# csr_file

Figure 1. Routing congestion map (csr_file).
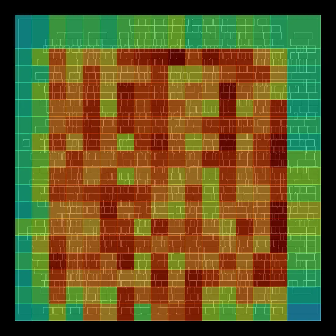

$ cat src/rtl/csr_pkg.sv
// Shared CSR definitions: addresses, funct3 encodings and the decoded op.
// The CSR_COUNTERS_64_EN build macro selects 64-bit counters; it is consumed in csr_file.
package csr_pkg;

  localparam logic [11:0] CSR_TOHOST    = 12'h51E;
  localparam logic [11:0] CSR_MCYCLE    = 12'hB00;
  localparam logic [11:0] CSR_MCYCLEH   = 12'hB80;
  localparam logic [11:0] CSR_MINSTRET  = 12'hB02;
  localparam logic [11:0] CSR_MINSTRETH = 12'hB82;
  localparam logic [11:0] CSR_CYCLE     = 12'hC00;
  localparam logic [11:0] CSR_CYCLEH    = 12'hC80;
  localparam logic [11:0] CSR_INSTRET   = 12'hC02;
  localparam logic [11:0] CSR_INSTRETH  = 12'hC82;

  localparam logic [2:0] F3_RW  = 3'b001;
  localparam logic [2:0] F3_RS  = 3'b010;
  localparam logic [2:0] F3_RC  = 3'b011;
  localparam logic [2:0] F3_RWI = 3'b101;
  localparam logic [2:0] F3_RSI = 3'b110;
  localparam logic [2:0] F3_RCI = 3'b111;

  typedef enum logic [1:0] {
    OP_NONE = 2'b00,
    OP_RW   = 2'b01,
    OP_RS   = 2'b10,
    OP_RC   = 2'b11
  } csr_op_e;

  // Register and immediate forms share the same operation.
  function automatic csr_op_e decode_op(input logic [2:0] f3);
    case (f3)
      F3_RW, F3_RWI: decode_op = OP_RW;
      F3_RS, F3_RSI: decode_op = OP_RS;
      F3_RC, F3_RCI: decode_op = OP_RC;
      default:       decode_op = OP_NONE;
    endcase
  endfunction

endpackage

$ cat src/rtl/csr_counter.sv
// Free-running counter with 32-bit half writes; a write beats the increment
// and leaves the other half untouched. Widths above 32 expose a writable hi half.
module csr_counter #(
  parameter int CNT_W = 64
) (
  input  logic             clk,
  input  logic             rst,
  input  logic             inc,
  input  logic             wr_lo,
  input  logic             wr_hi,
  input  logic [31:0]      wdata,
  output logic [CNT_W-1:0] value
);

  generate
    if (CNT_W > 32) begin : g_wide
      // Half writes take priority over counting; lo carries into hi on increment.
      always_ff @(posedge clk) begin
        if (rst)
          value <= '0;
        else if (wr_lo)
          value[31:0] <= wdata;
        else if (wr_hi)
          value[CNT_W-1:32] <= wdata[CNT_W-33:0];
        else if (inc)
          value <= value + CNT_W'(1);
      end
    end else begin : g_narrow
      logic unused_wr_hi;
      assign unused_wr_hi = wr_hi;

      // No hi half exists; only lo writes and increments apply.
      always_ff @(posedge clk) begin
        if (rst)
          value <= '0;
        else if (wr_lo)
          value <= wdata[CNT_W-1:0];
        else if (inc)
          value <= value + CNT_W'(1);
      end
    end
  endgenerate

endmodule

$ cat src/rtl/csr_file.sv
// Machine CSR file: tohost plus mcycle/minstret with read-only user aliases.
// Define CSR_COUNTERS_64_EN for 64-bit counters with hi halves; otherwise
// counters are 32 bits, hi reads return 0 and hi writes are dropped.
module csr_file
  import csr_pkg::*;
#(
  parameter logic [31:0] TOHOST_RST = 32'h0,
  parameter int          CNT_W      = 64
) (
  input  logic        clk,
  input  logic        rst,
  input  logic        csr_en,
  input  logic [2:0]  csr_funct3,
  input  logic [11:0] csr_addr,
  input  logic [4:0]  rs1_idx,
  input  logic [31:0] rs1_data,
  input  logic        stall,
  input  logic        retire,
  output logic [31:0] csr_rdata,
  output logic [31:0] tohost,
  output logic        illegal_csr
);

`ifdef CSR_COUNTERS_64_EN
  localparam int CW = CNT_W;
`else
  localparam int CW = 32;
  localparam int unused_cnt_w = CNT_W;
`endif

  csr_op_e       op;
  logic          active;
  logic          wants_write;
  logic [31:0]   operand;
  logic [31:0]   old_val;
  logic [31:0]   wval;
  logic          mapped;
  logic          ro;
  logic          illegal;
  logic          do_write;
  logic [CW-1:0] mcycle;
  logic [CW-1:0] minstret;
  logic [31:0]   mcycle_hi;
  logic [31:0]   minstret_hi;

  assign op          = decode_op(csr_funct3);
  assign active      = csr_en & ~stall & (op != OP_NONE);
  assign operand     = csr_funct3[2] ? {27'b0, rs1_idx} : rs1_data;
  // Set/clear with x0 (or zimm 0) are pure reads.
  assign wants_write = (op == OP_RW) | (rs1_idx != 5'd0);

`ifdef CSR_COUNTERS_64_EN
  assign mcycle_hi   = 32'(mcycle[CW-1:32]);
  assign minstret_hi = 32'(minstret[CW-1:32]);
`else
  assign mcycle_hi   = 32'h0;
  assign minstret_hi = 32'h0;
`endif

  // Read mux and address classification.
  always_comb begin
    old_val = 32'h0;
    mapped  = 1'b1;
    ro      = 1'b0;
    case (csr_addr)
      CSR_TOHOST:    old_val = tohost;
      CSR_MCYCLE:    old_val = mcycle[31:0];
      CSR_MCYCLEH:   old_val = mcycle_hi;
      CSR_MINSTRET:  old_val = minstret[31:0];
      CSR_MINSTRETH: old_val = minstret_hi;
      CSR_CYCLE:     begin old_val = mcycle[31:0];   ro = 1'b1; end
      CSR_CYCLEH:    begin old_val = mcycle_hi;      ro = 1'b1; end
      CSR_INSTRET:   begin old_val = minstret[31:0]; ro = 1'b1; end
      CSR_INSTRETH:  begin old_val = minstret_hi;    ro = 1'b1; end
      default:       mapped = 1'b0;
    endcase
  end

  // Read-modify-write value.
  always_comb begin
    case (op)
      OP_RS:   wval = old_val | operand;
      OP_RC:   wval = old_val & ~operand;
      default: wval = operand;
    endcase
  end

  assign illegal  = active & (~mapped | (ro & wants_write));
  assign do_write = active & mapped & ~ro & wants_write;

  // tohost register.
  always_ff @(posedge clk) begin
    if (rst)
      tohost <= TOHOST_RST;
    else if (do_write && csr_addr == CSR_TOHOST)
      tohost <= wval;
  end

  // Registered old value for WB and one-cycle illegal pulse.
  always_ff @(posedge clk) begin
    if (rst) begin
      csr_rdata   <= 32'h0;
      illegal_csr <= 1'b0;
    end else begin
      illegal_csr <= illegal;
      if (active)
        csr_rdata <= illegal ? 32'h0 : old_val;
    end
  end

  csr_counter #(.CNT_W(CW)) u_mcycle (
    .clk   (clk),
    .rst   (rst),
    .inc   (1'b1),
    .wr_lo (do_write && csr_addr == CSR_MCYCLE),
    .wr_hi (do_write && csr_addr == CSR_MCYCLEH),
    .wdata (wval),
    .value (mcycle)
  );

  csr_counter #(.CNT_W(CW)) u_minstret (
    .clk   (clk),
    .rst   (rst),
    .inc   (retire & ~stall),
    .wr_lo (do_write && csr_addr == CSR_MINSTRET),
    .wr_hi (do_write && csr_addr == CSR_MINSTRETH),
    .wdata (wval),
    .value (minstret)
  );

endmodule

$ cat config.mk
export PLATFORM = sky130hd
export DESIGN_NAME = csr_file
export DESIGN_NICKNAME = d
export VERILOG_FILES = /design/src/rtl/csr_pkg.sv /design/src/rtl/csr_counter.sv /design/src/rtl/csr_file.sv
export SDC_FILE = /design/constraint.sdc
export NUM_CORES = 1
export LEC_CHECK = 0
export CORE_UTILIZATION = 56
export DETAILED_ROUTE_END_ITERATION = 10
export PLACE_DENSITY = 0.82
export SLEW_MARGIN = 20
export SYNTH_ARGS = -nofsm -noshare
export SYNTH_HDL_FRONTEND = slang
export SYNTH_HIERARCHICAL = 1
export SYNTH_SLANG_ARGS = --single-unit
$ cat constraint.sdc
create_clock -name clk -period 9.13 [get_ports clk]
set_input_delay 1.3695 -clock clk [delete_from_list [all_inputs] [get_ports clk]]
set_output_delay 1.3695 -clock clk [all_outputs]
set_load 0.005 [all_outputs]
# fetch_unit_flat

==> src/rtl/fetch_pkg.sv <==
// Shared types and constants for the instruction-fetch stage.
package fetch_pkg;

   // Fetch sequencing: present request, wait for response, hold for decode.
   typedef enum logic [1:0] {
      REQ  = 2'd0,
      WAIT = 2'd1,
      HOLD = 2'd2
   } fetch_state_e;

   // Byte distance between consecutive sequential instructions.
   localparam int PC_STEP = 4;

   // Default instruction and address widths.
   localparam int DEFAULT_INSTR_W = 32;
   localparam int DEFAULT_XLEN    = 64;

endpackage

==> src/rtl/fetch_unit_if.sv <==
// Instruction-memory request/response and decode hand-off signals.
// master: the fetch stage. slave: memory + decode environment.
interface fetch_unit_if #(
   parameter int XLEN    = 64,
   parameter int INSTR_W = 32
);
   logic               imem_req_valid;
   logic               imem_req_ready;
   logic [XLEN-1:0]    imem_req_addr;
   logic               imem_rsp_valid;
   logic [INSTR_W-1:0] imem_rsp_data;
   logic               if_valid;
   logic               if_ready;
   logic [XLEN-1:0]    if_pc;
   logic [INSTR_W-1:0] if_instr;

   modport master (
      output imem_req_valid, imem_req_addr,
      input  imem_req_ready, imem_rsp_valid, imem_rsp_data,
      output if_valid, if_pc, if_instr,
      input  if_ready
   );

   modport slave (
      input  imem_req_valid, imem_req_addr,
      output imem_req_ready, imem_rsp_valid, imem_rsp_data,
      input  if_valid, if_pc, if_instr,
      output if_ready
   );
endinterface

==> src/rtl/fetch_pc_reg.sv <==
// Architectural PC register: reset value, taken-branch redirect (word aligned)
// and sequential +PC_STEP advance. Redirect always wins over advance.
module fetch_pc_reg
   import fetch_pkg::*;
#(
   parameter int              XLEN     = 64,
   parameter logic [XLEN-1:0] RESET_PC = {XLEN{1'b0}}
) (
   input  logic            clk,
   input  logic            reset,
   input  logic            redirect_valid,
   input  logic [XLEN-1:0] redirect_pc,
   input  logic            advance,
   output logic [XLEN-1:0] pc
);

   logic [XLEN-1:0] pc_d;
   logic [XLEN-1:0] pc_q;

   // Next-PC select; the low two target bits are forced to zero, +4 wraps naturally.
   always_comb begin
      pc_d = pc_q;
      if (redirect_valid) begin
         pc_d = redirect_pc & {{(XLEN-2){1'b1}}, 2'b00};
      end else if (advance) begin
         pc_d = pc_q + XLEN'(PC_STEP);
      end else begin
         pc_d = pc_q;
      end
   end

   // PC state with asynchronous reset to the boot address.
   always_ff @(posedge clk or posedge reset) begin
      if (reset) begin
         pc_q <= RESET_PC;
      end else begin
         pc_q <= pc_d;
      end
   end

   assign pc = pc_q;

endmodule

==> src/rtl/fetch_unit_chk.sv <==
// Protocol checker for the fetch stage: memory may only respond while a
// request is outstanding.
module fetch_unit_chk (
   input logic clk,
   input logic reset,
   input logic in_wait,
   input logic rsp_valid
);

   // A response outside the waiting state is a memory protocol violation.
   rsp_only_in_wait: assert property (@(posedge clk) disable iff (reset) rsp_valid |-> in_wait)
      else $error("fetch_unit: imem response arrived with no outstanding request");

endmodule

==> src/rtl/fetch_unit.sv <==
// Instruction-fetch stage. Owns the PC, issues one instruction-memory request
// at a time, delivers {pc, instr} to decode and honours taken-branch redirects,
// discarding the response of any request that a redirect made wrong-path.
// Optional feature macro: FETCH_STALL_CNT_EN adds the saturating stall_cycles counter.
module fetch_unit
   import fetch_pkg::*;
#(
   parameter int              XLEN     = DEFAULT_XLEN,
   parameter int              INSTR_W  = DEFAULT_INSTR_W,
   parameter logic [XLEN-1:0] RESET_PC = {XLEN{1'b0}}
) (
   input  logic            clk,
   input  logic            reset,
   input  logic            redirect_valid,
   input  logic [XLEN-1:0] redirect_pc,
   fetch_unit_if.master    bus
`ifdef FETCH_STALL_CNT_EN
   ,
   output logic [31:0]     stall_cycles
`endif
);

   fetch_state_e       state_d, state_q;
   logic               drop_d, drop_q;
   logic               if_valid_d, if_valid_q;
   logic [XLEN-1:0]    if_pc_d, if_pc_q;
   logic [INSTR_W-1:0] if_instr_d, if_instr_q;
   logic               advance;
   logic [XLEN-1:0]    pc;

   fetch_pc_reg #(
      .XLEN     (XLEN),
      .RESET_PC (RESET_PC)
   ) u_pc_reg (
      .clk            (clk),
      .reset          (reset),
      .redirect_valid (redirect_valid),
      .redirect_pc    (redirect_pc),
      .advance        (advance),
      .pc             (pc)
   );

   // The PC steps only when a good-path response is captured for decode.
   always_comb begin
      advance = 1'b0;
      if ((state_q == WAIT) && bus.imem_rsp_valid && !drop_q && !redirect_valid) begin
         advance = 1'b1;
      end else begin
         advance = 1'b0;
      end
   end

   // Next-state and output-register values; a redirect squashes whatever is in flight.
   always_comb begin
      state_d    = state_q;
      drop_d     = drop_q;
      if_valid_d = if_valid_q;
      if_pc_d    = if_pc_q;
      if_instr_d = if_instr_q;
      case (state_q)
         REQ: begin
            if (bus.imem_req_ready) begin
               // The old address is already accepted; remember to discard its data.
               state_d = WAIT;
               drop_d  = redirect_valid;
            end else begin
               state_d = REQ;
            end
         end
         WAIT: begin
            if (bus.imem_rsp_valid) begin
               if (drop_q || redirect_valid) begin
                  drop_d  = 1'b0;
                  state_d = REQ;
               end else begin
                  if_instr_d = bus.imem_rsp_data;
                  if_pc_d    = pc;
                  if_valid_d = 1'b1;
                  state_d    = HOLD;
               end
            end else if (redirect_valid) begin
               drop_d = 1'b1;
            end else begin
               drop_d = drop_q;
            end
         end
         HOLD: begin
            if (redirect_valid || bus.if_ready) begin
               if_valid_d = 1'b0;
               state_d    = REQ;
            end else begin
               state_d = HOLD;
            end
         end
         default: begin
            state_d    = REQ;
            drop_d     = 1'b0;
            if_valid_d = 1'b0;
         end
      endcase
   end

   // FSM, wrong-path flag and registered decode outputs.
   always_ff @(posedge clk or posedge reset) begin
      if (reset) begin
         state_q    <= REQ;
         drop_q     <= 1'b0;
         if_valid_q <= 1'b0;
         if_pc_q    <= {XLEN{1'b0}};
         if_instr_q <= {INSTR_W{1'b0}};
      end else begin
         state_q    <= state_d;
         drop_q     <= drop_d;
         if_valid_q <= if_valid_d;
         if_pc_q    <= if_pc_d;
         if_instr_q <= if_instr_d;
      end
   end

   assign bus.imem_req_valid = (state_q == REQ);
   assign bus.imem_req_addr  = pc;
   assign bus.if_valid       = if_valid_q;
   assign bus.if_pc          = if_pc_q;
   assign bus.if_instr       = if_instr_q;

`ifdef FETCH_STALL_CNT_EN
   logic [31:0] stall_d, stall_q;
   logic        stall_event;

   // A cycle stalls when the request is refused, memory is pending, or decode is not taking.
   always_comb begin
      stall_event = ((state_q == REQ) && !bus.imem_req_ready) ||
                    (state_q == WAIT) ||
                    ((state_q == HOLD) && !bus.if_ready);
      if (stall_event && (stall_q != 32'hFFFF_FFFF)) begin
         stall_d = stall_q + 32'd1;
      end else begin
         stall_d = stall_q;
      end
   end

   // Saturating stall counter, cleared only by reset.
   always_ff @(posedge clk or posedge reset) begin
      if (reset) begin
         stall_q <= 32'd0;
      end else begin
         stall_q <= stall_d;
      end
   end

   assign stall_cycles = stall_q;
`endif

   fetch_unit_chk u_chk (
      .clk       (clk),
      .reset     (reset),
      .in_wait   (state_q == WAIT),
      .rsp_valid (bus.imem_rsp_valid)
   );

endmodule

==> src/flat_wrapper.sv <==
// flat-port wrapper written by rule: the top's interface ports become plain ports
module fetch_unit_flat import fetch_pkg::*;
#(
   parameter int              XLEN     = DEFAULT_XLEN,
   parameter int              INSTR_W  = DEFAULT_INSTR_W,
   parameter logic [XLEN-1:0] RESET_PC = {XLEN{1'b0}}
)
  (clk, reset, redirect_valid, redirect_pc, bus_imem_req_valid, bus_imem_req_addr, bus_imem_req_ready, bus_imem_rsp_valid, bus_imem_rsp_data, bus_if_valid, bus_if_pc, bus_if_instr, bus_if_ready);
  fetch_unit_if #(.XLEN(XLEN), .INSTR_W(INSTR_W)) bus_i ();
  input  logic clk;
  input  logic reset;
  input  logic redirect_valid;
  input  logic [XLEN-1:0] redirect_pc;
  output wire logic [$bits(bus_i.imem_req_valid)-1:0] bus_imem_req_valid;
  output wire logic [$bits(bus_i.imem_req_addr)-1:0] bus_imem_req_addr;
  input wire logic [$bits(bus_i.imem_req_ready)-1:0] bus_imem_req_ready;
  input wire logic [$bits(bus_i.imem_rsp_valid)-1:0] bus_imem_rsp_valid;
  input wire logic [$bits(bus_i.imem_rsp_data)-1:0] bus_imem_rsp_data;
  output wire logic [$bits(bus_i.if_valid)-1:0] bus_if_valid;
  output wire logic [$bits(bus_i.if_pc)-1:0] bus_if_pc;
  output wire logic [$bits(bus_i.if_instr)-1:0] bus_if_instr;
  input wire logic [$bits(bus_i.if_ready)-1:0] bus_if_ready;
  assign bus_imem_req_valid = bus_i.imem_req_valid;
  assign bus_imem_req_addr = bus_i.imem_req_addr;
  assign bus_i.imem_req_ready = bus_imem_req_ready;
  assign bus_i.imem_rsp_valid = bus_imem_rsp_valid;
  assign bus_i.imem_rsp_data = bus_imem_rsp_data;
  assign bus_if_valid = bus_i.if_valid;
  assign bus_if_pc = bus_i.if_pc;
  assign bus_if_instr = bus_i.if_instr;
  assign bus_i.if_ready = bus_if_ready;
  fetch_unit #(.XLEN(XLEN), .INSTR_W(INSTR_W), .RESET_PC(RESET_PC)) u_core (.clk(clk), .reset(reset), .redirect_valid(redirect_valid), .redirect_pc(redirect_pc), .bus(bus_i));
endmodule
==> config.mk <==
export PLATFORM = sky130hd
export DESIGN_NAME = fetch_unit_flat
export DESIGN_NICKNAME = d
export VERILOG_FILES = /design/src/rtl/fetch_pkg.sv /design/src/rtl/fetch_unit_if.sv /design/src/rtl/fetch_pc_reg.sv /design/src/rtl/fetch_unit_chk.sv /design/src/rtl/fetch_unit.sv /design/src/flat_wrapper.sv
export SDC_FILE = /design/constraint.sdc
export NUM_CORES = 1
export LEC_CHECK = 0
export ABC_AREA = 0
export CELL_PAD_IN_SITES_DETAIL_PLACEMENT = 1
export CELL_PAD_IN_SITES_GLOBAL_PLACEMENT = 1
export CORE_ASPECT_RATIO = 0.6
export CORE_UTILIZATION = 35
export CTS_BUF_LIST = sky130_fd_sc_hd__clkbuf_16
export DETAILED_ROUTE_END_ITERATION = 10
export PLACE_DENSITY_LB_ADDON = 0.12
export SLEW_MARGIN = 20
export SYNTH_ARGS = -nofsm -noshare
export SYNTH_HDL_FRONTEND = slang
export SYNTH_SLANG_ARGS = --single-unit
==> constraint.sdc <==
create_clock -name clk -period 7.1 [get_ports clk]
set_input_delay 1.42 -clock clk [delete_from_list [all_inputs] [get_ports clk]]
set_output_delay 1.42 -clock clk [all_outputs]
set_load 0.03 [all_outputs]

==> notes/layouts.md <==
Pictures saved along the way, in no particular order.

Metal 2.
picture 1
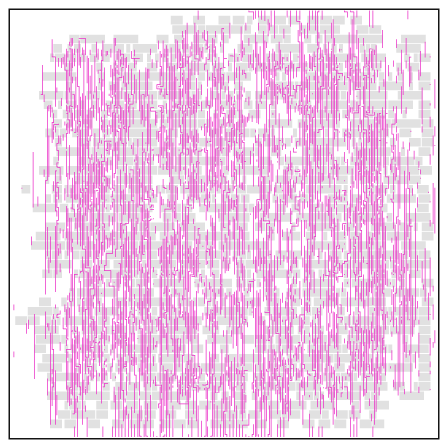
picture 2
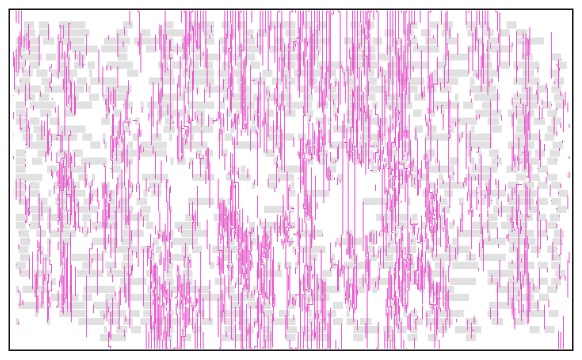
picture 1: csr_file
picture 2: fetch_unit_flat

Figure 2. Clock network drawn from the DEF (fetch_unit_flat).
The bar under the picture is 50 um long.
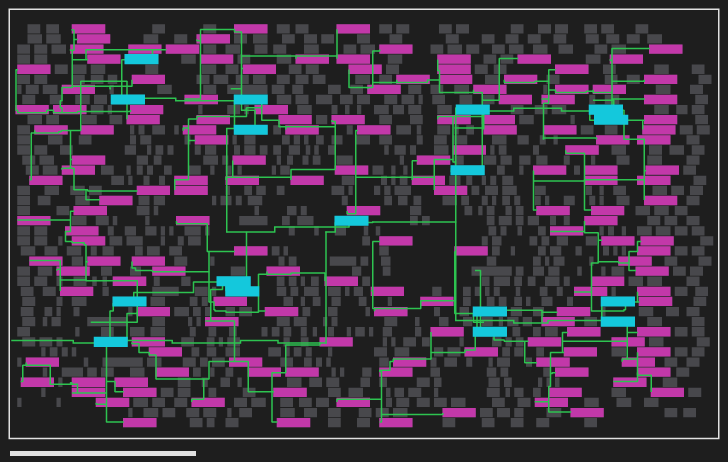
- magenta: flip-flops (count 160)
- green: clock wires (length 2250 um)
- cyan: clock-net drivers (count 17)
- flops lie: widely spread
- routed clock nets: 18
clk pwr: 956 uW
Clock Skew: 11.4 ps

==> changes_impl.md, fetch_unit_flat <==
## Implementation

- Max incr delay on CP: 700 ps
- Synth Seq Share: 53.5%
- Global Route met1 Usage: 32.5%
- Netlist cell types: 47
- Met2 Routed Length: 11200 um
- Comb/total area: 30.1%
- Worst reg2reg setup slack: 3900 ps
- Status: finished clean
- Final Core Density: 53.3%
- FP Util: 36.5%
- Adders+Majority by Area: 0.167%
- Synth mux share: 14.6%
- Gp weighted congestion: 0.803
- Setup ws final: 3010 ps
- Combinational group power: 1670 uW
- Synth flops: 160
- Max-Cap Viols: 0
- Share of cells above drive strength 1: 15.4%
Figure 3. Signal wires by layer (csr_file).
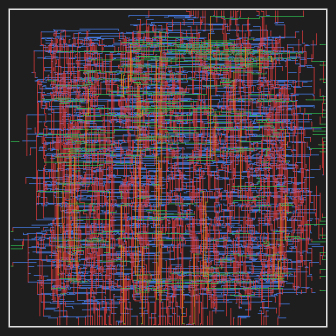
- red: M2 (wire length 12300 um)
- orange: M4 (wire length 1090 um)
- blue: M1 (wire length 10900 um)
- green: M3 (wire length 2510 um)

## Picture notes: Figure 1
DR WL/cell: 19.3 um
Top Usage Layer GRT: met2
met2 Use GR: 56.5%

==> changes_impl.md, csr_file <==
## Implementation

- Status: finished clean
- Vias in the first global route: 8427
- Die width: 124 um
- Via-to-Cell Ratio: 6.64
- Clk pwr: 824 uW
- CTS tree: yes
- Top Layout Cells: dfxtp_1, nand2_1, nor2_1
- Most used logic cell in the final layout: dfxtp_1
- Hold Path Class: reg -> reg
- Final Hold Viols: 0
- Max-Cap Viols: 0
- FF+latch count: 129
- P per Cell Area: 148 mW/mm2
- CTS sink count: 129
- Worst Setup EP: u_minstret/value[26]
- Via count: 9229
- Hold EP: csr_rdata[18]
- Final nets: 1251
- Mapped Avg Cell Area: 7.42 um2
- Tap cells: 184
- Setup bufs post-CTS: 0
- Port bufs: 121
- Combinational Power Share: 7.9%
- Met2 Routed Length: 12300 um
- Post-route insts no fill: 1389
- Critical Path AT: 5150 ps
- Max incr delay on CP: 460 ps
- Post-place setup slack: 3940 ps
- Comb area: 0.00516 mm2
- Final period util: 53.1%

# bpu_flat

$ cat config.mk
export PLATFORM = sky130hd
export DESIGN_NAME = bpu_flat
export DESIGN_NICKNAME = d
export VERILOG_FILES = /design/src/rtl/bpu_pkg.sv /design/src/rtl/bpu_if.sv /design/src/rtl/bpu_table.sv /design/src/rtl/bpu.sv /design/src/flat_wrapper.sv
export SDC_FILE = /design/constraint.sdc
export NUM_CORES = 2
export LEC_CHECK = 0
export CAP_MARGIN = 20
export CORE_ASPECT_RATIO = 0.6
export CORE_UTILIZATION = 60
export CTS_CLUSTER_SIZE = 24
export DETAILED_ROUTE_END_ITERATION = 6
export PLACE_DENSITY = 0.78
export SLEW_MARGIN = 20
export SYNTH_ARGS = -nofsm -noshare
export SYNTH_HDL_FRONTEND = slang
export SYNTH_SLANG_ARGS = --single-unit
$ cat constraint.sdc
create_clock -name clock -period 6.3 [get_ports clock]
set_input_delay 0.63 -clock clock [delete_from_list [all_inputs] [get_ports clock]]
set_output_delay 0.63 -clock clock [all_outputs]
set_load 0.02 [all_outputs]
$ cat src/rtl/bpu_pkg.sv
// bpu_pkg: shared definitions for the branch prediction unit.
//   - default table geometry (index and tag widths)
//   - 2-bit saturating counter type, its encodings and reset value
//   - BTB entry layout
//   - saturating counter next-state helper
package bpu_pkg;

    localparam int unsigned BPU_IDX_W = 6;
    localparam int unsigned BPU_TAG_W = 8;

    typedef logic [1:0] ctr_t;

    localparam ctr_t CTR_SNT   = 2'b00;
    localparam ctr_t CTR_WNT   = 2'b01;
    localparam ctr_t CTR_WT    = 2'b10;
    localparam ctr_t CTR_ST    = 2'b11;
    localparam ctr_t CTR_RESET = CTR_WNT;

    // Layout of one BTB word as stored in the table: {valid, tag, target}.
    typedef struct packed {
        logic                 valid;
        logic [BPU_TAG_W-1:0] tag;
        logic [31:0]          target;
    } btb_entry_t;

    // Counter moves one step toward the resolved outcome and sticks at 00 / 11.
    function automatic ctr_t ctr_next(input ctr_t cur, input logic taken);
        ctr_t nxt;
        nxt = cur;
        if (taken) begin
            if (cur != CTR_ST) nxt = cur + 2'd1;
        end else begin
            if (cur != CTR_SNT) nxt = cur - 2'd1;
        end
        return nxt;
    endfunction

endpackage

$ cat src/rtl/bpu_if.sv
// bpu_if: fetch-side and training-side signals of the branch prediction unit.
//   master : IFU / IDU side (drives lookup requests, accepts predictions,
//            flushes, sends resolved branch outcomes)
//   slave  : the bpu itself
//   req_valid/req_ready/req_pc        lookup request handshake
//   pred_valid/pred_ready/pred_*      prediction handshake and payload
//   flush                             drop pending prediction
//   upd_valid/upd_pc/upd_taken/upd_target  resolved conditional branch
interface bpu_if;

    logic        req_valid;
    logic        req_ready;
    logic [31:0] req_pc;

    logic        pred_valid;
    logic        pred_ready;
    logic [31:0] pred_pc;
    logic        pred_taken;
    logic [31:0] pred_target;

    logic        flush;

    logic        upd_valid;
    logic [31:0] upd_pc;
    logic        upd_taken;
    logic [31:0] upd_target;

    modport master (
        output req_valid, req_pc, pred_ready, flush,
               upd_valid, upd_pc, upd_taken, upd_target,
        input  req_ready, pred_valid, pred_pc, pred_taken, pred_target
    );

    modport slave (
        input  req_valid, req_pc, pred_ready, flush,
               upd_valid, upd_pc, upd_taken, upd_target,
        output req_ready, pred_valid, pred_pc, pred_taken, pred_target
    );

endinterface

$ cat src/rtl/bpu_table.sv
// bpu_table: 2^IDX_W-entry register array of W-bit words.
//   clock, reset : clock and synchronous active-high reset (all entries
//                  return to RESET_VAL)
//   raddr/rdata  : asynchronous read port
//   we/waddr/wdata : write port, written at the clock edge
//   wq           : current contents at waddr, so the owner can do a
//                  read-modify-write through the write port
// A read to the address being written in the same cycle returns the old
// contents; the new value is visible from the next cycle.
module bpu_table #(
    parameter int unsigned W         = 2,
    parameter int unsigned IDX_W     = 6,
    parameter logic [W-1:0] RESET_VAL = '0
) (
    input  logic             clock,
    input  logic             reset,
    input  logic [IDX_W-1:0] raddr,
    output logic [W-1:0]     rdata,
    input  logic             we,
    input  logic [IDX_W-1:0] waddr,
    input  logic [W-1:0]     wdata,
    output logic [W-1:0]     wq
);

    localparam int unsigned DEPTH = 1 << IDX_W;

    logic [W-1:0] mem [DEPTH];

    assign rdata = mem[raddr];
    assign wq    = mem[waddr];

    always_ff @(posedge clock) begin
        if (reset) begin
            for (int i = 0; i < DEPTH; i++) begin
                mem[i] <= RESET_VAL;
            end
        end else if (we) begin
            mem[waddr] <= wdata;
        end
    end

endmodule

$ cat src/rtl/bpu.sv
// bpu: branch prediction unit (direct-mapped BHT of 2-bit counters plus a
// tagged BTB). Lookups answer one cycle after the request fires; training
// comes from resolved conditional branches.
//   clock, reset : clock, synchronous active-high reset
//   bus          : bpu_if.slave (lookup request, prediction output, flush,
//                  update path)
// Optional feature: define BPU_GSHARE_EN to XOR a non-speculative global
// history register into the BHT index (BTB indexing is unaffected).
module bpu
    import bpu_pkg::*;
#(
    parameter int unsigned IDX_W = BPU_IDX_W,
    parameter int unsigned TAG_W = BPU_TAG_W
) (
    input  logic  clock,
    input  logic  reset,
    bpu_if.slave  bus
);

    localparam int unsigned BTB_W = 1 + TAG_W + 32;

    logic [IDX_W-1:0] req_idx, upd_idx;
    logic [TAG_W-1:0] req_tag, upd_tag;
    logic [IDX_W-1:0] bht_ridx, bht_widx;

    logic             req_fire;
    ctr_t             bht_rd, bht_wq;
    logic [BTB_W-1:0] btb_rd, btb_wq_unused;
    logic             lk_hit, lk_taken;
    logic [31:0]      lk_target;

    logic             pred_valid_p1;
    logic [31:0]      pred_pc_p1;
    logic             pred_taken_p1;
    logic [31:0]      pred_target_p1;

    assign req_idx = bus.req_pc[IDX_W+1:2];
    assign upd_idx = bus.upd_pc[IDX_W+1:2];
    assign req_tag = bus.req_pc[IDX_W+TAG_W+1:IDX_W+2];
    assign upd_tag = bus.upd_pc[IDX_W+TAG_W+1:IDX_W+2];

`ifdef BPU_GSHARE_EN
    logic [IDX_W-1:0] ghr;

    // Both lookup and update hash with the history as it stands before this
    // edge's shift.
    assign bht_ridx = req_idx ^ ghr;
    assign bht_widx = upd_idx ^ ghr;

    always_ff @(posedge clock) begin
        if (reset) begin
            ghr <= '0;
        end else if (bus.upd_valid) begin
            ghr <= {ghr[IDX_W-2:0], bus.upd_taken};
        end
    end
`else
    assign bht_ridx = req_idx;
    assign bht_widx = upd_idx;
`endif

    bpu_table #(
        .W         (2),
        .IDX_W     (IDX_W),
        .RESET_VAL (CTR_RESET)
    ) u_bht (
        .clock (clock),
        .reset (reset),
        .raddr (bht_ridx),
        .rdata (bht_rd),
        .we    (bus.upd_valid),
        .waddr (bht_widx),
        .wdata (ctr_next(bht_wq, bus.upd_taken)),
        .wq    (bht_wq)
    );

    // Not-taken outcomes leave the BTB alone so a learned target survives
    // while the counter cools down.
    bpu_table #(
        .W         (BTB_W),
        .IDX_W     (IDX_W),
        .RESET_VAL ('0)
    ) u_btb (
        .clock (clock),
        .reset (reset),
        .raddr (req_idx),
        .rdata (btb_rd),
        .we    (bus.upd_valid & bus.upd_taken),
        .waddr (upd_idx),
        .wdata ({1'b1, upd_tag, bus.upd_target}),
        .wq    (btb_wq_unused)
    );

    assign bus.req_ready = ~pred_valid_p1 | bus.pred_ready;
    assign req_fire      = bus.req_valid & bus.req_ready;

    assign lk_hit    = btb_rd[BTB_W-1] & (btb_rd[TAG_W+31:32] == req_tag);
    assign lk_taken  = lk_hit & bht_rd[1];
    assign lk_target = lk_taken ? btb_rd[31:0] : bus.req_pc + 32'd4;

    // ---- stage p1: prediction output register ----
    // Flush wins over a same-cycle fire; a fire alongside pred_ready
    // replaces the held prediction without a bubble.
    always_ff @(posedge clock) begin
        if (reset) begin
            pred_valid_p1  <= 1'b0;
            pred_pc_p1     <= '0;
            pred_taken_p1  <= 1'b0;
            pred_target_p1 <= '0;
        end else if (bus.flush) begin
            pred_valid_p1 <= 1'b0;
        end else if (req_fire) begin
            pred_valid_p1  <= 1'b1;
            pred_pc_p1     <= bus.req_pc;
            pred_taken_p1  <= lk_taken;
            pred_target_p1 <= lk_target;
        end else if (bus.pred_ready) begin
            pred_valid_p1 <= 1'b0;
        end
    end

    assign bus.pred_valid  = pred_valid_p1;
    assign bus.pred_pc     = pred_pc_p1;
    assign bus.pred_taken  = pred_taken_p1;
    assign bus.pred_target = pred_target_p1;

endmodule
$ cat src/flat_wrapper.sv
// flat-port wrapper written by rule: the top's interface ports become plain ports
module bpu_flat import bpu_pkg::*;
#(
    parameter int unsigned IDX_W = BPU_IDX_W,
    parameter int unsigned TAG_W = BPU_TAG_W
)
  (clock, reset, bus_req_valid, bus_req_pc, bus_pred_ready, bus_flush, bus_upd_valid, bus_upd_pc, bus_upd_taken, bus_upd_target, bus_req_ready, bus_pred_valid, bus_pred_pc, bus_pred_taken, bus_pred_target);
  bpu_if bus_i ();
  input  logic clock;
  input  logic reset;
  input wire logic [$bits(bus_i.req_valid)-1:0] bus_req_valid;
  input wire logic [$bits(bus_i.req_pc)-1:0] bus_req_pc;
  input wire logic [$bits(bus_i.pred_ready)-1:0] bus_pred_ready;
  input wire logic [$bits(bus_i.flush)-1:0] bus_flush;
  input wire logic [$bits(bus_i.upd_valid)-1:0] bus_upd_valid;
  input wire logic [$bits(bus_i.upd_pc)-1:0] bus_upd_pc;
  input wire logic [$bits(bus_i.upd_taken)-1:0] bus_upd_taken;
  input wire logic [$bits(bus_i.upd_target)-1:0] bus_upd_target;
  output wire logic [$bits(bus_i.req_ready)-1:0] bus_req_ready;
  output wire logic [$bits(bus_i.pred_valid)-1:0] bus_pred_valid;
  output wire logic [$bits(bus_i.pred_pc)-1:0] bus_pred_pc;
  output wire logic [$bits(bus_i.pred_taken)-1:0] bus_pred_taken;
  output wire logic [$bits(bus_i.pred_target)-1:0] bus_pred_target;
  assign bus_i.req_valid = bus_req_valid;
  assign bus_i.req_pc = bus_req_pc;
  assign bus_i.pred_ready = bus_pred_ready;
  assign bus_i.flush = bus_flush;
  assign bus_i.upd_valid = bus_upd_valid;
  assign bus_i.upd_pc = bus_upd_pc;
  assign bus_i.upd_taken = bus_upd_taken;
  assign bus_i.upd_target = bus_upd_target;
  assign bus_req_ready = bus_i.req_ready;
  assign bus_pred_valid = bus_i.pred_valid;
  assign bus_pred_pc = bus_i.pred_pc;
  assign bus_pred_taken = bus_i.pred_taken;
  assign bus_pred_target = bus_i.pred_target;
  bpu #(.IDX_W(IDX_W), .TAG_W(TAG_W)) u_core (.clock(clock), .reset(reset), .bus(bus_i));
endmodule
# ilb_frame_sequencer

--- src/rtl/ilb_seq_pkg.sv ---
// Shared definitions for the ILB frame sequencer: state encoding and default geometry.
package ilb_seq_pkg;

    localparam int IMG_W_DEF = 28;
    localparam int IMG_H_DEF = 28;
    localparam int K_DEF     = 7;

    typedef enum logic [2:0] {
        S_IDLE      = 3'd0,
        S_WAIT_PIX  = 3'd1,
        S_SEND      = 3'd2,
        S_WAIT_RECV = 3'd3,
        S_SHIFT     = 3'd4,
        S_CONV      = 3'd5,
        S_ADVANCE   = 3'd6,
        S_DONE      = 3'd7
    } seq_state_t;

    function automatic int max_int(input int a, input int b);
        return (a > b) ? a : b;
    endfunction

endpackage

--- src/rtl/ilb_pos_counter.sv ---
// Row/column position of the pixel in flight; columns wrap into the next row, last flags the final pixel.
module ilb_pos_counter
    import ilb_seq_pkg::*;
#(
    parameter int IMG_W = IMG_W_DEF,
    parameter int IMG_H = IMG_H_DEF,
    parameter int CW    = $clog2(max_int(IMG_W, IMG_H))
) (
    input  logic          clk,
    input  logic          rst,
    input  logic          clr,
    input  logic          adv,
    output logic [CW-1:0] row,
    output logic [CW-1:0] col,
    output logic          last
);

    localparam logic [CW-1:0] COL_MAX = CW'(IMG_W - 1);
    localparam logic [CW-1:0] ROW_MAX = CW'(IMG_H - 1);

    assign last = (row == ROW_MAX) && (col == COL_MAX);

    always_ff @(posedge clk) begin
        if (!rst || clr) begin
            row <= '0;
            col <= '0;
        end else if (adv) begin
            if (col == COL_MAX) begin
                col <= '0;
                row <= row + 1'b1;
            end else begin
                col <= col + 1'b1;
            end
        end
    end

endmodule

--- src/rtl/ilb_frame_sequencer.sv ---
// Per-pixel ILB send/read, window shift and convolution launch for one frame.
// Optional handshake watchdog compiled in with ILB_SEQ_WATCHDOG_EN.
module ilb_frame_sequencer
    import ilb_seq_pkg::*;
#(
    parameter int IMG_W = IMG_W_DEF,
    parameter int IMG_H = IMG_H_DEF,
    parameter int K     = K_DEF,
    parameter int CW    = $clog2(max_int(IMG_W, IMG_H))
`ifdef ILB_SEQ_WATCHDOG_EN
    ,
    parameter int TO_CYCLES = 1024
`endif
) (
    input  logic          clk,
    input  logic          rst,
    input  logic          start,
    input  logic          uart_valid,
    output logic          ilb_send_enable,
    input  logic          byte_sent,
    output logic          ilb_read_enable,
    input  logic          bytes_recieved,
    output logic          win_shift,
    output logic          conv_start,
    input  logic          conv_done,
    output logic [CW-1:0] row,
    output logic [CW-1:0] col,
    output logic          busy,
    output logic          frame_done,
    output logic          overrun
`ifdef ILB_SEQ_WATCHDOG_EN
    ,
    output logic          timeout_err
`endif
);

    localparam logic [CW-1:0] KM1 = CW'(K - 1);

    seq_state_t state;
    logic       pend;
    logic       pend_clr;
    logic       pos_clr;
    logic       pos_adv;
    logic       last;
    logic       win_ok;

    assign pend_clr = (state == S_WAIT_PIX) && pend;
    assign pos_clr  = ((state == S_IDLE) && start) || (state == S_DONE);
    assign pos_adv  = (state == S_ADVANCE) && !bytes_recieved;
    assign win_ok   = (row >= KM1) && (col >= KM1);

    ilb_pos_counter #(
        .IMG_W(IMG_W),
        .IMG_H(IMG_H),
        .CW   (CW)
    ) u_pos (
        .clk (clk),
        .rst (rst),
        .clr (pos_clr),
        .adv (pos_adv),
        .row (row),
        .col (col),
        .last(last)
    );

`ifdef ILB_SEQ_WATCHDOG_EN
    localparam int WD_W = (TO_CYCLES > 1) ? $clog2(TO_CYCLES) : 1;

    logic [WD_W-1:0] wd_cnt;
    logic            wd_active;
    logic            wd_leave;
    logic            wd_expire;

    assign wd_active = (state == S_SEND) || (state == S_WAIT_RECV) || (state == S_CONV);
    // Leaving a watched state restarts the count, including SEND -> WAIT_RECV.
    assign wd_leave  = ((state == S_SEND) && byte_sent) ||
                       ((state == S_WAIT_RECV) && bytes_recieved) ||
                       ((state == S_CONV) && conv_done);
    assign wd_expire = wd_active && (wd_cnt == WD_W'(TO_CYCLES - 1));
`endif

    always_ff @(posedge clk) begin
        if (!rst) begin
            state           <= S_IDLE;
            pend            <= 1'b0;
            ilb_send_enable <= 1'b0;
            ilb_read_enable <= 1'b0;
            win_shift       <= 1'b0;
            conv_start      <= 1'b0;
            busy            <= 1'b0;
            frame_done      <= 1'b0;
            overrun         <= 1'b0;
`ifdef ILB_SEQ_WATCHDOG_EN
            timeout_err     <= 1'b0;
            wd_cnt          <= '0;
`endif
        end else begin
            win_shift  <= 1'b0;
            conv_start <= 1'b0;
            frame_done <= 1'b0;

            // A pixel landing in the hand-off cycle re-arms pend instead of overrunning.
            if (state == S_IDLE) begin
                pend <= 1'b0;
            end else if (uart_valid) begin
                if (pend && !pend_clr)
                    overrun <= 1'b1;
                else
                    pend <= 1'b1;
            end else if (pend_clr) begin
                pend <= 1'b0;
            end

            case (state)
                S_IDLE: begin
                    if (start) begin
                        overrun <= 1'b0;
`ifdef ILB_SEQ_WATCHDOG_EN
                        timeout_err <= 1'b0;
`endif
                        busy    <= 1'b1;
                        state   <= S_WAIT_PIX;
                    end
                end
                S_WAIT_PIX: begin
                    if (pend) begin
                        ilb_send_enable <= 1'b1;
                        state           <= S_SEND;
                    end
                end
                S_SEND: begin
                    if (byte_sent) begin
                        ilb_send_enable <= 1'b0;
                        ilb_read_enable <= 1'b1;
                        state           <= S_WAIT_RECV;
                    end
                end
                S_WAIT_RECV: begin
                    if (bytes_recieved) begin
                        ilb_read_enable <= 1'b0;
                        win_shift       <= 1'b1;
                        state           <= S_SHIFT;
                    end
                end
                S_SHIFT: begin
                    if (win_ok) begin
                        conv_start <= 1'b1;
                        state      <= S_CONV;
                    end else begin
                        state <= S_ADVANCE;
                    end
                end
                S_CONV: begin
                    if (conv_done)
                        state <= S_ADVANCE;
                end
                S_ADVANCE: begin
                    // Hold until the ILB interface has dropped bytes_recieved and is idle again.
                    if (!bytes_recieved) begin
                        if (last) begin
                            frame_done <= 1'b1;
                            state      <= S_DONE;
                        end else begin
                            state <= S_WAIT_PIX;
                        end
                    end
                end
                S_DONE: begin
                    busy  <= 1'b0;
                    state <= S_IDLE;
                end
                default: state <= S_IDLE;
            endcase

`ifdef ILB_SEQ_WATCHDOG_EN
            wd_cnt <= (wd_active && !wd_leave) ? wd_cnt + 1'b1 : '0;
            if (wd_expire) begin
                timeout_err     <= 1'b1;
                ilb_send_enable <= 1'b0;
                ilb_read_enable <= 1'b0;
                win_shift       <= 1'b0;
                conv_start      <= 1'b0;
                frame_done      <= 1'b1;
                busy            <= 1'b0;
                wd_cnt          <= '0;
                state           <= S_IDLE;
            end
`endif
        end
    end

endmodule
--- config.mk ---
export PLATFORM = sky130hd
export DESIGN_NAME = ilb_frame_sequencer
export DESIGN_NICKNAME = d
export VERILOG_FILES = /design/src/rtl/ilb_seq_pkg.sv /design/src/rtl/ilb_pos_counter.sv /design/src/rtl/ilb_frame_sequencer.sv
export SDC_FILE = /design/constraint.sdc
export NUM_CORES = 1
export LEC_CHECK = 0
export CAP_MARGIN = 20
export CORE_ASPECT_RATIO = 1.4
export CORE_MARGIN = 1.5
export CORE_UTILIZATION = 36
export DETAILED_ROUTE_END_ITERATION = 12
export PLACE_DENSITY_LB_ADDON = 0.08
export SETUP_SLACK_MARGIN = 0.1
export SYNTH_ARGS = -nofsm -noshare
export SYNTH_HDL_FRONTEND = slang
export SYNTH_SLANG_ARGS = --single-unit
--- constraint.sdc ---
create_clock -name clk -period 3.3 [get_ports clk]
set_clock_uncertainty 0.1 [all_clocks]
set_input_delay 0.66 -clock clk [delete_from_list [all_inputs] [get_ports clk]]
set_output_delay 0.66 -clock clk [all_outputs]
set_load 0.05 [all_outputs]
# imem_loader_flat

### src/rtl/imem_loader_if.sv
// ============================================================================
// Module      : imem_loader_if
// Description : Byte-stream input and instruction-memory write bus shared by
//               the program-image loader and its environment.
// Revision    : 1.0 - initial release
// ============================================================================
`default_nettype none

interface imem_loader_if #(
  parameter int ADDR_W = 64
) ();

  // Byte stream from the host (valid/ready)
  logic              in_valid;
  logic [7:0]        in_data;
  logic              in_ready;

  // Byte write port into instruction memory
  logic              mem_we;
  logic [ADDR_W-1:0] mem_addr;
  logic [7:0]        mem_wdata;

  // Environment side: drives the stream, observes the memory writes
  modport master (
    output in_valid,
    output in_data,
    input  in_ready,
    input  mem_we,
    input  mem_addr,
    input  mem_wdata
  );

  // Loader side: consumes the stream, drives the memory writes
  modport slave (
    input  in_valid,
    input  in_data,
    output in_ready,
    output mem_we,
    output mem_addr,
    output mem_wdata
  );

endinterface

`default_nettype wire

### src/rtl/imem_loader.sv
// ============================================================================
// Module      : imem_loader
// Description : Receives a byte-serial Y86 program image (LEN_LO, LEN_HI,
//               payload[, checksum]) over a valid/ready stream and writes the
//               payload byte-by-byte into instruction memory starting at
//               BASE_ADDR. Holds the CPU until the image is loaded.
//               Optional trailing XOR checksum: define IMEM_LOADER_CKSUM_EN.
// Revision    : 1.0 - initial release
// ============================================================================
`default_nettype none

module imem_loader #(
  parameter int                ADDR_W    = 64,
  parameter logic [ADDR_W-1:0] BASE_ADDR = '0,
  parameter int                MEM_BYTES = 1024
) (
  input  logic        clk,
  input  logic        rst_n,
  input  logic        start,
  imem_loader_if.slave bus,
  output logic [15:0] byte_count,
  output logic        cpu_hold,
  output logic        load_done,
  output logic        load_err
);

  typedef enum logic [2:0] {
    S_LEN_LO = 3'd0,
    S_LEN_HI = 3'd1,
    S_DATA   = 3'd2,
`ifdef IMEM_LOADER_CKSUM_EN
    S_CKSUM  = 3'd3,
`endif
    S_DONE   = 3'd4,
    S_ERR    = 3'd5
  } state_t;

  // State entered once the last payload byte (or an empty payload) is seen
`ifdef IMEM_LOADER_CKSUM_EN
  localparam state_t c_after_payload = S_CKSUM;
`else
  localparam state_t c_after_payload = S_DONE;
`endif

  localparam logic [31:0] c_mem_bytes = 32'(MEM_BYTES);

  state_t            r_state;
  state_t            w_state_nxt;

  logic [15:0]       r_len;
  logic [15:0]       r_byte_count;
  logic              r_mem_we;
  logic [ADDR_W-1:0] r_mem_addr;
  logic [7:0]        r_mem_wdata;
`ifdef IMEM_LOADER_CKSUM_EN
  logic [7:0]        r_xor;
`endif

  logic              w_in_ready;
  logic              w_hs;
  logic              w_wr;
  logic              w_lat_lo;
  logic              w_lat_hi;
  logic              w_clear;
  logic [15:0]       w_len_full;

  // State register; reset abandons any image in progress
  always_ff @(posedge clk) begin
    if (!rst_n) begin
      r_state <= S_LEN_LO;
    end else begin
      r_state <= w_state_nxt;
    end
  end

  // Next-state decode and per-cycle datapath controls
  always_comb begin
    w_state_nxt = r_state;
    w_in_ready  = (r_state != S_DONE) && (r_state != S_ERR);
    w_hs        = bus.in_valid & w_in_ready;
    w_wr        = 1'b0;
    w_lat_lo    = 1'b0;
    w_lat_hi    = 1'b0;
    w_clear     = 1'b0;
    w_len_full  = {bus.in_data, r_len[7:0]};

    case (r_state)
      S_LEN_LO: begin
        if (w_hs) begin
          w_lat_lo    = 1'b1;
          w_state_nxt = S_LEN_HI;
        end
      end
      S_LEN_HI: begin
        if (w_hs) begin
          w_lat_hi = 1'b1;
          if ({16'd0, w_len_full} > c_mem_bytes) begin
            w_state_nxt = S_ERR;
          end else if (w_len_full == 16'd0) begin
            w_state_nxt = c_after_payload;
          end else begin
            w_state_nxt = S_DATA;
          end
        end
      end
      S_DATA: begin
        if (w_hs) begin
          w_wr = 1'b1;
          // byte_count is the index of this byte, so +1 is the running total
          if (r_byte_count + 16'd1 == r_len) begin
            w_state_nxt = c_after_payload;
          end
        end
      end
`ifdef IMEM_LOADER_CKSUM_EN
      S_CKSUM: begin
        if (w_hs) begin
          w_state_nxt = (bus.in_data == r_xor) ? S_DONE : S_ERR;
        end
      end
`endif
      S_DONE, S_ERR: begin
        if (start) begin
          w_clear     = 1'b1;
          w_state_nxt = S_LEN_LO;
        end
      end
      default: begin
        w_state_nxt = S_LEN_LO;
      end
    endcase
  end

  // Length capture, registered memory write and payload bookkeeping
  always_ff @(posedge clk) begin
    if (!rst_n) begin
      r_len        <= 16'd0;
      r_byte_count <= 16'd0;
      r_mem_we     <= 1'b0;
      r_mem_addr   <= BASE_ADDR;
      r_mem_wdata  <= 8'd0;
`ifdef IMEM_LOADER_CKSUM_EN
      r_xor        <= 8'd0;
`endif
    end else begin
      r_mem_we <= w_wr;
      if (w_lat_lo) begin
        r_len[7:0] <= bus.in_data;
      end
      if (w_lat_hi) begin
        r_len[15:8] <= bus.in_data;
      end
      if (w_wr) begin
        r_mem_addr   <= BASE_ADDR + ADDR_W'(r_byte_count);
        r_mem_wdata  <= bus.in_data;
        r_byte_count <= r_byte_count + 16'd1;
`ifdef IMEM_LOADER_CKSUM_EN
        r_xor        <= r_xor ^ bus.in_data;
`endif
      end
      if (w_clear) begin
        r_len        <= 16'd0;
        r_byte_count <= 16'd0;
`ifdef IMEM_LOADER_CKSUM_EN
        r_xor        <= 8'd0;
`endif
      end
    end
  end

  assign bus.in_ready  = w_in_ready;
  assign bus.mem_we    = r_mem_we;
  assign bus.mem_addr  = r_mem_addr;
  assign bus.mem_wdata = r_mem_wdata;

  assign byte_count = r_byte_count;
  assign load_done  = (r_state == S_DONE);
  assign load_err   = (r_state == S_ERR);
  assign cpu_hold   = ~load_done;

endmodule

`default_nettype wire

### src/flat_wrapper.sv
// flat-port wrapper written by rule: the top's interface ports become plain ports
module imem_loader_flat 
#(
  parameter int                ADDR_W    = 64,
  parameter logic [ADDR_W-1:0] BASE_ADDR = '0,
  parameter int                MEM_BYTES = 1024
)
  (clk, rst_n, start, byte_count, cpu_hold, load_done, load_err, bus_in_valid, bus_in_data, bus_in_ready, bus_mem_we, bus_mem_addr, bus_mem_wdata);
  imem_loader_if #(.ADDR_W(ADDR_W)) bus_i ();
  input  logic clk;
  input  logic rst_n;
  input  logic start;
  output logic [15:0] byte_count;
  output logic cpu_hold;
  output logic load_done;
  output logic load_err;
  input wire logic [$bits(bus_i.in_valid)-1:0] bus_in_valid;
  input wire logic [$bits(bus_i.in_data)-1:0] bus_in_data;
  output wire logic [$bits(bus_i.in_ready)-1:0] bus_in_ready;
  output wire logic [$bits(bus_i.mem_we)-1:0] bus_mem_we;
  output wire logic [$bits(bus_i.mem_addr)-1:0] bus_mem_addr;
  output wire logic [$bits(bus_i.mem_wdata)-1:0] bus_mem_wdata;
  assign bus_i.in_valid = bus_in_valid;
  assign bus_i.in_data = bus_in_data;
  assign bus_in_ready = bus_i.in_ready;
  assign bus_mem_we = bus_i.mem_we;
  assign bus_mem_addr = bus_i.mem_addr;
  assign bus_mem_wdata = bus_i.mem_wdata;
  imem_loader #(.ADDR_W(ADDR_W), .BASE_ADDR(BASE_ADDR), .MEM_BYTES(MEM_BYTES)) u_core (.clk(clk), .rst_n(rst_n), .start(start), .bus(bus_i), .byte_count(byte_count), .cpu_hold(cpu_hold), .load_done(load_done), .load_err(load_err));
endmodule
### config.mk
export PLATFORM = sky130hd
export DESIGN_NAME = imem_loader_flat
export DESIGN_NICKNAME = d
export VERILOG_FILES = /design/src/rtl/imem_loader_if.sv /design/src/rtl/imem_loader.sv /design/src/flat_wrapper.sv
export SDC_FILE = /design/constraint.sdc
export NUM_CORES = 1
export LEC_CHECK = 0
export ABC_AREA = 1
export CAP_MARGIN = 30
export CORE_ASPECT_RATIO = 1.25
export CORE_MARGIN = 2
export CORE_UTILIZATION = 35
export DETAILED_ROUTE_END_ITERATION = 8
export GPL_TIMING_DRIVEN = 0
export MAX_ROUTING_LAYER = met4
export PLACE_DENSITY = 0.61
export SETUP_SLACK_MARGIN = 0.05
export SLEW_MARGIN = 15
export SYNTH_ARGS = -nofsm -noshare
export SYNTH_HDL_FRONTEND = slang
export SYNTH_SLANG_ARGS = --single-unit
### constraint.sdc
create_clock -name clk -period 2.7 [get_ports clk]
set_input_delay 0.405 -clock clk [delete_from_list [all_inputs] [get_ports clk]]
set_output_delay 0.405 -clock clk [all_outputs]
set_load 0.05 [all_outputs]
# hedios_tx_arbiter

## src/rtl/hedios_tx_arbiter.sv

```systemverilog
// Round-robin, frame-atomic arbiter sharing one byte-wide UART TX path
// between N_REQ requesters, with an idle-mid-frame watchdog.
module hedios_tx_arbiter #(
  parameter int unsigned N_REQ   = 3,
  parameter int unsigned DATA_W  = 8,
  parameter int unsigned TIMEOUT = 1024
) (
  input  logic                     clk,
  input  logic                     rst_n,
  input  logic [N_REQ-1:0]         req,
  input  logic [N_REQ*DATA_W-1:0]  in_data,
  input  logic [N_REQ-1:0]         in_valid,
  input  logic [N_REQ-1:0]         in_last,
  output logic [N_REQ-1:0]         in_ready,
  output logic [DATA_W-1:0]        tx_data,
  output logic                     tx_valid,
  input  logic                     tx_ready,
  output logic [N_REQ-1:0]         grant,
  output logic                     busy,
  output logic                     abort,
  output logic [$clog2(N_REQ)-1:0] abort_id
);

  localparam int unsigned PTR_W = $clog2(N_REQ);
  localparam int unsigned SUM_W = PTR_W + 1;
  localparam int unsigned CNT_W = (TIMEOUT > 0) ? $clog2(TIMEOUT + 1) : 1;

  localparam logic [PTR_W-1:0] LAST_IDX  = PTR_W'(N_REQ - 1);
  localparam logic [SUM_W-1:0] N_SUM     = SUM_W'(N_REQ);
  localparam logic [CNT_W-1:0] CNT_LIMIT = (TIMEOUT > 0) ? CNT_W'(TIMEOUT - 1) : '0;
  localparam logic [CNT_W-1:0] CNT_MAX   = CNT_W'(TIMEOUT);

  typedef enum logic {S_IDLE = 1'b0, S_OWN = 1'b1} state_e;

  state_e             state_q, state_d;
  logic [N_REQ-1:0]   grant_q, grant_d;
  logic [PTR_W-1:0]   owner_q, owner_d;
  logic [PTR_W-1:0]   rr_ptr_q, rr_ptr_d;
  logic [CNT_W-1:0]   cnt_q, cnt_d;
  logic               abort_q, abort_d;
  logic [PTR_W-1:0]   abort_id_q, abort_id_d;

  logic [DATA_W-1:0]  lane [N_REQ];
  logic               own_valid;
  logic               own_last;
  logic               xfer;
  logic [PTR_W-1:0]   ptr_inc;
  logic               found;
  logic [PTR_W-1:0]   pick;
  logic [SUM_W-1:0]   sum;
  logic [PTR_W-1:0]   cand;

  // Unpack the flat data bus into per-requester byte lanes
  for (genvar gi = 0; gi < N_REQ; gi++) begin : g_lane
    assign lane[gi] = in_data[gi*DATA_W +: DATA_W];
  end

  assign busy     = (state_q == S_OWN);
  assign grant    = grant_q;
  assign abort    = abort_q;
  assign abort_id = abort_id_q;

  assign own_valid = in_valid[owner_q];
  assign own_last  = in_last[owner_q];
  assign ptr_inc   = (owner_q == LAST_IDX) ? '0 : owner_q + PTR_W'(1);

  // Combinational pass-through of the owner's lane to the transmitter
  always_comb begin
    tx_data  = '0;
    tx_valid = 1'b0;
    in_ready = '0;
    if (busy) begin
      tx_data  = lane[owner_q];
      tx_valid = own_valid;
      in_ready = N_REQ'(tx_ready) << owner_q;
    end
  end

  assign xfer = tx_valid & tx_ready;

  // Round-robin pick: first requesting index at or above rr_ptr, wrapping
  always_comb begin
    found = 1'b0;
    pick  = '0;
    sum   = '0;
    cand  = '0;
    for (int unsigned k = 0; k < N_REQ; k++) begin
      sum = {1'b0, rr_ptr_q} + SUM_W'(k);
      if (sum >= N_SUM) begin
        sum = sum - N_SUM;
      end
      cand = sum[PTR_W-1:0];
      if (!found && req[cand]) begin
        found = 1'b1;
        pick  = cand;
      end
    end
  end

  // Next-state: grant acquisition, frame completion and watchdog revocation
  always_comb begin
    state_d    = state_q;
    grant_d    = grant_q;
    owner_d    = owner_q;
    rr_ptr_d   = rr_ptr_q;
    cnt_d      = cnt_q;
    abort_d    = 1'b0;
    abort_id_d = abort_id_q;
    case (state_q)
      S_IDLE: begin
        cnt_d = '0;
        if (found) begin
          state_d = S_OWN;
          owner_d = pick;
          grant_d = N_REQ'(1) << pick;
        end
      end
      S_OWN: begin
        if (xfer && own_last) begin
          state_d  = S_IDLE;
          grant_d  = '0;
          rr_ptr_d = ptr_inc;
          cnt_d    = '0;
        end else if (own_valid) begin
          // Valid bytes, including back-pressured ones, keep the grant alive
          cnt_d = '0;
        end else if ((TIMEOUT > 0) && (cnt_q == CNT_LIMIT)) begin
          state_d    = S_IDLE;
          grant_d    = '0;
          rr_ptr_d   = ptr_inc;
          cnt_d      = '0;
          abort_d    = 1'b1;
          abort_id_d = owner_q;
        end else if (cnt_q < CNT_MAX) begin
          cnt_d = cnt_q + CNT_W'(1);
        end
      end
      default: begin
        state_d = S_IDLE;
        grant_d = '0;
      end
    endcase
  end

  // State registers; async reset drops the grant immediately
  always_ff @(posedge clk or negedge rst_n) begin
    if (!rst_n) begin
      state_q    <= S_IDLE;
      grant_q    <= '0;
      owner_q    <= '0;
      rr_ptr_q   <= '0;
      cnt_q      <= '0;
      abort_q    <= 1'b0;
      abort_id_q <= '0;
    end else begin
      state_q    <= state_d;
      grant_q    <= grant_d;
      owner_q    <= owner_d;
      rr_ptr_q   <= rr_ptr_d;
      cnt_q      <= cnt_d;
      abort_q    <= abort_d;
      abort_id_q <= abort_id_d;
    end
  end

endmodule

```

## config.mk

```make
export PLATFORM = sky130hd
export DESIGN_NAME = hedios_tx_arbiter
export DESIGN_NICKNAME = d
export VERILOG_FILES = /design/src/rtl/hedios_tx_arbiter.sv
export SDC_FILE = /design/constraint.sdc
export NUM_CORES = 1
export LEC_CHECK = 0
export CORE_AREA = 2 2 54 69
export DETAILED_ROUTE_END_ITERATION = 16
export DIE_AREA = 0 0 56 71
export PLACE_DENSITY = 0.83
export SLEW_MARGIN = 5
export SYNTH_ARGS = -nofsm -noshare
export SYNTH_HDL_FRONTEND = slang
export SYNTH_SLANG_ARGS = --single-unit
```

## constraint.sdc

```tcl
create_clock -name clk -period 4.27 [get_ports clk]
set_clock_uncertainty 0.15 [all_clocks]
set_input_delay 0.6405 -clock clk [delete_from_list [all_inputs] [get_ports clk]]
set_output_delay 0.6405 -clock clk [all_outputs]
set_load 0.02 [all_outputs]
```

Figure 4. Clock network drawn from the DEF (imem_loader_flat).
The bar under the picture is 20 um long.
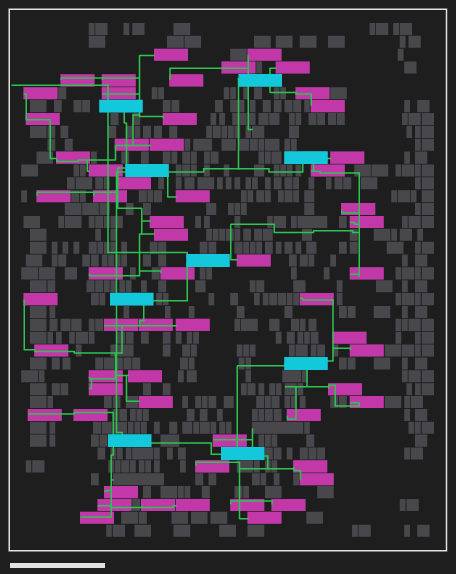
- green: clock wires (length 919 um)
- magenta: flip-flops (count 60)
- cyan: clock-net drivers (count 9)
- flops lie: widely spread
- routed clock nets: 10

==> changes_impl.md, imem_loader_flat <==
## Implementation

- Clock Skew: 5.57 ps
- Final hold slack: 517 ps
- Comb gates: 363
- Die Area: 0.0105 mm2
- Status: finished clean
- Aoi share: 17.9%
- Max Clk Rate: 413 MHz
- Clk pwr: 1250 uW
- Met2 Routed Length: 4900 um
- Reg clk slew, reported paths: 50 ps
- Critical Path AT: 2020 ps
- Antenna diode count: 0
- Worst reg2reg setup slack: 380 ps
- Grt total ovfl: 0
- Buffering overhead: 21.3%
- Hold-fix buffers, CTS: 0
- DR WL/cell: 13.2 um
- Final nets: 633
- CP required: 2300 ps
- Top-Level Pins: 105
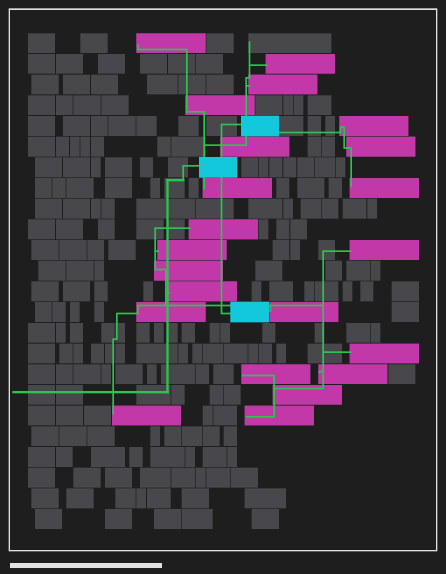
Figure 5: hedios_tx_arbiter, clock network drawn from the DEF.
The bar under the picture is 20 um long.
- green: clock wires (length 265 um)
- magenta: flip-flops (count 22)
- cyan: clock-net drivers (count 3)
- routed clock nets: 4

Figure 6. Metal 2 (hedios_tx_arbiter).
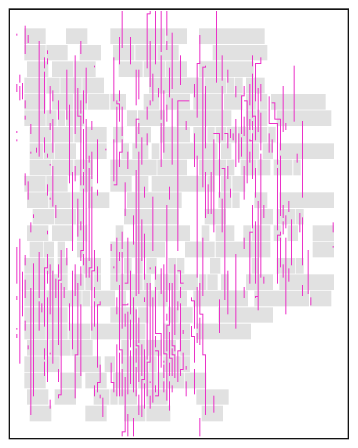
- share of all routed wire: 51%
- main direction: vertical
- wire length on this layer: 1860 um
- longest straight run: 26.2 um

==> changes_impl.md, hedios_tx_arbiter <==
## Implementation

- Max incr delay on CP: 690 ps
- Status: finished clean
- Met2 Routed Length: 1860 um
- ANT nets after route: 0
- Synth top area share: 35.2%
- Final instance area: 0.00219 mm2
- Post-route insts no fill: 267
- Final Core Density: 65.1%
- Worst path cell trace: inv_2 > nor2_1 > a21oi_1 > nor2b_1 > clkdlybuf4s50_1
- Final hold slack: 343 ps
- Clkbuf count: 3
- Setup ws final: 1110 ps
- Peak VDD IR: 366 uV
- Synth flops: 22
- Synth Warn #: 0
- Critical Path AT: 2370 ps
- Critical path type: reg -> out
- Layout fillers: 278
- CP bufs+invs: 2
- Crit path launch: owner_q[1]
- Post-synth net total: 218
- Post-layout min period: 3160 ps
- Synth Seq Share: 35.2%
- Buffering overhead: 24.7%
- HPWL Detailed: 2860 um
- Hold Path Depth: 1
- Late-Pin Clk Latency: 260 ps
- Mapped Avg Cell Area: 8.79 um2
- RR Startpoint: rr_ptr_q[0]
- Std-Cell Rows: 24
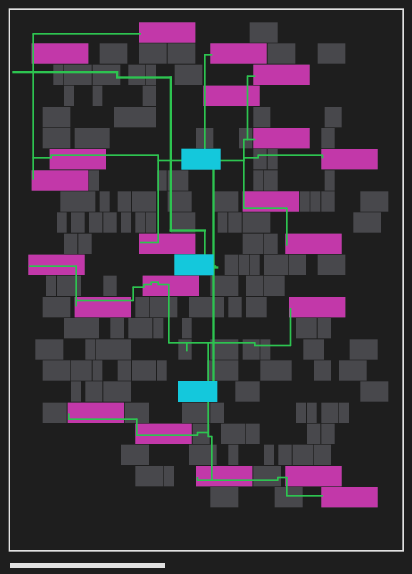
Figure 7: ilb_frame_sequencer, clock network drawn from the DEF.
The bar under the picture is 20 um long.
- magenta: flip-flops (count 21)
- green: clock wires (length 336 um)
- cyan: clock-net drivers (count 3)
- flops lie: widely spread

==> changes_impl.md, ilb_frame_sequencer <==
## Implementation

- Synth top cell by count: dfxtp_1
- Worst Setup EP: col[3]
- Initial DRC count: 21
- CP endpoint kind: output port
- P per Cell Area: 340 mW/mm2
- Global Route met1 Usage: 18.5%
- Largest regs: u_pos.col (5), u_pos.row (5), state (3)
- Post-layout min period: 2350 ps
- Post-place setup slack: 869 ps
- Mapped Avg Cell Area: 8.43 um2
- Routed met3 length: 87 um
- Switch Pwr: 124 uW
- Commonest flop: dfxtp_1
- RSZ-0062 raised after global routing: false
- RR Startpoint: state[2]
- DRT Pass-1 Iters: 4
- Log Warnings: 28
- Cells after synthesis: 135
- Status: finished clean
- Max Clk Rate: 425 MHz
- Clk tree area frac: 3.24%
- Dpl cells: 191
- Port bufs: 23
Figure 8. Routing congestion map (bpu_flat).
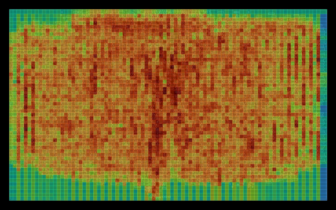
Global Route met3 Usage: 15.1%
met2 Use GR: 51.4%
Top Usage Layer GRT: met1
GRT Overall Usage: 36.9%

Figure 9. Clock network drawn from the DEF (bpu_flat).
The bar under the picture is 200 um long.
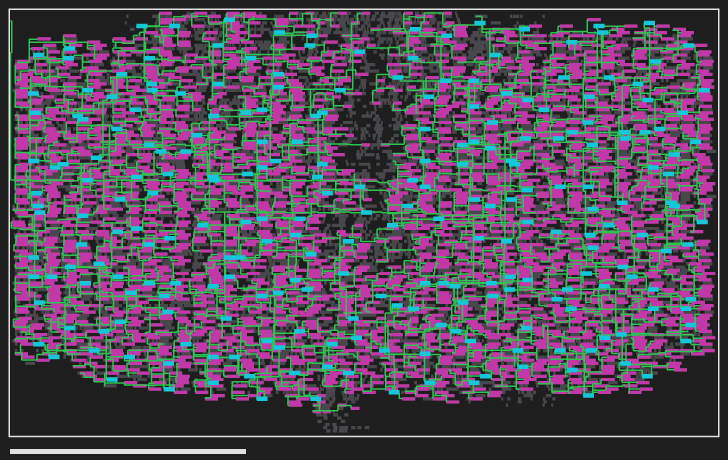
- green: clock wires (length 31.3 mm)
- cyan: clock-net drivers (count 245)
- magenta: flip-flops (count 2818)
- routed clock nets: 246
- flops lie: widely spread
clock share of power: 37.4%
Late-Pin Clk Latency: 910 ps
clk pwr: 15200 uW
Clock Skew: 47.1 ps

==> changes_impl.md, bpu_flat <==
## Implementation

- Log Warnings: 45
- Synth mux share: 15.1%
- Final nets: 8132
- Seq. cell area: 0.0833 mm2
- Max-Cap Viols: 0
- CTS sink count: 2818
- Status: finished clean
- Post-synth net total: 8304
- Top Layout Cells: edfxtp_1, and2_1, mux4_2
- Comb gates: 4490
- RR Startpoint: u_core.u_btb.mem[53][36]
- FF+latch count: 2818
- Max reg flops: 2624
- Vias in the first global route: 74000
- P_seq: 21600 uW
- Worst path cell trace: buf_2 > buf_4 > mux4_2 > o22ai_1 > nor3_1 > a21oi_1 > a21oi_1 > or4_1 > nor4_4 > buf_4 > nor4_1 > a311o_1

## Gallery

Signal wires by layer.
(a)
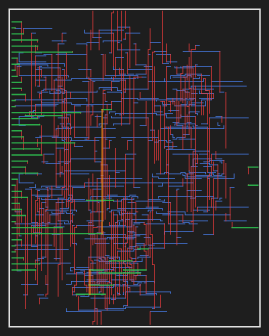
(b)
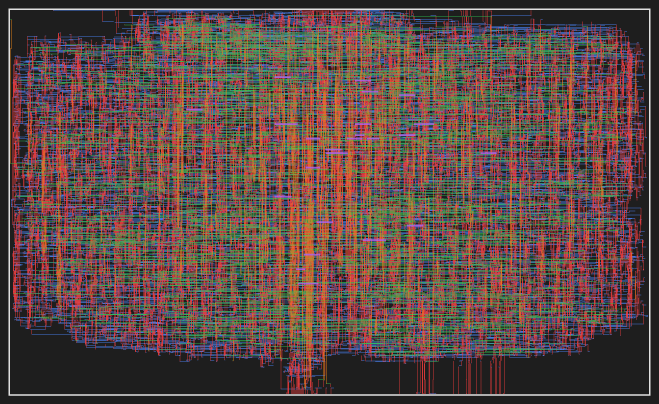
(c)
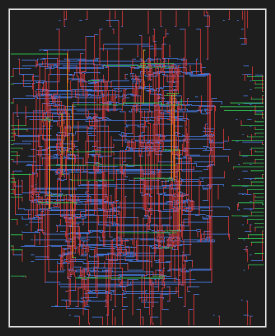
(d)
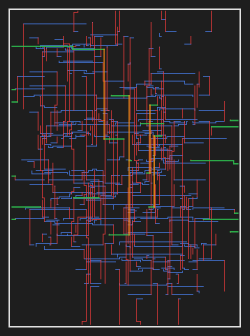
Of these, most wire: (b)
Of these, least wire: (d)
| picture | from |
|---|---|
| (c) | imem_loader_flat |
| (d) | ilb_frame_sequencer |
| (a) | hedios_tx_arbiter |
| (b) | bpu_flat |



==> gallery <==
Metal 3.
panel A
The bar under the picture is 20 um long.
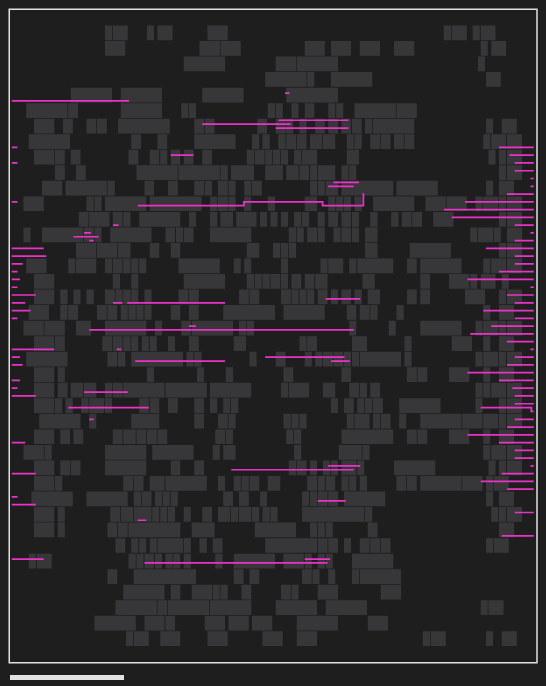
panel B
The bar under the picture is 20 um long.
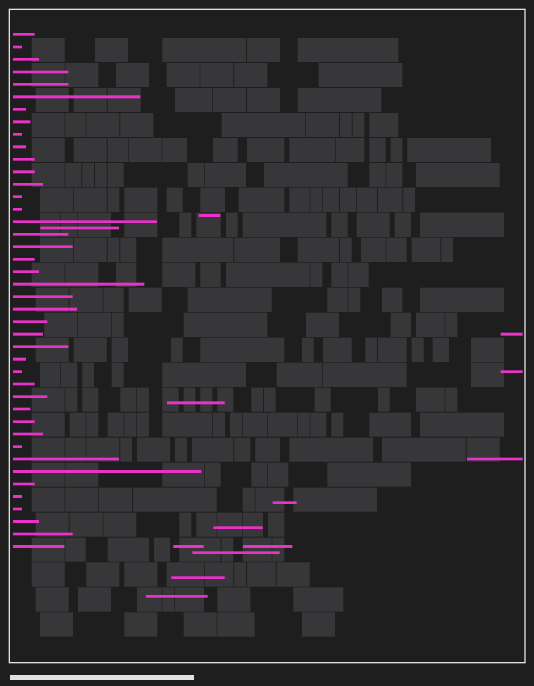
panel C
The bar under the picture is 20 um long.
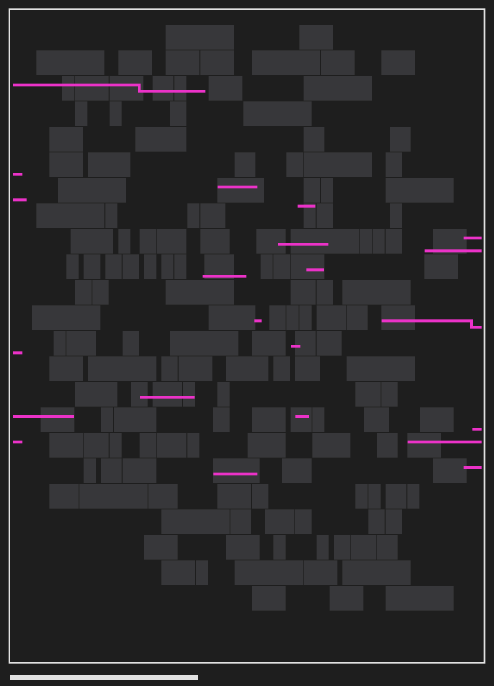
panel D
The bar under the picture is 50 um long.
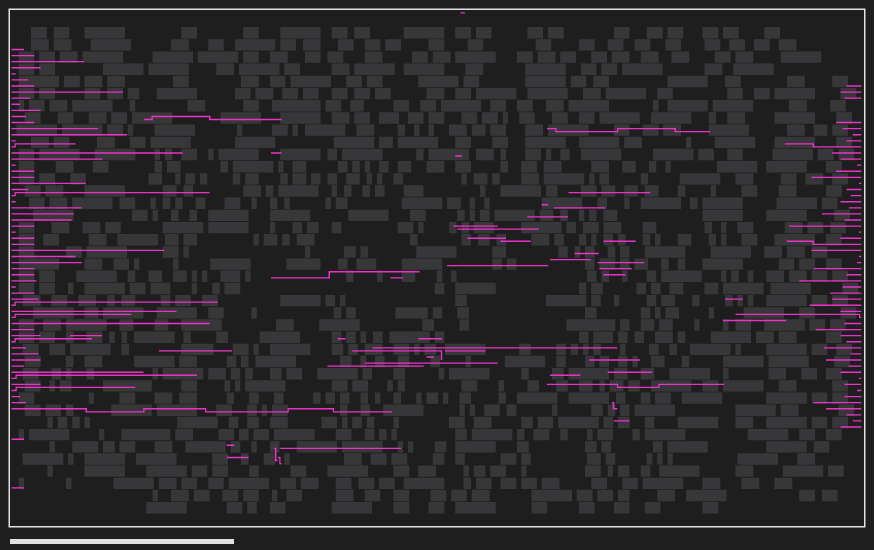
panel E
The bar under the picture is 200 um long.
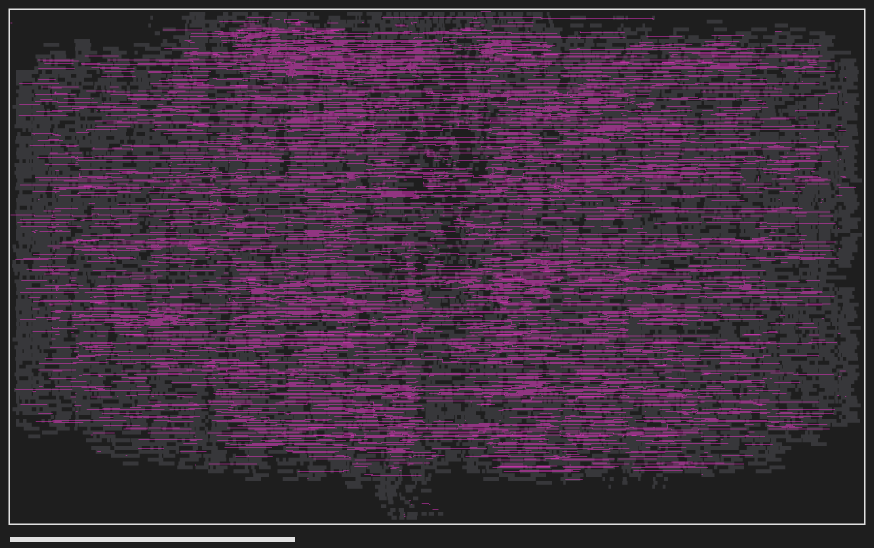
bpu_flat: panel E
imem_loader_flat: panel A
hedios_tx_arbiter: panel B
ilb_frame_sequencer: panel C
fetch_unit_flat: panel D

Key to panel A:
- nets with wire on the layer: 90
- share of all routed wire: 6.2%
- wire length on this layer: 613 um
- longest straight run: 46.0 um
- main direction: horizontal


==> layout pictures side by side <==
Metal 2.
Plate I
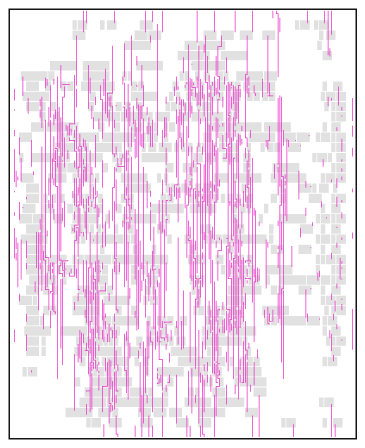
Plate II
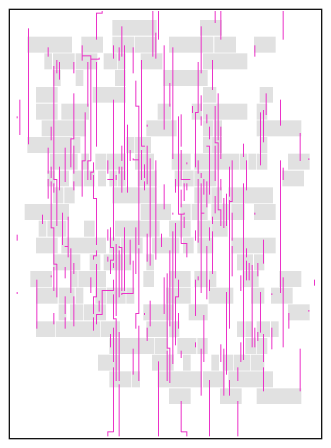
Plate III
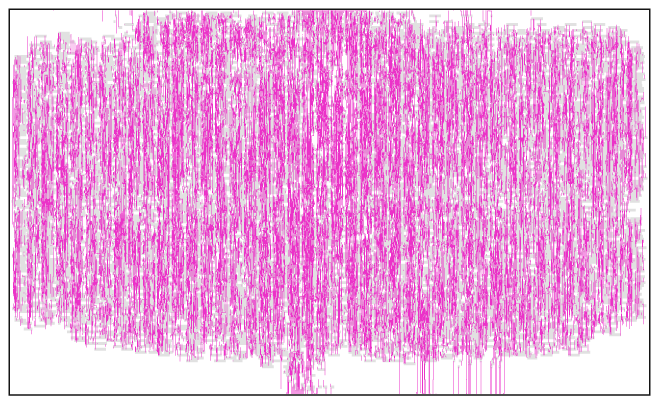
Plate II is ilb_frame_sequencer.
Plate III is bpu_flat.
Plate I is imem_loader_flat.

Key to Plate III:
- wire length on this layer: 167 mm
- main direction: vertical
- nets with wire on the layer: 7015
- longest straight run: 136 um

No activity file was given, so power comes from the tool's default toggle rates.
